==================== design 1
## config.mk

```make
export PLATFORM = sky130hd
export DESIGN_NAME = pong_game_ctrl
export DESIGN_NICKNAME = d
export VERILOG_FILES = /design/src/rtl/pong_pkg.sv /design/src/rtl/pong_tick_gen.sv /design/src/rtl/pong_game_ctrl.sv
export SDC_FILE = /design/constraint.sdc
export NUM_CORES = 1
export LEC_CHECK = 0
export CORE_MARGIN = 2
export CORE_UTILIZATION = 35
export DETAILED_ROUTE_END_ITERATION = 8
export PLACE_DENSITY_LB_ADDON = 0.3
export SLEW_MARGIN = 5
export SYNTH_ARGS = -nofsm -noshare
export SYNTH_HDL_FRONTEND = slang
export SYNTH_SLANG_ARGS = --single-unit
```

## constraint.sdc

```tcl
create_clock -name CLK100MHZ -period 2.85 [get_ports CLK100MHZ]
set_input_delay 0.7125 -clock CLK100MHZ [delete_from_list [all_inputs] [get_ports CLK100MHZ]]
set_output_delay 0.7125 -clock CLK100MHZ [all_outputs]
set_load 0.01 [all_outputs]
```

## src/rtl/pong_pkg.sv

```systemverilog
// Shared definitions for the pong match sequencer: FSM state codes,
// serve-direction encodings and the default update-tick divider.
package pong_pkg;

    typedef enum logic [2:0] {
        ST_IDLE     = 3'd0,
        ST_SERVE    = 3'd1,
        ST_PLAY     = 3'd2,
        ST_PAUSE    = 3'd3,
        ST_POINT    = 3'd4,
        ST_GAMEOVER = 3'd5
    } state_t;

    localparam logic SERVE_LEFT  = 1'b0;
    localparam logic SERVE_RIGHT = 1'b1;

    localparam int DEF_TICK_DIV = 500000;

endpackage

```

## src/rtl/pong_tick_gen.sv

```systemverilog
// Free-running programmable-period counter; o_tick is high in the last
// count of each period. A new i_period is taken only at the wrap.
module pong_tick_gen #(
    parameter int CNT_W        = 19,
    parameter int RESET_PERIOD = 500000
) (
    input  logic             i_clk,
    input  logic             i_rst,
    input  logic [CNT_W-1:0] i_period,
    output logic             o_tick
);

    logic [CNT_W-1:0] r_count;
    logic [CNT_W-1:0] r_period_q;
    logic             w_last;

    assign w_last = (r_count == r_period_q - CNT_W'(1));
    assign o_tick = w_last;

    // Latching the period at the wrap keeps a mid-period change from
    // truncating or overshooting the period already in progress.
    always_ff @(posedge i_clk or posedge i_rst) begin
        if (i_rst) begin
            r_count    <= '0;
            r_period_q <= CNT_W'(RESET_PERIOD);
        end else if (w_last) begin
            r_count    <= '0;
            r_period_q <= i_period;
        end else begin
            r_count    <= r_count + CNT_W'(1);
        end
    end

endmodule

```

## src/rtl/pong_game_ctrl.sv

```systemverilog
// Pong match sequencer: start-button edge detect, update-tick pacing and the
// serve/play/point/game-over FSM with scores. PONG_SPEEDUP_EN shortens the tick
// period every fourth paddle hit.
module pong_game_ctrl
    import pong_pkg::*;
#(
    parameter int TICK_DIV    = DEF_TICK_DIV,
    parameter int POINT_PAUSE = 100,
    parameter int WIN_SCORE   = 11,
    parameter int SCORE_W     = 4
) (
    input  logic               CLK100MHZ,
    input  logic               reset,
    input  logic               btn_start,
    input  logic               miss_left,
    input  logic               miss_right,
    input  logic               paddle_hit,
    output logic               move_tick,
    output logic               ball_reset,
    output logic               serve_dir,
    output logic [SCORE_W-1:0] score_l,
    output logic [SCORE_W-1:0] score_r,
    output logic [2:0]         state,
    output logic               game_over
);

    localparam int CNT_W   = $clog2(TICK_DIV + 1);
    localparam int PAUSE_W = (POINT_PAUSE > 1) ? $clog2(POINT_PAUSE) : 1;

    logic               r_sync1, r_sync2, r_sync3;
    logic               w_start_rise;
    logic               w_tick;
    logic [CNT_W-1:0]   w_period;
    state_t             r_state;
    logic [SCORE_W-1:0] r_score_l, r_score_r;
    logic [SCORE_W-1:0] w_score_l_inc, w_score_r_inc;
    logic [PAUSE_W-1:0] r_pause_cnt;
    logic               r_serve_dir;
    logic               r_ball_reset;
    logic               r_game_over;

    // btn_start is asynchronous: two flops settle it, the third remembers the
    // previous level so a held button yields a single pulse.
    always_ff @(posedge CLK100MHZ or posedge reset) begin
        if (reset) begin
            r_sync1 <= 1'b0;
            r_sync2 <= 1'b0;
            r_sync3 <= 1'b0;
        end else begin
            r_sync1 <= btn_start;
            r_sync2 <= r_sync1;
            r_sync3 <= r_sync2;
        end
    end

    assign w_start_rise = r_sync2 & ~r_sync3;

`ifdef PONG_SPEEDUP_EN
    localparam logic [CNT_W-1:0] PERIOD_STEP  = CNT_W'(TICK_DIV / 16);
    localparam logic [CNT_W-1:0] PERIOD_FLOOR = CNT_W'(TICK_DIV / 2);

    logic [CNT_W-1:0] r_period;
    logic [CNT_W-1:0] w_period_next;
    logic [1:0]       r_hit_cnt;

    assign w_period_next = (r_period >= PERIOD_FLOOR + PERIOD_STEP) ?
                           r_period - PERIOD_STEP : PERIOD_FLOOR;

    always_ff @(posedge CLK100MHZ or posedge reset) begin
        if (reset) begin
            r_period  <= CNT_W'(TICK_DIV);
            r_hit_cnt <= '0;
        end else if (r_state == ST_SERVE) begin
            r_period  <= CNT_W'(TICK_DIV);
            r_hit_cnt <= '0;
        end else if (r_state == ST_PLAY && w_tick && paddle_hit) begin
            r_hit_cnt <= r_hit_cnt + 2'd1;
            if (r_hit_cnt == 2'd3)
                r_period <= w_period_next;
        end
    end

    assign w_period = r_period;
`else
    logic w_unused_hit;

    assign w_unused_hit = paddle_hit;
    assign w_period     = CNT_W'(TICK_DIV);
`endif

    pong_tick_gen #(
        .CNT_W        (CNT_W),
        .RESET_PERIOD (TICK_DIV)
    ) u_tick_gen (
        .i_clk    (CLK100MHZ),
        .i_rst    (reset),
        .i_period (w_period),
        .o_tick   (w_tick)
    );

    assign w_score_l_inc = r_score_l + SCORE_W'(1);
    assign w_score_r_inc = r_score_r + SCORE_W'(1);

    // NOTE: all FSM state and outputs use <= so every branch reads the values
    // from before this edge, independent of statement order.
    always_ff @(posedge CLK100MHZ or posedge reset) begin
        if (reset) begin
            r_state      <= ST_IDLE;
            r_score_l    <= '0;
            r_score_r    <= '0;
            r_pause_cnt  <= '0;
            r_serve_dir  <= SERVE_RIGHT;
            r_ball_reset <= 1'b0;
            r_game_over  <= 1'b0;
        end else begin
            r_ball_reset <= 1'b0;
            case (r_state)
                ST_IDLE: begin
                    r_score_l <= '0;
                    r_score_r <= '0;
                    if (w_start_rise) begin
                        r_state      <= ST_SERVE;
                        r_ball_reset <= 1'b1;
                    end
                end
                ST_SERVE: r_state <= ST_PLAY;
                ST_PLAY: begin
                    if (w_start_rise) begin
                        r_state <= ST_PAUSE;
                    end else if (w_tick) begin
                        if (miss_left && miss_right) begin
                            r_state <= ST_POINT;
                        end else if (miss_left) begin
                            r_score_r   <= w_score_r_inc;
                            r_serve_dir <= SERVE_LEFT;
                            r_game_over <= (w_score_r_inc == SCORE_W'(WIN_SCORE));
                            r_state     <= (w_score_r_inc == SCORE_W'(WIN_SCORE)) ?
                                           ST_GAMEOVER : ST_POINT;
                        end else if (miss_right) begin
                            r_score_l   <= w_score_l_inc;
                            r_serve_dir <= SERVE_RIGHT;
                            r_game_over <= (w_score_l_inc == SCORE_W'(WIN_SCORE));
                            r_state     <= (w_score_l_inc == SCORE_W'(WIN_SCORE)) ?
                                           ST_GAMEOVER : ST_POINT;
                        end
                    end
                end
                ST_PAUSE: begin
                    if (w_start_rise)
                        r_state <= ST_PLAY;
                end
                ST_POINT: begin
                    if (w_tick) begin
                        if (r_pause_cnt == PAUSE_W'(POINT_PAUSE - 1)) begin
                            r_pause_cnt  <= '0;
                            r_state      <= ST_SERVE;
                            r_ball_reset <= 1'b1;
                        end else begin
                            r_pause_cnt  <= r_pause_cnt + PAUSE_W'(1);
                        end
                    end
                end
                ST_GAMEOVER: begin
                    if (w_start_rise) begin
                        r_score_l    <= '0;
                        r_score_r    <= '0;
                        r_game_over  <= 1'b0;
                        r_state      <= ST_SERVE;
                        r_ball_reset <= 1'b1;
                    end
                end
                default: r_state <= ST_IDLE;
            endcase
        end
    end

    assign move_tick  = w_tick && (r_state == ST_PLAY);
    assign ball_reset = r_ball_reset;
    assign serve_dir  = r_serve_dir;
    assign score_l    = r_score_l;
    assign score_r    = r_score_r;
    assign state      = r_state;
    assign game_over  = r_game_over;

endmodule
```

==================== design 2
[src/rtl/uart_tx_arbiter.sv]
// Round-robin, packet-locking arbiter sharing one UART transmitter between NUM_REQ byte streams.
// Define UART_TX_ARB_LOCK_TIMEOUT_EN to add the idle-lock timeout and the lock_abort output.
module uart_tx_arbiter #(
    parameter int NUM_REQ      = 3,
    parameter int IDX_W        = 2,
    parameter int LOCK_TIMEOUT = 250000
) (
    input  logic                 clk48,
    input  logic                 boot_reset,
    input  logic [NUM_REQ-1:0]   req_valid,
    input  logic [8*NUM_REQ-1:0] req_data,
    input  logic [NUM_REQ-1:0]   req_last,
    output logic [NUM_REQ-1:0]   req_ready,
    output logic [NUM_REQ-1:0]   grant,
    output logic [7:0]           tx_data,
    output logic                 tx_valid,
    input  logic                 tx_ready,
`ifdef UART_TX_ARB_LOCK_TIMEOUT_EN
    output logic                 lock_abort,
`endif
    output logic                 busy
);

    typedef enum logic [1:0] {IDLE, ISSUE, ACCEPT, DRAIN} state_t;

    state_t           state;
    state_t           next_state;
    logic             lock;
    logic [IDX_W-1:0] rr_ptr;
    logic             found;
    logic [IDX_W-1:0] winner;
    logic             transfer;
    logic             timeout_hit;

    if (NUM_REQ < 2 || NUM_REQ > 8 || (2 ** IDX_W) < NUM_REQ || LOCK_TIMEOUT < 1) begin : g_bad_params
        $error("uart_tx_arbiter: illegal parameter combination");
    end

    function automatic logic [IDX_W-1:0] wrap_idx(input logic [IDX_W-1:0] base, input int offset);
        int sum;
        sum = int'(base) + offset;
        if (sum >= NUM_REQ) begin
            sum = sum - NUM_REQ;
        end
        return IDX_W'(sum);
    endfunction

    // While locked, rr_ptr doubles as the owner index; otherwise search starts just past it.
    always_comb begin
        found  = 1'b0;
        winner = rr_ptr;
        if (lock) begin
            found = req_valid[rr_ptr];
        end else begin
            for (int k = 1; k <= NUM_REQ; k++) begin
                if (!found && req_valid[wrap_idx(rr_ptr, k)]) begin
                    found  = 1'b1;
                    winner = wrap_idx(rr_ptr, k);
                end
            end
        end
    end

    assign transfer = (state == IDLE) && found;

    always_ff @(posedge clk48 or posedge boot_reset) begin
        if (boot_reset) begin
            state <= IDLE;
        end else begin
            state <= next_state;
        end
    end

    always_comb begin
        next_state = state;
        case (state)
            IDLE:    if (found)     next_state = ISSUE;
            ISSUE:   if (tx_ready)  next_state = ACCEPT;
            ACCEPT:  if (!tx_ready) next_state = DRAIN;
            DRAIN:   if (tx_ready)  next_state = IDLE;
            default:                next_state = IDLE;
        endcase
    end

    always_comb begin
        req_ready = '0;
        if (transfer) begin
            req_ready = NUM_REQ'(1) << winner;
        end
        tx_valid = (state == ACCEPT);
        busy     = (state != IDLE) || lock;
    end

    always_ff @(posedge clk48 or posedge boot_reset) begin
        if (boot_reset) begin
            tx_data <= '0;
            grant   <= '0;
            lock    <= 1'b0;
            rr_ptr  <= IDX_W'(NUM_REQ - 1);
        end else if (transfer) begin
            tx_data <= req_data[{winner, 3'b000} +: 8];
            grant   <= NUM_REQ'(1) << winner;
            lock    <= ~req_last[winner];
            rr_ptr  <= winner;
        end else if (timeout_hit) begin
            lock  <= 1'b0;
            grant <= '0;
        end else if (state == DRAIN && tx_ready && !lock) begin
            grant <= '0;
        end
    end

`ifdef UART_TX_ARB_LOCK_TIMEOUT_EN
    localparam int CNT_W = (LOCK_TIMEOUT > 1) ? $clog2(LOCK_TIMEOUT) : 1;

    logic [CNT_W-1:0] idle_cnt;
    logic             counting;

    // Only a locked owner that has gone silent in IDLE burns down the timeout.
    assign counting    = lock && (state == IDLE) && !req_valid[rr_ptr];
    assign timeout_hit = counting && (idle_cnt == CNT_W'(LOCK_TIMEOUT - 1));

    always_ff @(posedge clk48 or posedge boot_reset) begin
        if (boot_reset) begin
            idle_cnt   <= '0;
            lock_abort <= 1'b0;
        end else begin
            lock_abort <= timeout_hit;
            if (transfer || timeout_hit) begin
                idle_cnt <= '0;
            end else if (counting) begin
                idle_cnt <= idle_cnt + CNT_W'(1);
            end
        end
    end
`else
    assign timeout_hit = 1'b0;
`endif

    a_ready_onehot: assert property (@(posedge clk48) disable iff (boot_reset) $onehot0(req_ready));
    a_grant_onehot: assert property (@(posedge clk48) disable iff (boot_reset) $onehot0(grant));
    a_lock_has_owner: assert property (@(posedge clk48) disable iff (boot_reset) lock |-> (grant != '0));

endmodule
[config.mk]
export PLATFORM = sky130hd
export DESIGN_NAME = uart_tx_arbiter
export DESIGN_NICKNAME = d
export VERILOG_FILES = /design/src/rtl/uart_tx_arbiter.sv
export SDC_FILE = /design/constraint.sdc
export NUM_CORES = 1
export LEC_CHECK = 0
export ABC_AREA = 1
export CAP_MARGIN = 0
export CELL_PAD_IN_SITES_DETAIL_PLACEMENT = 1
export CELL_PAD_IN_SITES_GLOBAL_PLACEMENT = 1
export CORE_MARGIN = 1.5
export CORE_UTILIZATION = 29
export CTS_CLUSTER_DIAMETER = 100
export DETAILED_ROUTE_END_ITERATION = 16
export MAX_ROUTING_LAYER = met4
export PLACE_DENSITY_LB_ADDON = 0.1
export SLEW_MARGIN = 40
export SYNTH_ARGS = -nofsm -noshare
export SYNTH_HDL_FRONTEND = slang
export SYNTH_SLANG_ARGS = --single-unit
export TNS_END_PERCENT = 20
[constraint.sdc]
create_clock -name clk48 -period 2 [get_ports clk48]
set_clock_uncertainty 0.1 [all_clocks]
set_input_delay 0.2 -clock clk48 [delete_from_list [all_inputs] [get_ports clk48]]
set_output_delay 0.2 -clock clk48 [all_outputs]
set_load 0.02 [all_outputs]
==================== design 3
**src/rtl/multiplicador_param.sv**
```systemverilog
// Sequential shift-and-add multiplier with WIDTH-bit operands and a runtime signed/unsigned mode.
// The product is built from operand magnitudes and sign-corrected once the multiplier is exhausted.
module multiplicador_param #(
   parameter int unsigned WIDTH = 3
) (
   input  logic                 clk,
   input  logic                 rst,
   input  logic                 init,
   input  logic                 signed_mode,
   input  logic [WIDTH-1:0]     MD,
   input  logic [WIDTH-1:0]     MR,
   output logic [2*WIDTH-1:0]   resultado,
   output logic                 busy,
   output logic                 done
);

   typedef enum logic [2:0] {
      S_IDLE,
      S_CHECK,
      S_ADD,
      S_SHIFT,
      S_FIX,
      S_DONE
   } state_t;

   localparam logic [WIDTH-1:0]   ONE_W  = {{(WIDTH-1){1'b0}}, 1'b1};
   localparam logic [2*WIDTH-1:0] ONE_2W = {{(2*WIDTH-1){1'b0}}, 1'b1};

   state_t               state;
   state_t               state_next;
   logic [2*WIDTH-1:0]   a;
   logic [2*WIDTH-1:0]   pp;
   logic [WIDTH-1:0]     b;
   logic                 sign;
   logic [WIDTH-1:0]     md_mag;
   logic [WIDTH-1:0]     mr_mag;

   // The most negative operand negates to itself, which read unsigned is its true magnitude.
   always_comb begin
      md_mag = (signed_mode && MD[WIDTH-1]) ? (~MD + ONE_W) : MD;
      mr_mag = (signed_mode && MR[WIDTH-1]) ? (~MR + ONE_W) : MR;
   end

   always_comb begin
      state_next = S_IDLE;
      case (state)
         S_IDLE:  state_next = init ? S_CHECK : S_IDLE;
         S_CHECK: begin
            if (b == '0)
               state_next = S_FIX;
            else if (b[0])
               state_next = S_ADD;
            else
               state_next = S_SHIFT;
         end
         S_ADD:   state_next = S_SHIFT;
         S_SHIFT: state_next = S_CHECK;
         S_FIX:   state_next = S_DONE;
         S_DONE:  state_next = S_IDLE;
         default: state_next = S_IDLE;
      endcase
   end

   always_ff @(posedge clk or negedge rst) begin
      if (!rst)
         state <= S_IDLE;
      else
         state <= state_next;
   end

   always_ff @(posedge clk or negedge rst) begin
      if (!rst) begin
         a         <= '0;
         b         <= '0;
         pp        <= '0;
         sign      <= 1'b0;
         resultado <= '0;
         busy      <= 1'b0;
         done      <= 1'b0;
      end else begin
         case (state)
            S_IDLE: begin
               done <= 1'b0;
               if (init) begin
                  a    <= {{WIDTH{1'b0}}, md_mag};
                  b    <= mr_mag;
                  pp   <= '0;
                  sign <= signed_mode & (MD[WIDTH-1] ^ MR[WIDTH-1]);
                  busy <= 1'b1;
               end
            end
            S_ADD:   pp <= pp + a;
            S_SHIFT: begin
               a <= a << 1;
               b <= b >> 1;
            end
            S_FIX: begin
               resultado <= sign ? (~pp + ONE_2W) : pp;
               done      <= 1'b1;
               busy      <= 1'b0;
            end
            S_DONE:  done <= 1'b0;
            S_CHECK: ;
            default: begin
               busy <= 1'b0;
               done <= 1'b0;
            end
         endcase
      end
   end

endmodule

```
**config.mk**
```make
export PLATFORM = sky130hd
export DESIGN_NAME = multiplicador_param
export DESIGN_NICKNAME = d
export VERILOG_FILES = /design/src/rtl/multiplicador_param.sv
export SDC_FILE = /design/constraint.sdc
export NUM_CORES = 1
export LEC_CHECK = 0
export CAP_MARGIN = 20
export CORE_MARGIN = 2
export CORE_UTILIZATION = 50
export DETAILED_ROUTE_END_ITERATION = 16
export PLACE_DENSITY_LB_ADDON = 0.25
export SETUP_SLACK_MARGIN = 0.02
export SYNTH_ARGS = -nofsm -noshare
export SYNTH_HDL_FRONTEND = slang
export SYNTH_SLANG_ARGS = --single-unit
```
**constraint.sdc**
```tcl
create_clock -name clk -period 2.35 [get_ports clk]
set_input_delay 0.5875 -clock clk [delete_from_list [all_inputs] [get_ports clk]]
set_output_delay 0.5875 -clock clk [all_outputs]
set_load 0.01 [all_outputs]
```
### Wiring by layer, design 2

(8 px per um) Two of the layers only.
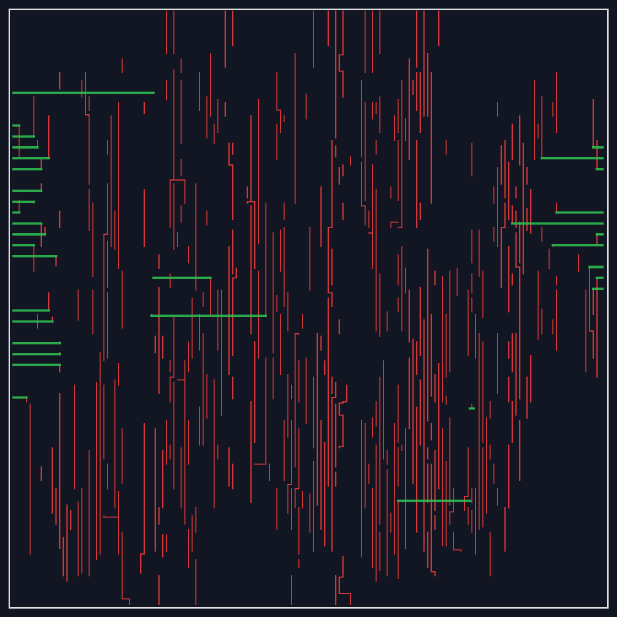
[met2] red | wire length: 2480 um
[met3] green | wire length: 149 um

==> highlights.md, design 2 <==
Power
* **power consumed by the clock network** 0.291 mW
* **Internal Power** 2.63 mW

Critical path
* **type of destination of the critical path** primary output
* **worst setup path startpoint** rr_ptr[1]$_DFFE_PP1P_
* **R2R Setup Slk** -0.40 ns

Status
* **result of the run** complete, but fails checks
* **failing checks** negative setup slack

STA
* **cycle use final** 1.28
* **final setup vio count** 19
* **Setup WS post-layout** -0.565 ns
* **setup repair after global routing missed its margin** true

Clock network
* **clock insertion delay at the later pin of the skew report** 0.25 ns
* **number of gates resized after cts** 34
* **post-cts hold-fix buffer tally** 0
* **clock tree from TritonCTS** built

GRT
* **GRT met2 Usage** 0.341
* **largest net degree at the start of global routing** 17
* **routing usage on met1** 0.251

Drt
* **ANT nets after route** 0

Logic synthesis
* **adder and majority cell fraction of the synthesized area** 0.0757

Finish
* **number of nets in the layout** 357

Floorplan
* **FP Util** 0.309

-- design 2: stage by stage --
stage	TNS, ns	total power [mW]	setup WS (ns)
after CTS	-6.07	5.18	-0.558
after floorplan	-2.57	3.05	-0.343
after detailed placement	-8.23	4.61	-0.819
after global placement	-7.33	4.53	-0.777
final	-6.46	5.31	-0.565
after global routing	-9.37	5.83	-0.703
-- design 2: state kept, by name, indices dropped and copies added (netlist names) --
signal,count
rr_ptr,2
grant,3
lock,1
state,2
tx_data,8
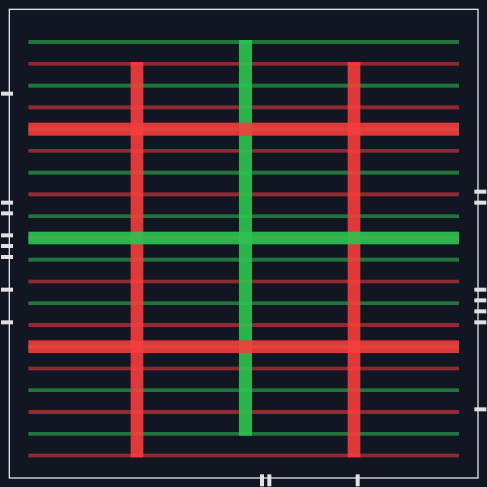
*PDN straps and rails, design 3*
(8 px per um) Pins as bars on the die edge.
[VSS] red
[VDD] green
met5 straps: 3
met4 straps: 3
met1 rails: 20
rows: 19
horizontal extent of the die: 58.4 um
die extent in y: 58.4 um
maximum vdd ir drop: 0.806 mV

==> highlights.md, design 3 <==
STA
* **final setup vio count** 0
* **setup repair after global routing missed its margin** false
* **final worst path period need** 1.85 ns

GRT
* **vias in the first global route** 1082
* **first-pass GRT wire length** 4.67 mm

Power
* **share of total power in the clock network** 0.106

Drt
* **topmost layer with routed signal wires** met4
* **detailed-route DRC error count** 0
* **vias post-DR** 1150

Finish
* **ClkCell Share** 0.0162
* **number of nets in the layout** 196
* **area taken by flip-flops and latches** 676 sq um
* **most area-hungry cell class in the final design** logic gates
* **fraction of cell area in non-clock buffers** 0.109

Logic synthesis
* **Post-synth top cells** 27 x sky130_fd_sc_hd__dfrtp_1, 20 x sky130_fd_sc_hd__nand2_1, 16 x sky130_fd_sc_hd__a21oi_1, 13 x sky130_fd_sc_hd__nor2_1
* **YS warnings** 0
* **dominant kind of combinational cell** simple AND/OR/NAND/NOR gates
* **Registers, synthesis** 27

Critical path
* **cell depth of the worst setup path** 1
* **critical path's largest stage delay** 0.54 ns
* **type of destination of the critical path** primary output
* **number of cell instances on the worst register-to-register path** 6
* **Critical R2R Launch** a[0]$_DFFE_PN0P_
* **category of the most critical setup path** flop to primary output

Place
* **Cell Count Post-Placement** 203
* **placer's final routability congestion estimate** 0.887

Status
* **result of the run** finished clean

Clock network
* **clock transition at the registers of the reported paths** 0.14 ns

-- design 3: power by group through the flow --
| stage | registers [mW] | logic [mW] | clock network [mW] |
|---|---|---|---|
| after floorplan | 0.813 | 0.592 | 0 |
| after global placement | 0.827 | 0.819 | 0 |
| after detailed placement | 0.837 | 0.857 | 0 |
| after CTS | 0.828 | 0.860 | 0.208 |
| after global routing | 0.859 | 0.962 | 0.226 |
| final | 0.827 | 0.851 | 0.198 |
-- design 3: state kept, by name, indices dropped and copies added, names as in the netlist --
signal     cells
a              6
pp             6
resultado      6
b              3
state          3
busy           1
done           1
sign           1
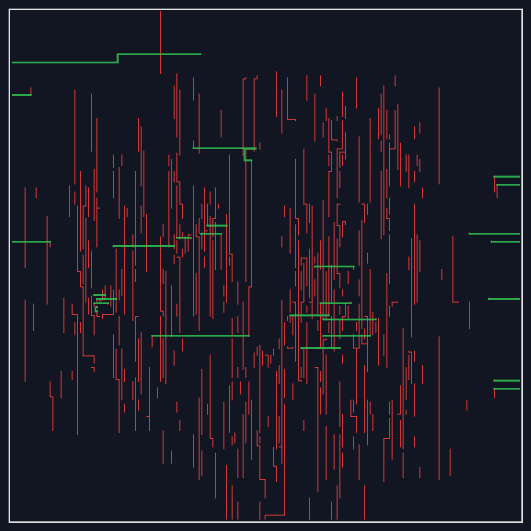
*Wiring by layer, design 1*
(6 px per um) Two of the layers only.
[met2] red | wire length: 2270 um
[met3] green | wire length: 176 um

==> highlights.md, design 1 <==
Critical path
* **Cell Chain, Critical Path** or4b_4 > nor3_4 > nand3_1 > nor2_1 > dlygate4sd2_1
* **worst endpoint required time** 2.14 ns
* **critical path's largest stage delay** 0.56 ns
* **worst-path maximum fanout** 5
* **Crit path buffers/inverters** 1

STA
* **cycle use final** 0.920
* **Worst Max-Slew Pin Slew** 0.433 ns
* **Hold Vio Cnt, Final** 0
* **final-layout worst hold slack** 0.355 ns

Worst hold path
* **startpoint of the lowest-slack hold path** r_sync1$_DFF_PP0_
* **number of cells on the worst hold path** 0

Floorplan
* **horizontal extent of the die** 85.2 um
* **well-tap cell count** 77
* **number of cell rows** 29

Logic synthesis
* **post-synth cell types** 55
* **post-synthesis async set-or-reset flop share** 1.00
* **Registers, synthesis** 43

GRT
* **overall overflow remaining after global route** 0

Drt
* **total routed wirelength** 4.79 mm
* **wire length on met3** 175 um

Status
* **result of the run** finished clean

-- design 1: stage by stage --
stage                      util  cells  area (sq um)
after floorplan               -    232          2310
after global placement    0.410    326          2600
after detailed placement  0.410    326          2600
after CTS                 0.428    334          2720
after global routing      0.428    334          2720
final                     0.428    334          2720
-- design 1: power by group --
group	switching [mW]	internal, mW	leakage [nW]
Sequential	0.0105	0.637	0.571
Combinational	0.238	0.185	0.552
Clock	0.220	0.261	0.0581
Total	0.469	1.08	1.18

==> screenshots <==
Local utilization.
Plate I
(3 px per um) The die is cut into 9 by 9 equal tiles; white is low, dark blue is high, 0 to 100% covered.
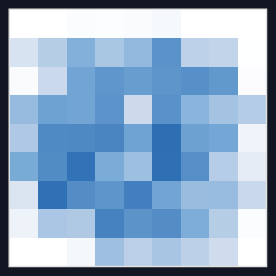
Plate II
(4 px per um) The die is cut into 12 by 12 equal tiles; white is low, dark blue is high, 0 to 100% covered.
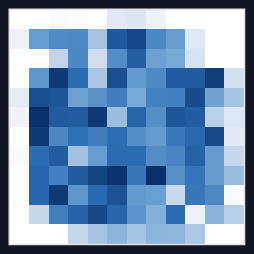
Plate III
(4 px per um) The die is cut into 7 by 7 equal tiles; white is low, dark blue is high, 0 to 100% covered.
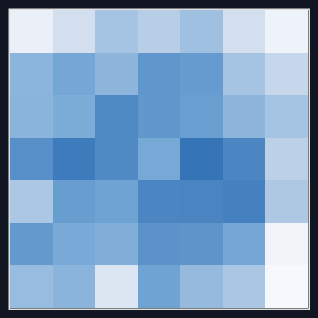
| picture | from |
|---|---|
| Plate III | design 2 |
| Plate I | design 1 |
| Plate II | design 3 |


==================== design 4
### Clock distribution, design 4

(4 px per um)
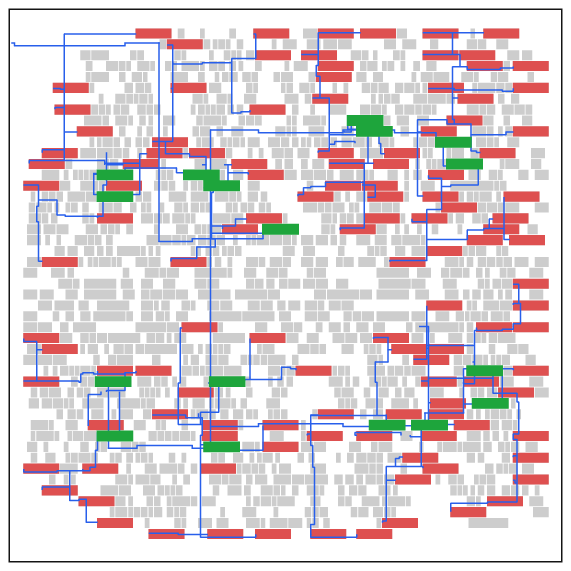

==> config.mk <==
export PLATFORM = sky130hd
export DESIGN_NAME = multi_alarm_flat
export DESIGN_NICKNAME = d
export VERILOG_FILES = /design/src/rtl/multi_alarm_pkg.sv /design/src/rtl/multi_alarm_if.sv /design/src/rtl/multi_alarm_channel.sv /design/src/rtl/multi_alarm.sv /design/src/flat_wrapper.sv
export SDC_FILE = /design/constraint.sdc
export NUM_CORES = 1
export LEC_CHECK = 0
export CORE_MARGIN = 3
export CORE_UTILIZATION = 55
export DETAILED_ROUTE_END_ITERATION = 12
export GPL_ROUTABILITY_DRIVEN = 1
export GPL_TIMING_DRIVEN = 0
export HOLD_SLACK_MARGIN = 0.02
export MAX_ROUTING_LAYER = met4
export PLACE_DENSITY = 0.74
export SLEW_MARGIN = 20
export SYNTH_ARGS = -nofsm -noshare
export SYNTH_HDL_FRONTEND = slang
export SYNTH_SLANG_ARGS = --single-unit
==> constraint.sdc <==
create_clock -name clk -period 10.4 [get_ports clk]
set_input_delay 2.08 -clock clk [delete_from_list [all_inputs] [get_ports clk]]
set_output_delay 2.08 -clock clk [all_outputs]
set_load 0.02 [all_outputs]
==> src/rtl/multi_alarm_pkg.sv <==
// -----------------------------------------------------------------------------
// multi_alarm_pkg
// Shared constants for the alarm block: field-select encodings, time field
// widths, per-channel FSM state encoding, the packed alarm time type and the
// time arithmetic helpers used by the channels.
// -----------------------------------------------------------------------------
package multi_alarm_pkg;

    localparam int SEC_W  = 6;
    localparam int MIN_W  = 6;
    localparam int HOUR_W = 5;

    localparam logic [1:0] SELECT_SEC  = 2'd0;
    localparam logic [1:0] SELECT_MIN  = 2'd1;
    localparam logic [1:0] SELECT_HOUR = 2'd2;

    typedef enum logic [1:0] {
        ST_IDLE    = 2'd0,
        ST_ARMED   = 2'd1,
        ST_RINGING = 2'd2,
        ST_SNOOZED = 2'd3
    } alarm_state_e;

    typedef struct packed {
        logic [HOUR_W-1:0] hour;
        logic [MIN_W-1:0]  min;
        logic [SEC_W-1:0]  sec;
    } alarm_time_t;

    localparam alarm_time_t TIME_ZERO = '{hour: 5'd0, min: 6'd0, sec: 6'd0};

    // One step up or down with wrap between 0 and max_val.
    function automatic logic [5:0] wrap_step(input logic [5:0] val,
                                             input logic [5:0] max_val,
                                             input logic       up);
        logic [5:0] res;
        if (up) begin
            if (val >= max_val) res = 6'd0;
            else                res = val + 6'd1;
        end else begin
            if (val == 6'd0)    res = max_val;
            else                res = val - 6'd1;
        end
        return res;
    endfunction

    // Add whole minutes to a time of day; seconds are kept, minutes carry
    // into hours and hours wrap after 23.
    function automatic alarm_time_t add_minutes(input alarm_time_t t,
                                                input logic [5:0]  mins);
        logic [6:0]  m_sum;
        alarm_time_t res;
        res   = t;
        m_sum = {1'b0, t.min} + {1'b0, mins};
        if (m_sum >= 7'd60) begin
            res.min = 6'(m_sum - 7'd60);
            if (t.hour >= 5'd23) res.hour = 5'd0;
            else                 res.hour = t.hour + 5'd1;
        end else begin
            res.min = m_sum[5:0];
        end
        return res;
    endfunction

endpackage

==> src/rtl/multi_alarm_if.sv <==
// -----------------------------------------------------------------------------
// multi_alarm_if
// Bundles every non-clock/reset signal of multi_alarm.
//   master : the environment (clock counter, debouncers, display side)
//   slave  : the multi_alarm block
// Inputs : tick_1hz, sec_in/min_in/hour_in (running time), chan_sel, select,
//          increment, decrement, arm[NUM_ALARMS], ack, snooze
// Outputs: disp_sec/min/hour (alarm time of chan_sel), ringing[NUM_ALARMS], out
// -----------------------------------------------------------------------------
interface multi_alarm_if
    import multi_alarm_pkg::*;
#(
    parameter int NUM_ALARMS = 4
);
    localparam int CH_W = (NUM_ALARMS > 1) ? $clog2(NUM_ALARMS) : 1;

    logic                  tick_1hz;
    logic [SEC_W-1:0]      sec_in;
    logic [MIN_W-1:0]      min_in;
    logic [HOUR_W-1:0]     hour_in;
    logic [CH_W-1:0]       chan_sel;
    logic [1:0]            select;
    logic                  increment;
    logic                  decrement;
    logic [NUM_ALARMS-1:0] arm;
    logic                  ack;
    logic                  snooze;
    logic [SEC_W-1:0]      disp_sec;
    logic [MIN_W-1:0]      disp_min;
    logic [HOUR_W-1:0]     disp_hour;
    logic [NUM_ALARMS-1:0] ringing;
    logic                  out;

    modport master (
        output tick_1hz, sec_in, min_in, hour_in, chan_sel, select,
               increment, decrement, arm, ack, snooze,
        input  disp_sec, disp_min, disp_hour, ringing, out
    );

    modport slave (
        input  tick_1hz, sec_in, min_in, hour_in, chan_sel, select,
               increment, decrement, arm, ack, snooze,
        output disp_sec, disp_min, disp_hour, ringing, out
    );
endinterface

==> src/rtl/multi_alarm_channel.sv <==
// -----------------------------------------------------------------------------
// alarm_channel
// One alarm channel: stored alarm time with inc/dec wrap editing, match edge
// detection, IDLE/ARMED/RINGING/SNOOZED FSM, ring timeout counter and (with
// MULTI_ALARM_SNOOZE_EN defined) the snooze target.
// Ports:
//   clk, reset      clock, async active-high reset
//   tick_1hz        one-cycle pulse per second
//   now_time        running clock time
//   select          field to edit
//   edit_up/edit_dn edit strobes for this channel (never both set)
//   arm             channel enable level
//   ack_evt         acknowledge edge
//   snooze_evt      snooze edge (ignored unless MULTI_ALARM_SNOOZE_EN)
//   alarm_time      stored alarm time
//   ring_next       ringing value being loaded this cycle
//   ringing         registered ringing flag
// -----------------------------------------------------------------------------
module alarm_channel
    import multi_alarm_pkg::*;
#(
    parameter int RING_SECS  = 60
`ifdef MULTI_ALARM_SNOOZE_EN
  , parameter int SNOOZE_MIN = 5
`endif
) (
    input  logic        clk,
    input  logic        reset,
    input  logic        tick_1hz,
    input  alarm_time_t now_time,
    input  logic [1:0]  select,
    input  logic        edit_up,
    input  logic        edit_dn,
    input  logic        arm,
    input  logic        ack_evt,
    input  logic        snooze_evt,
    output alarm_time_t alarm_time,
    output logic        ring_next,
    output logic        ringing
);

    localparam logic [7:0] RING_LAST = 8'(RING_SECS - 1);

    alarm_time_t  alarm_r;
    alarm_state_e state_r;
    alarm_state_e state_next_s;
    logic [7:0]   ring_cnt_r;
    logic [7:0]   ring_cnt_next_s;
    logic         match_s;
    logic         match_prev_r;
    logic         trig_s;
    logic         ringing_r;
    logic         snz_en_s;
    logic         snz_trig_s;

    assign match_s = (alarm_r == now_time);
    assign trig_s  = match_s & ~match_prev_r;

`ifdef MULTI_ALARM_SNOOZE_EN
    alarm_time_t snz_target_r;
    logic        snz_match_s;
    logic        snz_match_prev_r;

    assign snz_en_s    = 1'b1;
    assign snz_match_s = (snz_target_r == now_time);
    assign snz_trig_s  = snz_match_s & ~snz_match_prev_r;

    // Snooze target captured on the RINGING -> SNOOZED transition
    always_ff @(posedge clk or posedge reset) begin
        if (reset) begin
            snz_target_r     <= TIME_ZERO;
            snz_match_prev_r <= 1'b0;
        end else begin
            snz_match_prev_r <= snz_match_s;
            if ((state_r == ST_RINGING) && (state_next_s == ST_SNOOZED)) begin
                snz_target_r <= add_minutes(now_time, 6'(SNOOZE_MIN));
            end
        end
    end
`else
    // Without the feature the SNOOZED state is unreachable and optimised away.
    assign snz_en_s   = 1'b0;
    assign snz_trig_s = 1'b0;
`endif

    // Stored alarm time, edited one field at a time
    always_ff @(posedge clk or posedge reset) begin
        if (reset) begin
            alarm_r <= TIME_ZERO;
        end else if (edit_up || edit_dn) begin
            case (select)
                SELECT_SEC:  alarm_r.sec  <= wrap_step(alarm_r.sec, 6'd59, edit_up);
                SELECT_MIN:  alarm_r.min  <= wrap_step(alarm_r.min, 6'd59, edit_up);
                SELECT_HOUR: alarm_r.hour <= 5'(wrap_step({1'b0, alarm_r.hour}, 6'd23, edit_up));
                default:     alarm_r      <= alarm_r;
            endcase
        end
    end

    // Next state and ring counter; priority disarm > ack > snooze > timeout > trig
    always_comb begin
        state_next_s    = state_r;
        ring_cnt_next_s = ring_cnt_r;
        if (!arm) begin
            state_next_s = ST_IDLE;
        end else begin
            case (state_r)
                ST_IDLE: begin
                    state_next_s = ST_ARMED;
                end
                ST_ARMED: begin
                    if (trig_s) begin
                        state_next_s    = ST_RINGING;
                        ring_cnt_next_s = 8'd0;
                    end else begin
                        state_next_s = ST_ARMED;
                    end
                end
                ST_RINGING: begin
                    if (ack_evt) begin
                        state_next_s = ST_ARMED;
                    end else if (snooze_evt && snz_en_s) begin
                        state_next_s = ST_SNOOZED;
                    end else if (tick_1hz) begin
                        if (ring_cnt_r == RING_LAST) begin
                            state_next_s = ST_ARMED;
                        end else begin
                            ring_cnt_next_s = ring_cnt_r + 8'd1;
                        end
                    end else begin
                        state_next_s = ST_RINGING;
                    end
                end
                ST_SNOOZED: begin
                    if (ack_evt) begin
                        state_next_s = ST_ARMED;
                    end else if (snz_trig_s) begin
                        state_next_s    = ST_RINGING;
                        ring_cnt_next_s = 8'd0;
                    end else begin
                        state_next_s = ST_SNOOZED;
                    end
                end
                default: begin
                    state_next_s = ST_IDLE;
                end
            endcase
        end
    end

    // State, counter, match history and registered ringing flag
    always_ff @(posedge clk or posedge reset) begin
        if (reset) begin
            state_r      <= ST_IDLE;
            ring_cnt_r   <= 8'd0;
            match_prev_r <= 1'b0;
            ringing_r    <= 1'b0;
        end else begin
            state_r      <= state_next_s;
            ring_cnt_r   <= ring_cnt_next_s;
            match_prev_r <= match_s;
            ringing_r    <= (state_next_s == ST_RINGING);
        end
    end

    assign alarm_time = alarm_r;
    assign ring_next  = (state_next_s == ST_RINGING);
    assign ringing    = ringing_r;

endmodule

==> src/rtl/multi_alarm.sv <==
// -----------------------------------------------------------------------------
// multi_alarm
// NUM_ALARMS independently programmable alarms compared against the running
// clock time. Button edge detection, chan_sel decode into per-channel edit
// strobes, display mux and the registered OR of all ringing flags live here.
// Ports:
//   clk    system clock
//   reset  asynchronous active-high reset
//   bus    multi_alarm_if.slave (all time, edit, control and output signals)
// Optional feature: define MULTI_ALARM_SNOOZE_EN to enable snooze
// (ringing channels re-ring SNOOZE_MIN minutes later).
// A chan_sel beyond the last channel edits nothing and displays 00:00:00.
// -----------------------------------------------------------------------------
module multi_alarm
    import multi_alarm_pkg::*;
#(
    parameter int NUM_ALARMS = 4,
    parameter int RING_SECS  = 60,
    parameter int SNOOZE_MIN = 5
) (
    input logic          clk,
    input logic          reset,
    multi_alarm_if.slave bus
);

    localparam int CH_W = (NUM_ALARMS > 1) ? $clog2(NUM_ALARMS) : 1;
    localparam logic [CH_W:0] NUM_EXT = (CH_W + 1)'(NUM_ALARMS);

`ifndef MULTI_ALARM_SNOOZE_EN
    localparam int snooze_min_unused = SNOOZE_MIN;
`endif

    logic inc_prev_r;
    logic dec_prev_r;
    logic ack_prev_r;
    logic snooze_prev_r;
    logic inc_edge_s;
    logic dec_edge_s;
    logic ack_edge_s;
    logic snooze_edge_s;
    logic step_up_s;
    logic step_dn_s;
    logic chan_valid_s;
    logic out_r;

    alarm_time_t           now_time_s;
    alarm_time_t           disp_time_s;
    alarm_time_t           alarm_time_s [NUM_ALARMS];
    logic [NUM_ALARMS-1:0] chan_hit_s;
    logic [NUM_ALARMS-1:0] ring_next_s;
    logic [NUM_ALARMS-1:0] ring_s;

    // Previous button levels for rising-edge detection
    always_ff @(posedge clk or posedge reset) begin
        if (reset) begin
            inc_prev_r    <= 1'b0;
            dec_prev_r    <= 1'b0;
            ack_prev_r    <= 1'b0;
            snooze_prev_r <= 1'b0;
        end else begin
            inc_prev_r    <= bus.increment;
            dec_prev_r    <= bus.decrement;
            ack_prev_r    <= bus.ack;
            snooze_prev_r <= bus.snooze;
        end
    end

    assign inc_edge_s    = bus.increment & ~inc_prev_r;
    assign dec_edge_s    = bus.decrement & ~dec_prev_r;
    assign ack_edge_s    = bus.ack & ~ack_prev_r;
    assign snooze_edge_s = bus.snooze & ~snooze_prev_r;

    // Simultaneous increment and decrement edges cancel.
    assign step_up_s = inc_edge_s & ~dec_edge_s;
    assign step_dn_s = dec_edge_s & ~inc_edge_s;

    assign chan_valid_s = ({1'b0, bus.chan_sel} < NUM_EXT);
    assign now_time_s   = {bus.hour_in, bus.min_in, bus.sec_in};

    for (genvar i = 0; i < NUM_ALARMS; i++) begin : g_chan
        assign chan_hit_s[i] = chan_valid_s && (bus.chan_sel == CH_W'(i));

        alarm_channel #(
            .RING_SECS  (RING_SECS)
`ifdef MULTI_ALARM_SNOOZE_EN
          , .SNOOZE_MIN (SNOOZE_MIN)
`endif
        ) u_chan (
            .clk        (clk),
            .reset      (reset),
            .tick_1hz   (bus.tick_1hz),
            .now_time   (now_time_s),
            .select     (bus.select),
            .edit_up    (step_up_s & chan_hit_s[i]),
            .edit_dn    (step_dn_s & chan_hit_s[i]),
            .arm        (bus.arm[i]),
            .ack_evt    (ack_edge_s),
            .snooze_evt (snooze_edge_s),
            .alarm_time (alarm_time_s[i]),
            .ring_next  (ring_next_s[i]),
            .ringing    (ring_s[i])
        );
    end

    // Display mux; chan_hit_s is one-hot or zero, so OR-ing the picks is exact
    always_comb begin
        disp_time_s = TIME_ZERO;
        for (int i = 0; i < NUM_ALARMS; i++) begin
            disp_time_s = disp_time_s | (chan_hit_s[i] ? alarm_time_s[i] : TIME_ZERO);
        end
    end

    // Buzzer loaded from the same next values as the per-channel flags
    always_ff @(posedge clk or posedge reset) begin
        if (reset) begin
            out_r <= 1'b0;
        end else begin
            out_r <= |ring_next_s;
        end
    end

    assign bus.disp_sec  = disp_time_s.sec;
    assign bus.disp_min  = disp_time_s.min;
    assign bus.disp_hour = disp_time_s.hour;
    assign bus.ringing   = ring_s;
    assign bus.out       = out_r;

endmodule

==> src/flat_wrapper.sv <==
// flat-port wrapper written by rule: the top's interface ports become plain ports
module multi_alarm_flat import multi_alarm_pkg::*;
#(
    parameter int NUM_ALARMS = 4,
    parameter int RING_SECS  = 60,
    parameter int SNOOZE_MIN = 5
)
  (clk, reset, bus_tick_1hz, bus_sec_in, bus_min_in, bus_hour_in, bus_chan_sel, bus_select, bus_increment, bus_decrement, bus_arm, bus_ack, bus_snooze, bus_disp_sec, bus_disp_min, bus_disp_hour, bus_ringing, bus_out);
  multi_alarm_if #(.NUM_ALARMS(NUM_ALARMS)) bus_i ();
  input logic clk;
  input logic reset;
  input wire logic [$bits(bus_i.tick_1hz)-1:0] bus_tick_1hz;
  input wire logic [$bits(bus_i.sec_in)-1:0] bus_sec_in;
  input wire logic [$bits(bus_i.min_in)-1:0] bus_min_in;
  input wire logic [$bits(bus_i.hour_in)-1:0] bus_hour_in;
  input wire logic [$bits(bus_i.chan_sel)-1:0] bus_chan_sel;
  input wire logic [$bits(bus_i.select)-1:0] bus_select;
  input wire logic [$bits(bus_i.increment)-1:0] bus_increment;
  input wire logic [$bits(bus_i.decrement)-1:0] bus_decrement;
  input wire logic [$bits(bus_i.arm)-1:0] bus_arm;
  input wire logic [$bits(bus_i.ack)-1:0] bus_ack;
  input wire logic [$bits(bus_i.snooze)-1:0] bus_snooze;
  output wire logic [$bits(bus_i.disp_sec)-1:0] bus_disp_sec;
  output wire logic [$bits(bus_i.disp_min)-1:0] bus_disp_min;
  output wire logic [$bits(bus_i.disp_hour)-1:0] bus_disp_hour;
  output wire logic [$bits(bus_i.ringing)-1:0] bus_ringing;
  output wire logic [$bits(bus_i.out)-1:0] bus_out;
  assign bus_i.tick_1hz = bus_tick_1hz;
  assign bus_i.sec_in = bus_sec_in;
  assign bus_i.min_in = bus_min_in;
  assign bus_i.hour_in = bus_hour_in;
  assign bus_i.chan_sel = bus_chan_sel;
  assign bus_i.select = bus_select;
  assign bus_i.increment = bus_increment;
  assign bus_i.decrement = bus_decrement;
  assign bus_i.arm = bus_arm;
  assign bus_i.ack = bus_ack;
  assign bus_i.snooze = bus_snooze;
  assign bus_disp_sec = bus_i.disp_sec;
  assign bus_disp_min = bus_i.disp_min;
  assign bus_disp_hour = bus_i.disp_hour;
  assign bus_ringing = bus_i.ringing;
  assign bus_out = bus_i.out;
  multi_alarm #(.NUM_ALARMS(NUM_ALARMS), .RING_SECS(RING_SECS), .SNOOZE_MIN(SNOOZE_MIN)) u_core (.clk(clk), .reset(reset), .bus(bus_i));
endmodule
==================== design 5
## config.mk

```make
export PLATFORM = sky130hd
export DESIGN_NAME = skid_rr_arbiter
export DESIGN_NICKNAME = d
export VERILOG_FILES = /design/src/rtl/skid_arb_pkg.sv /design/src/rtl/skid_rr_arbiter_rr_pick.sv /design/src/rtl/skid_rr_arbiter.sv
export SDC_FILE = /design/constraint.sdc
export NUM_CORES = 1
export LEC_CHECK = 0
export ABC_AREA = 0
export CAP_MARGIN = 20
export CELL_PAD_IN_SITES_DETAIL_PLACEMENT = 0
export CELL_PAD_IN_SITES_GLOBAL_PLACEMENT = 1
export CORE_UTILIZATION = 30
export CTS_CLUSTER_SIZE = 10
export DETAILED_ROUTE_END_ITERATION = 8
export GPL_ROUTABILITY_DRIVEN = 0
export GPL_TIMING_DRIVEN = 0
export HOLD_SLACK_MARGIN = 0.05
export PLACE_DENSITY = 0.79
export SYNTH_ARGS = -nofsm -noshare
export SYNTH_HDL_FRONTEND = slang
export SYNTH_SLANG_ARGS = --single-unit
export TNS_END_PERCENT = 20
```

## constraint.sdc

```tcl
create_clock -name clk -period 4.8 [get_ports clk]
set_input_delay 0.72 -clock clk [delete_from_list [all_inputs] [get_ports clk]]
set_output_delay 0.72 -clock clk [all_outputs]
set_load 0.005 [all_outputs]
```

## src/rtl/skid_arb_pkg.sv

```systemverilog
// Shared types and the rotating-priority helper for the skid_rr_arbiter block.
package skid_arb_pkg;

    typedef enum logic [0:0] {
        ARB_IDLE   = 1'b0,
        ARB_LOCKED = 1'b1
    } arb_st_t;

    // Largest port count the helper understands; narrower users zero-pad.
    localparam int RR_MAX_PORTS = 16;

    // Returns {found, id}: the first set bit of req scanning upward from
    // ptr+1 with wrap at n_ports, so the port at ptr has lowest priority.
    function automatic logic [4:0] rr_next(
        input logic [15:0] req,
        input logic [3:0]  ptr,
        input int          n_ports
    );
        logic [4:0] res;
        int         idx;
        res = 5'd0;
        for (int k = 1; k <= RR_MAX_PORTS; k++) begin
            if (k <= n_ports) begin
                idx = int'(ptr) + k;
                if (idx >= n_ports) begin
                    idx = idx - n_ports;
                end else begin
                    idx = idx;
                end
                if (!res[4] && req[idx[3:0]]) begin
                    res = {1'b1, idx[3:0]};
                end else begin
                    res = res;
                end
            end else begin
                res = res;
            end
        end
        return res;
    endfunction

endpackage

```

## src/rtl/skid_rr_arbiter_rr_pick.sv

```systemverilog
// Combinational rotating-priority selector: picks the first requester after ptr.
module rr_pick #(
    parameter int N_PORTS = 4,
    parameter int ID_W    = $clog2(N_PORTS)
) (
    input  logic [N_PORTS-1:0] req,
    input  logic [ID_W-1:0]    ptr,
    output logic               gnt_valid,
    output logic [ID_W-1:0]    gnt_id
);
    import skid_arb_pkg::*;

    logic [15:0] req_ext_s;
    logic [3:0]  ptr_ext_s;
    logic [4:0]  pick_s;

    // Widen the request/pointer to the helper's fixed width and decode the pick.
    always_comb begin
        req_ext_s                = 16'd0;
        req_ext_s[N_PORTS-1:0]   = req;
        ptr_ext_s                = 4'd0;
        ptr_ext_s[ID_W-1:0]      = ptr;
        pick_s                   = rr_next(req_ext_s, ptr_ext_s, N_PORTS);
        gnt_valid                = pick_s[4];
        gnt_id                   = ID_W'(pick_s[3:0]);
    end

endmodule

```

## src/rtl/skid_rr_arbiter.sv

```systemverilog
// Packet-granular round-robin arbiter feeding one registered valid/ready stream.
// A grant is held until the owner sends last or MAX_BURST beats have passed;
// every output beat is tagged with its source port so split packets can be
// reassembled downstream.
module skid_rr_arbiter #(
    parameter int N_PORTS    = 4,
    parameter int DATA_WIDTH = 32,
    parameter int MAX_BURST  = 16,
    parameter int ID_W       = $clog2(N_PORTS)
) (
    input  logic                                clk,
    input  logic                                rst,
    input  logic [N_PORTS-1:0]                  in_valid_i,
    output logic [N_PORTS-1:0]                  in_ready_o,
    input  logic [N_PORTS-1:0][DATA_WIDTH-1:0]  in_data_i,
    input  logic [N_PORTS-1:0]                  in_last_i,
    output logic                                out_valid_o,
    input  logic                                out_ready_i,
    output logic [DATA_WIDTH-1:0]               out_data_o,
    output logic                                out_last_o,
    output logic [ID_W-1:0]                     out_id_o
);
    import skid_arb_pkg::*;

    localparam int                CNT_W     = (MAX_BURST == 0) ? 1 : $clog2(MAX_BURST + 1);
    localparam logic [CNT_W-1:0]  CNT_LIMIT = CNT_W'(MAX_BURST);
    localparam logic [ID_W-1:0]   PTR_RST   = ID_W'(N_PORTS - 1);
    localparam bit                BURST_ON  = (MAX_BURST != 0);
    localparam bit                BURST_ONE = (MAX_BURST == 1);

    arb_st_t               state_q, state_d;
    logic [ID_W-1:0]       rr_ptr_q, rr_ptr_d;
    logic [ID_W-1:0]       owner_q, owner_d;
    logic [CNT_W-1:0]      beat_cnt_q, beat_cnt_d;
    logic                  out_valid_q, out_valid_d;
    logic [DATA_WIDTH-1:0] out_data_q, out_data_d;
    logic                  out_last_q, out_last_d;
    logic [ID_W-1:0]       out_id_q, out_id_d;

    logic                  can_load_s;
    logic                  pick_valid_s;
    logic [ID_W-1:0]       pick_id_s;
    logic                  winner_valid_s;
    logic [ID_W-1:0]       winner_s;
    logic [N_PORTS-1:0]    ready_s;
    logic                  accept_s;
    logic                  acc_last_s;
    logic [CNT_W-1:0]      cnt_inc_s;
    logic                  burst_done_s;

    rr_pick #(
        .N_PORTS (N_PORTS),
        .ID_W    (ID_W)
    ) u_pick (
        .req       (in_valid_i),
        .ptr       (rr_ptr_q),
        .gnt_valid (pick_valid_s),
        .gnt_id    (pick_id_s)
    );

    // Choose the winner (locked owner or round-robin pick) and form the handshake.
    always_comb begin
        can_load_s = !out_valid_q || out_ready_i;
        if (state_q == ARB_LOCKED) begin
            winner_valid_s = 1'b1;
            winner_s       = owner_q;
        end else begin
            winner_valid_s = pick_valid_s;
            winner_s       = pick_id_s;
        end
        ready_s = '0;
        if (winner_valid_s && can_load_s) begin
            ready_s[winner_s] = 1'b1;
        end else begin
            ready_s = '0;
        end
        accept_s     = winner_valid_s && can_load_s && in_valid_i[winner_s];
        acc_last_s   = in_last_i[winner_s];
        cnt_inc_s    = beat_cnt_q + CNT_W'(1);
        burst_done_s = BURST_ON && (cnt_inc_s == CNT_LIMIT);
    end

    // Ready is held low for the whole time reset is asserted.
    assign in_ready_o = rst ? ready_s : '0;

    // Next-state for the FSM, burst counter, pointer and output register.
    always_comb begin
        state_d     = state_q;
        rr_ptr_d    = rr_ptr_q;
        owner_d     = owner_q;
        beat_cnt_d  = beat_cnt_q;
        out_valid_d = out_valid_q;
        out_data_d  = out_data_q;
        out_last_d  = out_last_q;
        out_id_d    = out_id_q;
        if (accept_s) begin
            out_valid_d = 1'b1;
            out_data_d  = in_data_i[winner_s];
            out_last_d  = acc_last_s;
            out_id_d    = winner_s;
            case (state_q)
                ARB_IDLE: begin
                    owner_d    = winner_s;
                    beat_cnt_d = CNT_W'(1);
                    if (acc_last_s || BURST_ONE) begin
                        state_d  = ARB_IDLE;
                        rr_ptr_d = winner_s;
                    end else begin
                        state_d  = ARB_LOCKED;
                    end
                end
                ARB_LOCKED: begin
                    if (acc_last_s || burst_done_s) begin
                        state_d    = ARB_IDLE;
                        rr_ptr_d   = owner_q;
                        beat_cnt_d = '0;
                    end else if (BURST_ON) begin
                        beat_cnt_d = cnt_inc_s;
                    end else begin
                        // Unlimited bursts: the counter is not needed, so it never moves.
                        beat_cnt_d = beat_cnt_q;
                    end
                end
                default: begin
                    state_d    = ARB_IDLE;
                    beat_cnt_d = '0;
                end
            endcase
        end else if (out_ready_i) begin
            out_valid_d = 1'b0;
        end else begin
            out_valid_d = out_valid_q;
        end
    end

    // State and output registers with asynchronous active-low reset.
    always_ff @(posedge clk or negedge rst) begin
        if (!rst) begin
            state_q     <= ARB_IDLE;
            rr_ptr_q    <= PTR_RST;
            owner_q     <= '0;
            beat_cnt_q  <= '0;
            out_valid_q <= 1'b0;
            out_data_q  <= '0;
            out_last_q  <= 1'b0;
            out_id_q    <= '0;
        end else begin
            state_q     <= state_d;
            rr_ptr_q    <= rr_ptr_d;
            owner_q     <= owner_d;
            beat_cnt_q  <= beat_cnt_d;
            out_valid_q <= out_valid_d;
            out_data_q  <= out_data_d;
            out_last_q  <= out_last_d;
            out_id_q    <= out_id_d;
        end
    end

    assign out_valid_o = out_valid_q;
    assign out_data_o  = out_data_q;
    assign out_last_o  = out_last_q;
    assign out_id_o    = out_id_q;

endmodule

```

==================== design 6
## config.mk

```make
export PLATFORM = sky130hd
export DESIGN_NAME = sspwm_seq_flat
export DESIGN_NICKNAME = d
export VERILOG_FILES = /design/src/rtl/sspwm_seq_if.sv /design/src/rtl/sspwm_seq.sv /design/src/flat_wrapper.sv
export SDC_FILE = /design/constraint.sdc
export NUM_CORES = 1
export LEC_CHECK = 0
export CAP_MARGIN = 10
export CORE_MARGIN = 8
export CORE_UTILIZATION = 40
export DETAILED_ROUTE_END_ITERATION = 6
export HOLD_SLACK_MARGIN = 0.02
export PLACE_DENSITY_LB_ADDON = 0.12
export SLEW_MARGIN = 20
export SYNTH_ARGS = -nofsm -noshare
export SYNTH_HDL_FRONTEND = slang
export SYNTH_SLANG_ARGS = --single-unit
```

## constraint.sdc

```tcl
create_clock -name clk -period 9.2 [get_ports clk]
set_input_delay 1.84 -clock clk [delete_from_list [all_inputs] [get_ports clk]]
set_output_delay 1.84 -clock clk [all_outputs]
set_load 0.01 [all_outputs]
```

## src/rtl/sspwm_seq_if.sv

```systemverilog
// sspwm_seq_if: run request / amplitude target in, counter, compare value,
// polarity and FSM state out, grouped for the sine PWM sequencer.
interface sspwm_seq_if;
    logic        en;
    logic [7:0]  amp_target;
    logic [11:0] cnt;
    logic        period_tick;
    logic [11:0] duty;
    logic        polarity;
    logic [1:0]  state;

    modport master (
        output en,
        output amp_target,
        input  cnt,
        input  period_tick,
        input  duty,
        input  polarity,
        input  state
    );

    modport slave (
        input  en,
        input  amp_target,
        output cnt,
        output period_tick,
        output duty,
        output polarity,
        output state
    );
endinterface

```

## src/rtl/sspwm_seq.sv

```systemverilog
// sspwm_seq: PWM period counter, half-wave sine stepping and amplitude ramp.
// Define SSPWM_SEQ_MINPULSE_EN to clamp duty away from 0 and PERIOD_TOP.
module sspwm_seq #(
    parameter int PERIOD_TOP = 3906,
    parameter int LUT_AW     = 6,
    parameter int RAMP_STEP  = 16,
    parameter int MIN_PULSE  = 20
) (
    input  logic       clk,
    input  logic       rst,
    sspwm_seq_if.slave bus
);
    typedef enum logic [1:0] {
        S_IDLE = 2'd0,
        S_RAMP = 2'd1,
        S_RUN  = 2'd2,
        S_STOP = 2'd3
    } state_t;

`ifdef SSPWM_SEQ_MINPULSE_EN
    localparam bit MP_EN = 1'b1;
`else
    localparam bit MP_EN = 1'b0;
`endif

    localparam logic [11:0] PT12  = 12'(PERIOD_TOP);
    localparam logic [11:0] MP12  = 12'(MIN_PULSE);
    localparam logic [11:0] HI12  = 12'(PERIOD_TOP - MIN_PULSE);
    localparam logic [7:0]  STEP8 = 8'(RAMP_STEP);
    localparam logic [LUT_AW-1:0] IDX_MAX  = '1;
    localparam logic [LUT_AW-1:0] IDX_HALF = {1'b1, {(LUT_AW-1){1'b0}}};

    logic [11:0]       r_cnt;
    logic              r_tick;
    logic [LUT_AW-1:0] r_idx;
    logic [7:0]        r_amp;
    state_t            r_state;
    logic [11:0]       r_duty;
    logic              r_pol;

    logic              w_wrap;
    logic [LUT_AW-1:0] w_idx_next;
    logic [LUT_AW-1:0] w_fold;
    logic [7:0]        w_amp_ramp;
    logic [7:0]        w_amp_dn;
    logic [7:0]        w_amp_next;
    logic [11:0]       w_lut;
    logic [19:0]       w_prod;
    logic [11:0]       w_raw;
    logic [11:0]       w_duty;

    // Table entries are round(3906*sin); rescaled if PERIOD_TOP differs.
    function automatic logic [11:0] f_sc(input int t);
        return 12'((t * PERIOD_TOP + 1953) / 3906);
    endfunction

    assign w_wrap     = (r_state != S_IDLE) && (r_idx == IDX_MAX);
    assign w_idx_next = (r_state == S_IDLE) ? '0 : r_idx + LUT_AW'(1);
    // Second quarter mirrors the first: lut[N-i] == lut[i].
    assign w_fold     = (w_idx_next[LUT_AW-1] && w_idx_next != IDX_HALF)
                      ? -w_idx_next : w_idx_next;
    assign w_amp_dn   = (r_amp > STEP8) ? r_amp - STEP8 : '0;

    // One ramp step toward the target, landing exactly on it when close.
    always_comb begin
        w_amp_ramp = bus.amp_target;
        if (r_amp < bus.amp_target && (bus.amp_target - r_amp) > STEP8)
            w_amp_ramp = r_amp + STEP8;
        else if (r_amp > bus.amp_target && (r_amp - bus.amp_target) > STEP8)
            w_amp_ramp = r_amp - STEP8;
    end

    // Amplitude after this tick, stepped only on wraps by current-state rules.
    always_comb begin
        w_amp_next = r_amp;
        case (r_state)
            S_IDLE:  w_amp_next = '0;
            S_RAMP:  w_amp_next = w_wrap ? w_amp_ramp : r_amp;
            S_STOP:  w_amp_next = w_wrap ? w_amp_dn : r_amp;
            default: w_amp_next = r_amp;
        endcase
    end

    // Quarter-wave sine table addressed by the folded next index.
    always_comb begin
        w_lut = '0;
        case (w_fold)
            6'd0:    w_lut = f_sc(0);
            6'd1:    w_lut = f_sc(192);
            6'd2:    w_lut = f_sc(383);
            6'd3:    w_lut = f_sc(573);
            6'd4:    w_lut = f_sc(762);
            6'd5:    w_lut = f_sc(949);
            6'd6:    w_lut = f_sc(1134);
            6'd7:    w_lut = f_sc(1316);
            6'd8:    w_lut = f_sc(1495);
            6'd9:    w_lut = f_sc(1670);
            6'd10:   w_lut = f_sc(1841);
            6'd11:   w_lut = f_sc(2008);
            6'd12:   w_lut = f_sc(2170);
            6'd13:   w_lut = f_sc(2327);
            6'd14:   w_lut = f_sc(2478);
            6'd15:   w_lut = f_sc(2623);
            6'd16:   w_lut = f_sc(2762);
            6'd17:   w_lut = f_sc(2894);
            6'd18:   w_lut = f_sc(3019);
            6'd19:   w_lut = f_sc(3137);
            6'd20:   w_lut = f_sc(3248);
            6'd21:   w_lut = f_sc(3350);
            6'd22:   w_lut = f_sc(3445);
            6'd23:   w_lut = f_sc(3531);
            6'd24:   w_lut = f_sc(3609);
            6'd25:   w_lut = f_sc(3678);
            6'd26:   w_lut = f_sc(3738);
            6'd27:   w_lut = f_sc(3789);
            6'd28:   w_lut = f_sc(3831);
            6'd29:   w_lut = f_sc(3864);
            6'd30:   w_lut = f_sc(3887);
            6'd31:   w_lut = f_sc(3901);
            6'd32:   w_lut = f_sc(3906);
            default: w_lut = '0;
        endcase
    end

    assign w_prod = {8'd0, w_lut} * {12'd0, w_amp_next};
    assign w_raw  = 12'(w_prod >> 8);

    // Optional clamp keeps pulses away from unusably narrow widths.
    always_comb begin
        w_duty = w_raw;
        if (MP_EN) begin
            if (w_raw != 12'd0 && w_raw < MP12)
                w_duty = '0;
            else if (w_raw > HI12)
                w_duty = PT12;
        end
    end

    // Free-running period counter; tick is high while cnt sits at the top.
    always_ff @(posedge clk or posedge rst) begin
        if (rst) begin
            r_cnt  <= '0;
            r_tick <= 1'b0;
        end else begin
            r_cnt  <= (r_cnt == PT12) ? '0 : r_cnt + 12'd1;
            r_tick <= (r_cnt == PT12 - 12'd1);
        end
    end

    // Soft-start/soft-stop FSM with its datapath, advanced once per period.
    always_ff @(posedge clk or posedge rst) begin
        if (rst) begin
            r_idx   <= '0;
            r_amp   <= '0;
            r_state <= S_IDLE;
            r_duty  <= '0;
            r_pol   <= 1'b0;
        end else if (r_tick) begin
            r_idx  <= w_idx_next;
            r_amp  <= w_amp_next;
            r_duty <= w_duty;
            r_pol  <= w_wrap ? ~r_pol : r_pol;
            case (r_state)
                S_IDLE: begin
                    r_idx  <= '0;
                    r_amp  <= '0;
                    r_duty <= '0;
                    r_pol  <= 1'b0;
                    if (bus.en)
                        r_state <= S_RAMP;
                end
                S_RAMP: begin
                    if (!bus.en)
                        r_state <= S_STOP;
                    else if (w_amp_next == bus.amp_target)
                        r_state <= S_RUN;
                end
                S_RUN: begin
                    if (!bus.en)
                        r_state <= S_STOP;
                    else if (bus.amp_target != r_amp)
                        r_state <= S_RAMP;
                end
                S_STOP: begin
                    if (w_wrap && w_amp_next == 8'd0) begin
                        r_state <= S_IDLE;
                        r_idx   <= '0;
                        r_duty  <= '0;
                        r_pol   <= 1'b0;
                    end else if (bus.en) begin
                        r_state <= S_RAMP;
                    end
                end
                default: r_state <= S_IDLE;
            endcase
        end
    end

    assign bus.cnt         = r_cnt;
    assign bus.period_tick = r_tick;
    assign bus.duty        = r_duty;
    assign bus.polarity    = r_pol;
    assign bus.state       = r_state;
endmodule

```

## src/flat_wrapper.sv

```systemverilog
// flat-port wrapper written by rule: the top's interface ports become plain ports
module sspwm_seq_flat 
#(
    parameter int PERIOD_TOP = 3906,
    parameter int LUT_AW     = 6,
    parameter int RAMP_STEP  = 16,
    parameter int MIN_PULSE  = 20
)
  (clk, rst, bus_en, bus_amp_target, bus_cnt, bus_period_tick, bus_duty, bus_polarity, bus_state);
  sspwm_seq_if bus_i ();
  input  logic clk;
  input  logic rst;
  input wire logic [$bits(bus_i.en)-1:0] bus_en;
  input wire logic [$bits(bus_i.amp_target)-1:0] bus_amp_target;
  output wire logic [$bits(bus_i.cnt)-1:0] bus_cnt;
  output wire logic [$bits(bus_i.period_tick)-1:0] bus_period_tick;
  output wire logic [$bits(bus_i.duty)-1:0] bus_duty;
  output wire logic [$bits(bus_i.polarity)-1:0] bus_polarity;
  output wire logic [$bits(bus_i.state)-1:0] bus_state;
  assign bus_i.en = bus_en;
  assign bus_i.amp_target = bus_amp_target;
  assign bus_cnt = bus_i.cnt;
  assign bus_period_tick = bus_i.period_tick;
  assign bus_duty = bus_i.duty;
  assign bus_polarity = bus_i.polarity;
  assign bus_state = bus_i.state;
  sspwm_seq #(.PERIOD_TOP(PERIOD_TOP), .LUT_AW(LUT_AW), .RAMP_STEP(RAMP_STEP), .MIN_PULSE(MIN_PULSE)) u_core (.clk(clk), .rst(rst), .bus(bus_i));
endmodule
```

### Local utilization, design 6

(2 px per um) The die is cut into 15 by 15 equal tiles; white is low, dark blue is high, 0 to 100% covered.
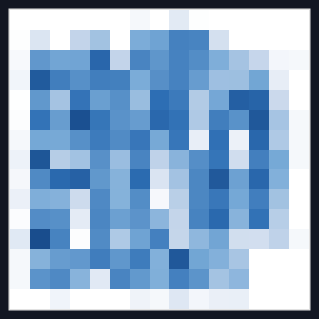
mean over tiles: 38%
fullest tile: 88%
nearly empty tiles: 19%
tiles over 75% full: 7.6%

==> highlights.md, design 6 <==
Status
* **result of the run** finished clean

Logic synthesis
* **post-synthesis async set-or-reset flop share** 1.00
* **Registers, synthesis** 42

Clock network
* **# clock sinks** 42
* **CTS Root Buffer Type** sky130_fd_sc_hd__clkbuf_16
* **level count of the clock H-tree** 2

Finish
* **Combinational Gates** 669
* **most common cell after layout, fill and taps aside** sky130_fd_sc_hd__nor2_1

Place
* **placer's final routability congestion estimate** 0.907

Drt
* **vias post-DR** 6757
* **wire length on met3** 931 um
* **initial detailed-routing violation count** 437

Floorplan
* **core region area** 0.0177 sq mm
* **FP Util** 0.402

STA
* **count of pins over their slew limit** 0

Power
* **power density of the placed cells** 53.3 mW/mm^2

==> design 6: stage by stage <==
step            util  TNS (ns)  std cells  instance area [sq um]  worst slack, ns
2_1_floorplan      -         0        853                   7130            0.741
3_3_place_gp   0.468    -0.940       1173                   8300           -0.204
3_5_place_dp   0.468     -1.61       1173                   8300           -0.280
4_1_cts        0.478         0       1181                   8470          0.00687
5_1_grt        0.497  -0.00953       1191                   8810         -0.00953
6_report       0.497         0       1191                   8810            0.358
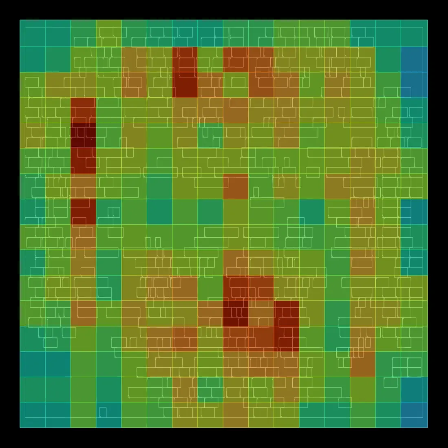
*Routing congestion map, design 5*
GRT Max-Usage Layer: met2
fin util: 0.494
total routing usage reported by global routing: 0.177
Avg WL per Cell: 15.9 um
GRT met2 Usage: 0.317

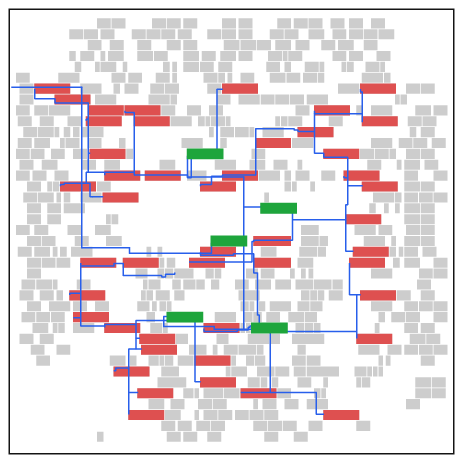
*Clock distribution, design 5*
(4 px per um)
[flip-flops] red | count: 46
[clock wires] blue | length: 747 um
[cells driving clock nets] green | count: 5
flops lie: widely spread
power consumed by the clock network: 0.380 mW
clock insertion delay at the later pin of the skew report: 0.29 ns
share of total power in the clock network: 0.077
Max Clock Skew: 0.00538 ns

==> highlights.md, design 5 <==
GRT
* **routing usage on met1** 0.212
* **overall overflow remaining after global route** 0

Floorplan
* **FP Util** 0.310

Finish
* **buffer count excluding the clock tree in the final layout** 197
* **count of antenna diodes in the layout** 0
* **number of sequential cells in the layout** 46

Critical path
* **category of the worst setup path launch point** flop
* **Critical R2R Launch** rr_ptr_q[0]$_DFFE_PN1P_

STA
* **Worst Max-Slew Pin Slew** 0.596 ns

Status
* **result of the run** finished clean

Logic synthesis
* **adder and majority cell fraction of the synthesized area** 0.0211
* **synthesized netlist cell count** 333
* **post-synthesis async set-or-reset flop share** 1.00
* **Post-Synth Simple-Gate Area** 0.0920
* **syn avg cell area** 10.7 sq um
* **dominant kind of combinational cell** multiplexers

Drt
* **total routed wirelength** 10.5 mm
* **topmost layer with routed signal wires** met4
* **detailed-route DRC error count** 0

Clock network
* **level count of the clock H-tree** 2

==> design 5: power breakdown <==
| group | leakage (nW) | switching, mW | internal (mW) | total (mW) |
|---|---|---|---|---|
| registers | 0.535 | 0.130 | 0.617 | 0.746 |
| logic | 1.77 | 1.72 | 2.10 | 3.81 |
| clock network | 0.0801 | 0.157 | 0.223 | 0.380 |
| total | 2.39 | 2.00 | 2.94 | 4.94 |
==> design 5: state kept, by name, indices dropped and copies added (netlist names) <==
signal	count
beat_cnt_q	5
out_data_o	32
out_id_o	2
out_last_o	1
out_valid_o	1
owner_q	2
rr_ptr_q	2
state_q	1
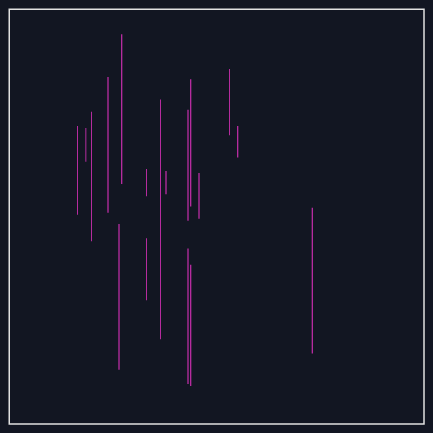
*Met4 routing, design 4*
(3 px per um)
main direction: vertical
nets with wire on the layer: 18
wire length on this layer: 601 um
longest straight run: 79.6 um
share of all routed wire: 2.2%

Notes on 'Clock distribution' of design 4 above:
[clock wires] blue | length: 1880 um
[cells driving clock nets] green | count: 17
[flip-flops] red | count: 120
flops lie: widely spread
routed clock nets: 18
power consumed by the clock network: 0.621 mW
Max Clock Skew: 0.00960 ns
clock insertion delay at the later pin of the skew report: 0.43 ns

==> highlights.md, design 4 <==
GRT
* **overall overflow remaining after global route** 0
* **antenna violations before repair** 0

Place
* **Port Buffers** 52
* **instance area at placement** 0.0104 sq mm

Drt
* **vias post-DR** 9237

Floorplan
* **number of cell rows** 47
* **die footprint** 0.0190 sq mm
* **FP Util** 0.568

Clock network
* **number of buffers between clock root and the deepest sink** 2

Logic synthesis
* **dominant kind of combinational cell** simple AND/OR/NAND/NOR gates
* **Registers, synthesis** 120
* **Post-synth seq share** 0.314
* **count of flip-flops with a built-in enable after synthesis** 0
* **post-synth cell types** 75
* **synthesized netlist cell count** 1154
* **YS warnings** 0

Run
* **number of max-capacitance violations reported** 0

Critical path
* **end of the worst register-to-register path** u_core.g_chan[0].u_chan.ring_cnt_r[1]$_DFFE_PP0P_
* **category of the most critical setup path** primary input to primary output
* **R2R Setup Slk** 7.95 ns
* **worst endpoint required time** 8.32 ns
* **slowest cell on the critical path** sky130_fd_sc_hd__mux4_2
* **arrival time reported for the critical path endpoint** 4.34 ns

Power
* **post-route total power** 2.48 mW

Status
* **result of the run** finished clean

Finish
* **area growth from synthesis to layout** 15.1%
* **number of sequential cells in the layout** 120
* **Combinational Gates** 901

Worst hold path
* **class of the most critical hold timing path** flop to flop

STA
* **setup repair after global routing missed its margin** false

-- design 4: per-layer routing --
layer,GRT usage,up-vias,wire (um)
li1,-,4367,-
met1,0.413,4401,11900
met2,0.467,426,12800
met3,0.0599,43,2370
met4,0.0884,0,601
met5,-,-,0
-- design 4: worst max-delay path, delay by kind of cell --
family	cells	cell delay (ns)
buf+inv	4	1.65
mux	1	0.60
-- design 4: power by group --
part | leakage (nW) | internal, mW | switching (mW)
logic | 2.73 | 0.461 | 0.712
registers | 1.51 | 0.571 | 0.112
clock network | 0.297 | 0.364 | 0.257
total | 4.53 | 1.40 | 1.08


==> notes/layouts.md <==
Pictures saved along the way, in no particular order.

Clock distribution.
picture 1
(8 px per um)
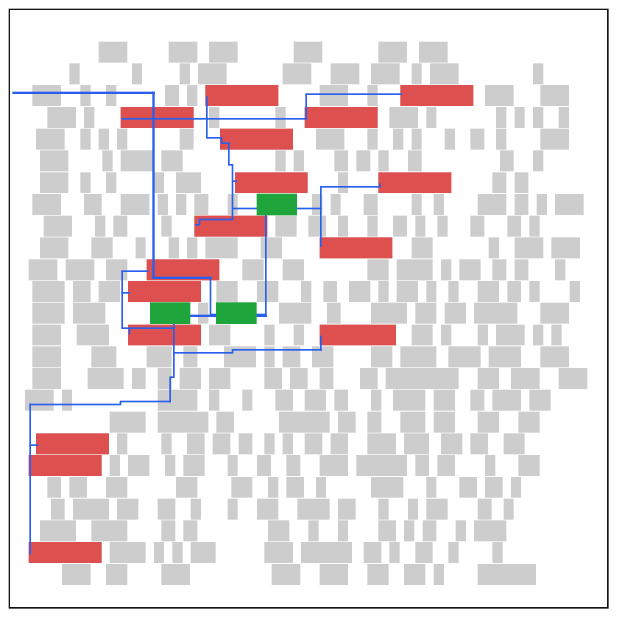
picture 2
(10 px per um)
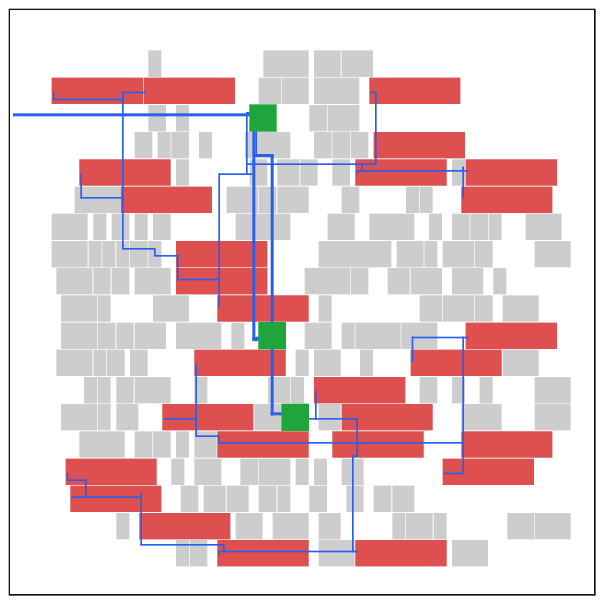
picture 3
(6 px per um)
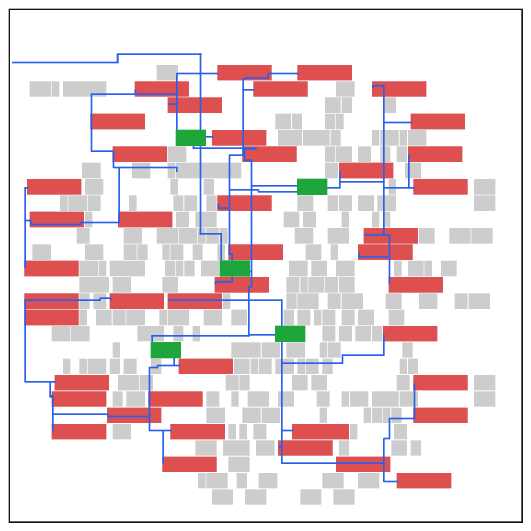
picture 4
(4 px per um)
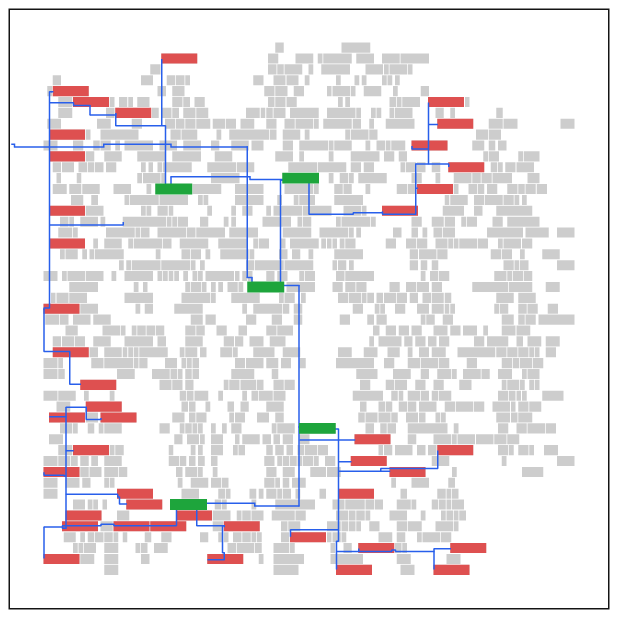
- fewest sequential cells: picture 1
- smallest die: picture 2
picture 3 -> design 1
picture 1 -> design 2
picture 4 -> design 6
picture 2 -> design 3

Key to picture 3:
[cells driving clock nets] green | count: 5
[flip-flops] red | count: 43
[clock wires] blue | length: 603 um
routed clock nets: 6


## Gallery

PDN straps and rails.
panel A
(6 px per um) Pins as bars on the die edge.
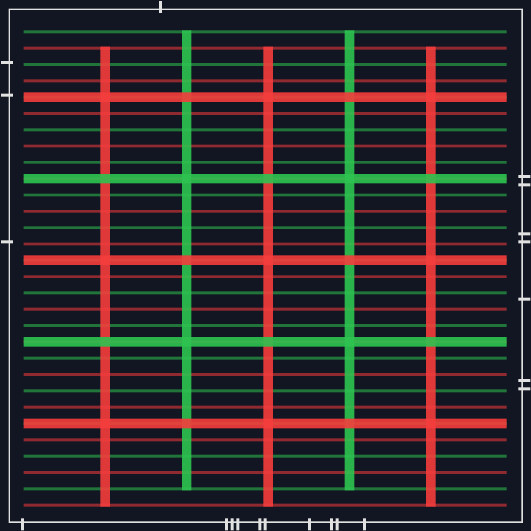
panel B
(3 px per um) Pins as bars on the die edge.
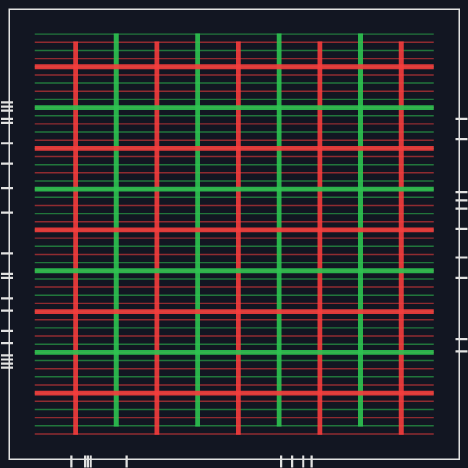
panel C
(3 px per um) Pins as bars on the die edge.
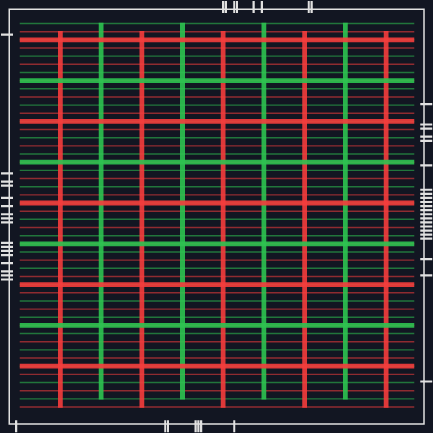
panel D
(4 px per um) Pins as bars on the die edge.
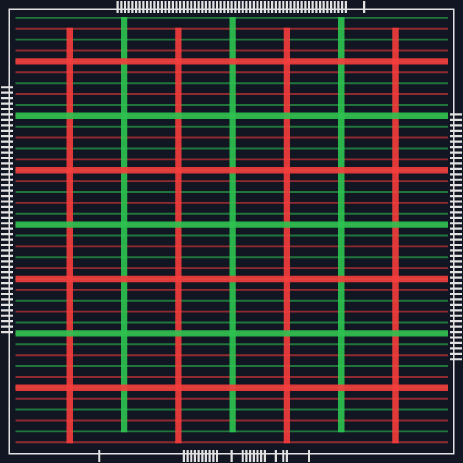
panel E
(6 px per um) Pins as bars on the die edge.
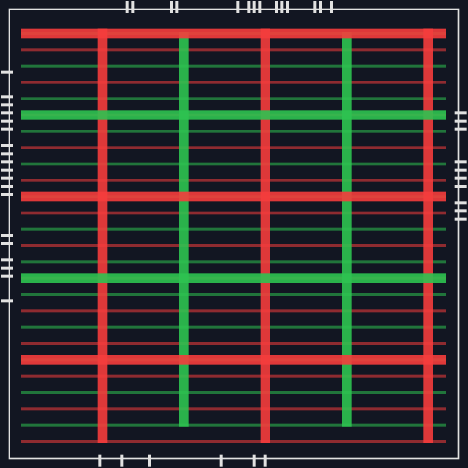
Panel A comes from design 1.
Panel C comes from design 4.
Panel B comes from design 6.
Panel D comes from design 5.
Panel E comes from design 2.

Power is estimated from default activity; no workload was simulated.
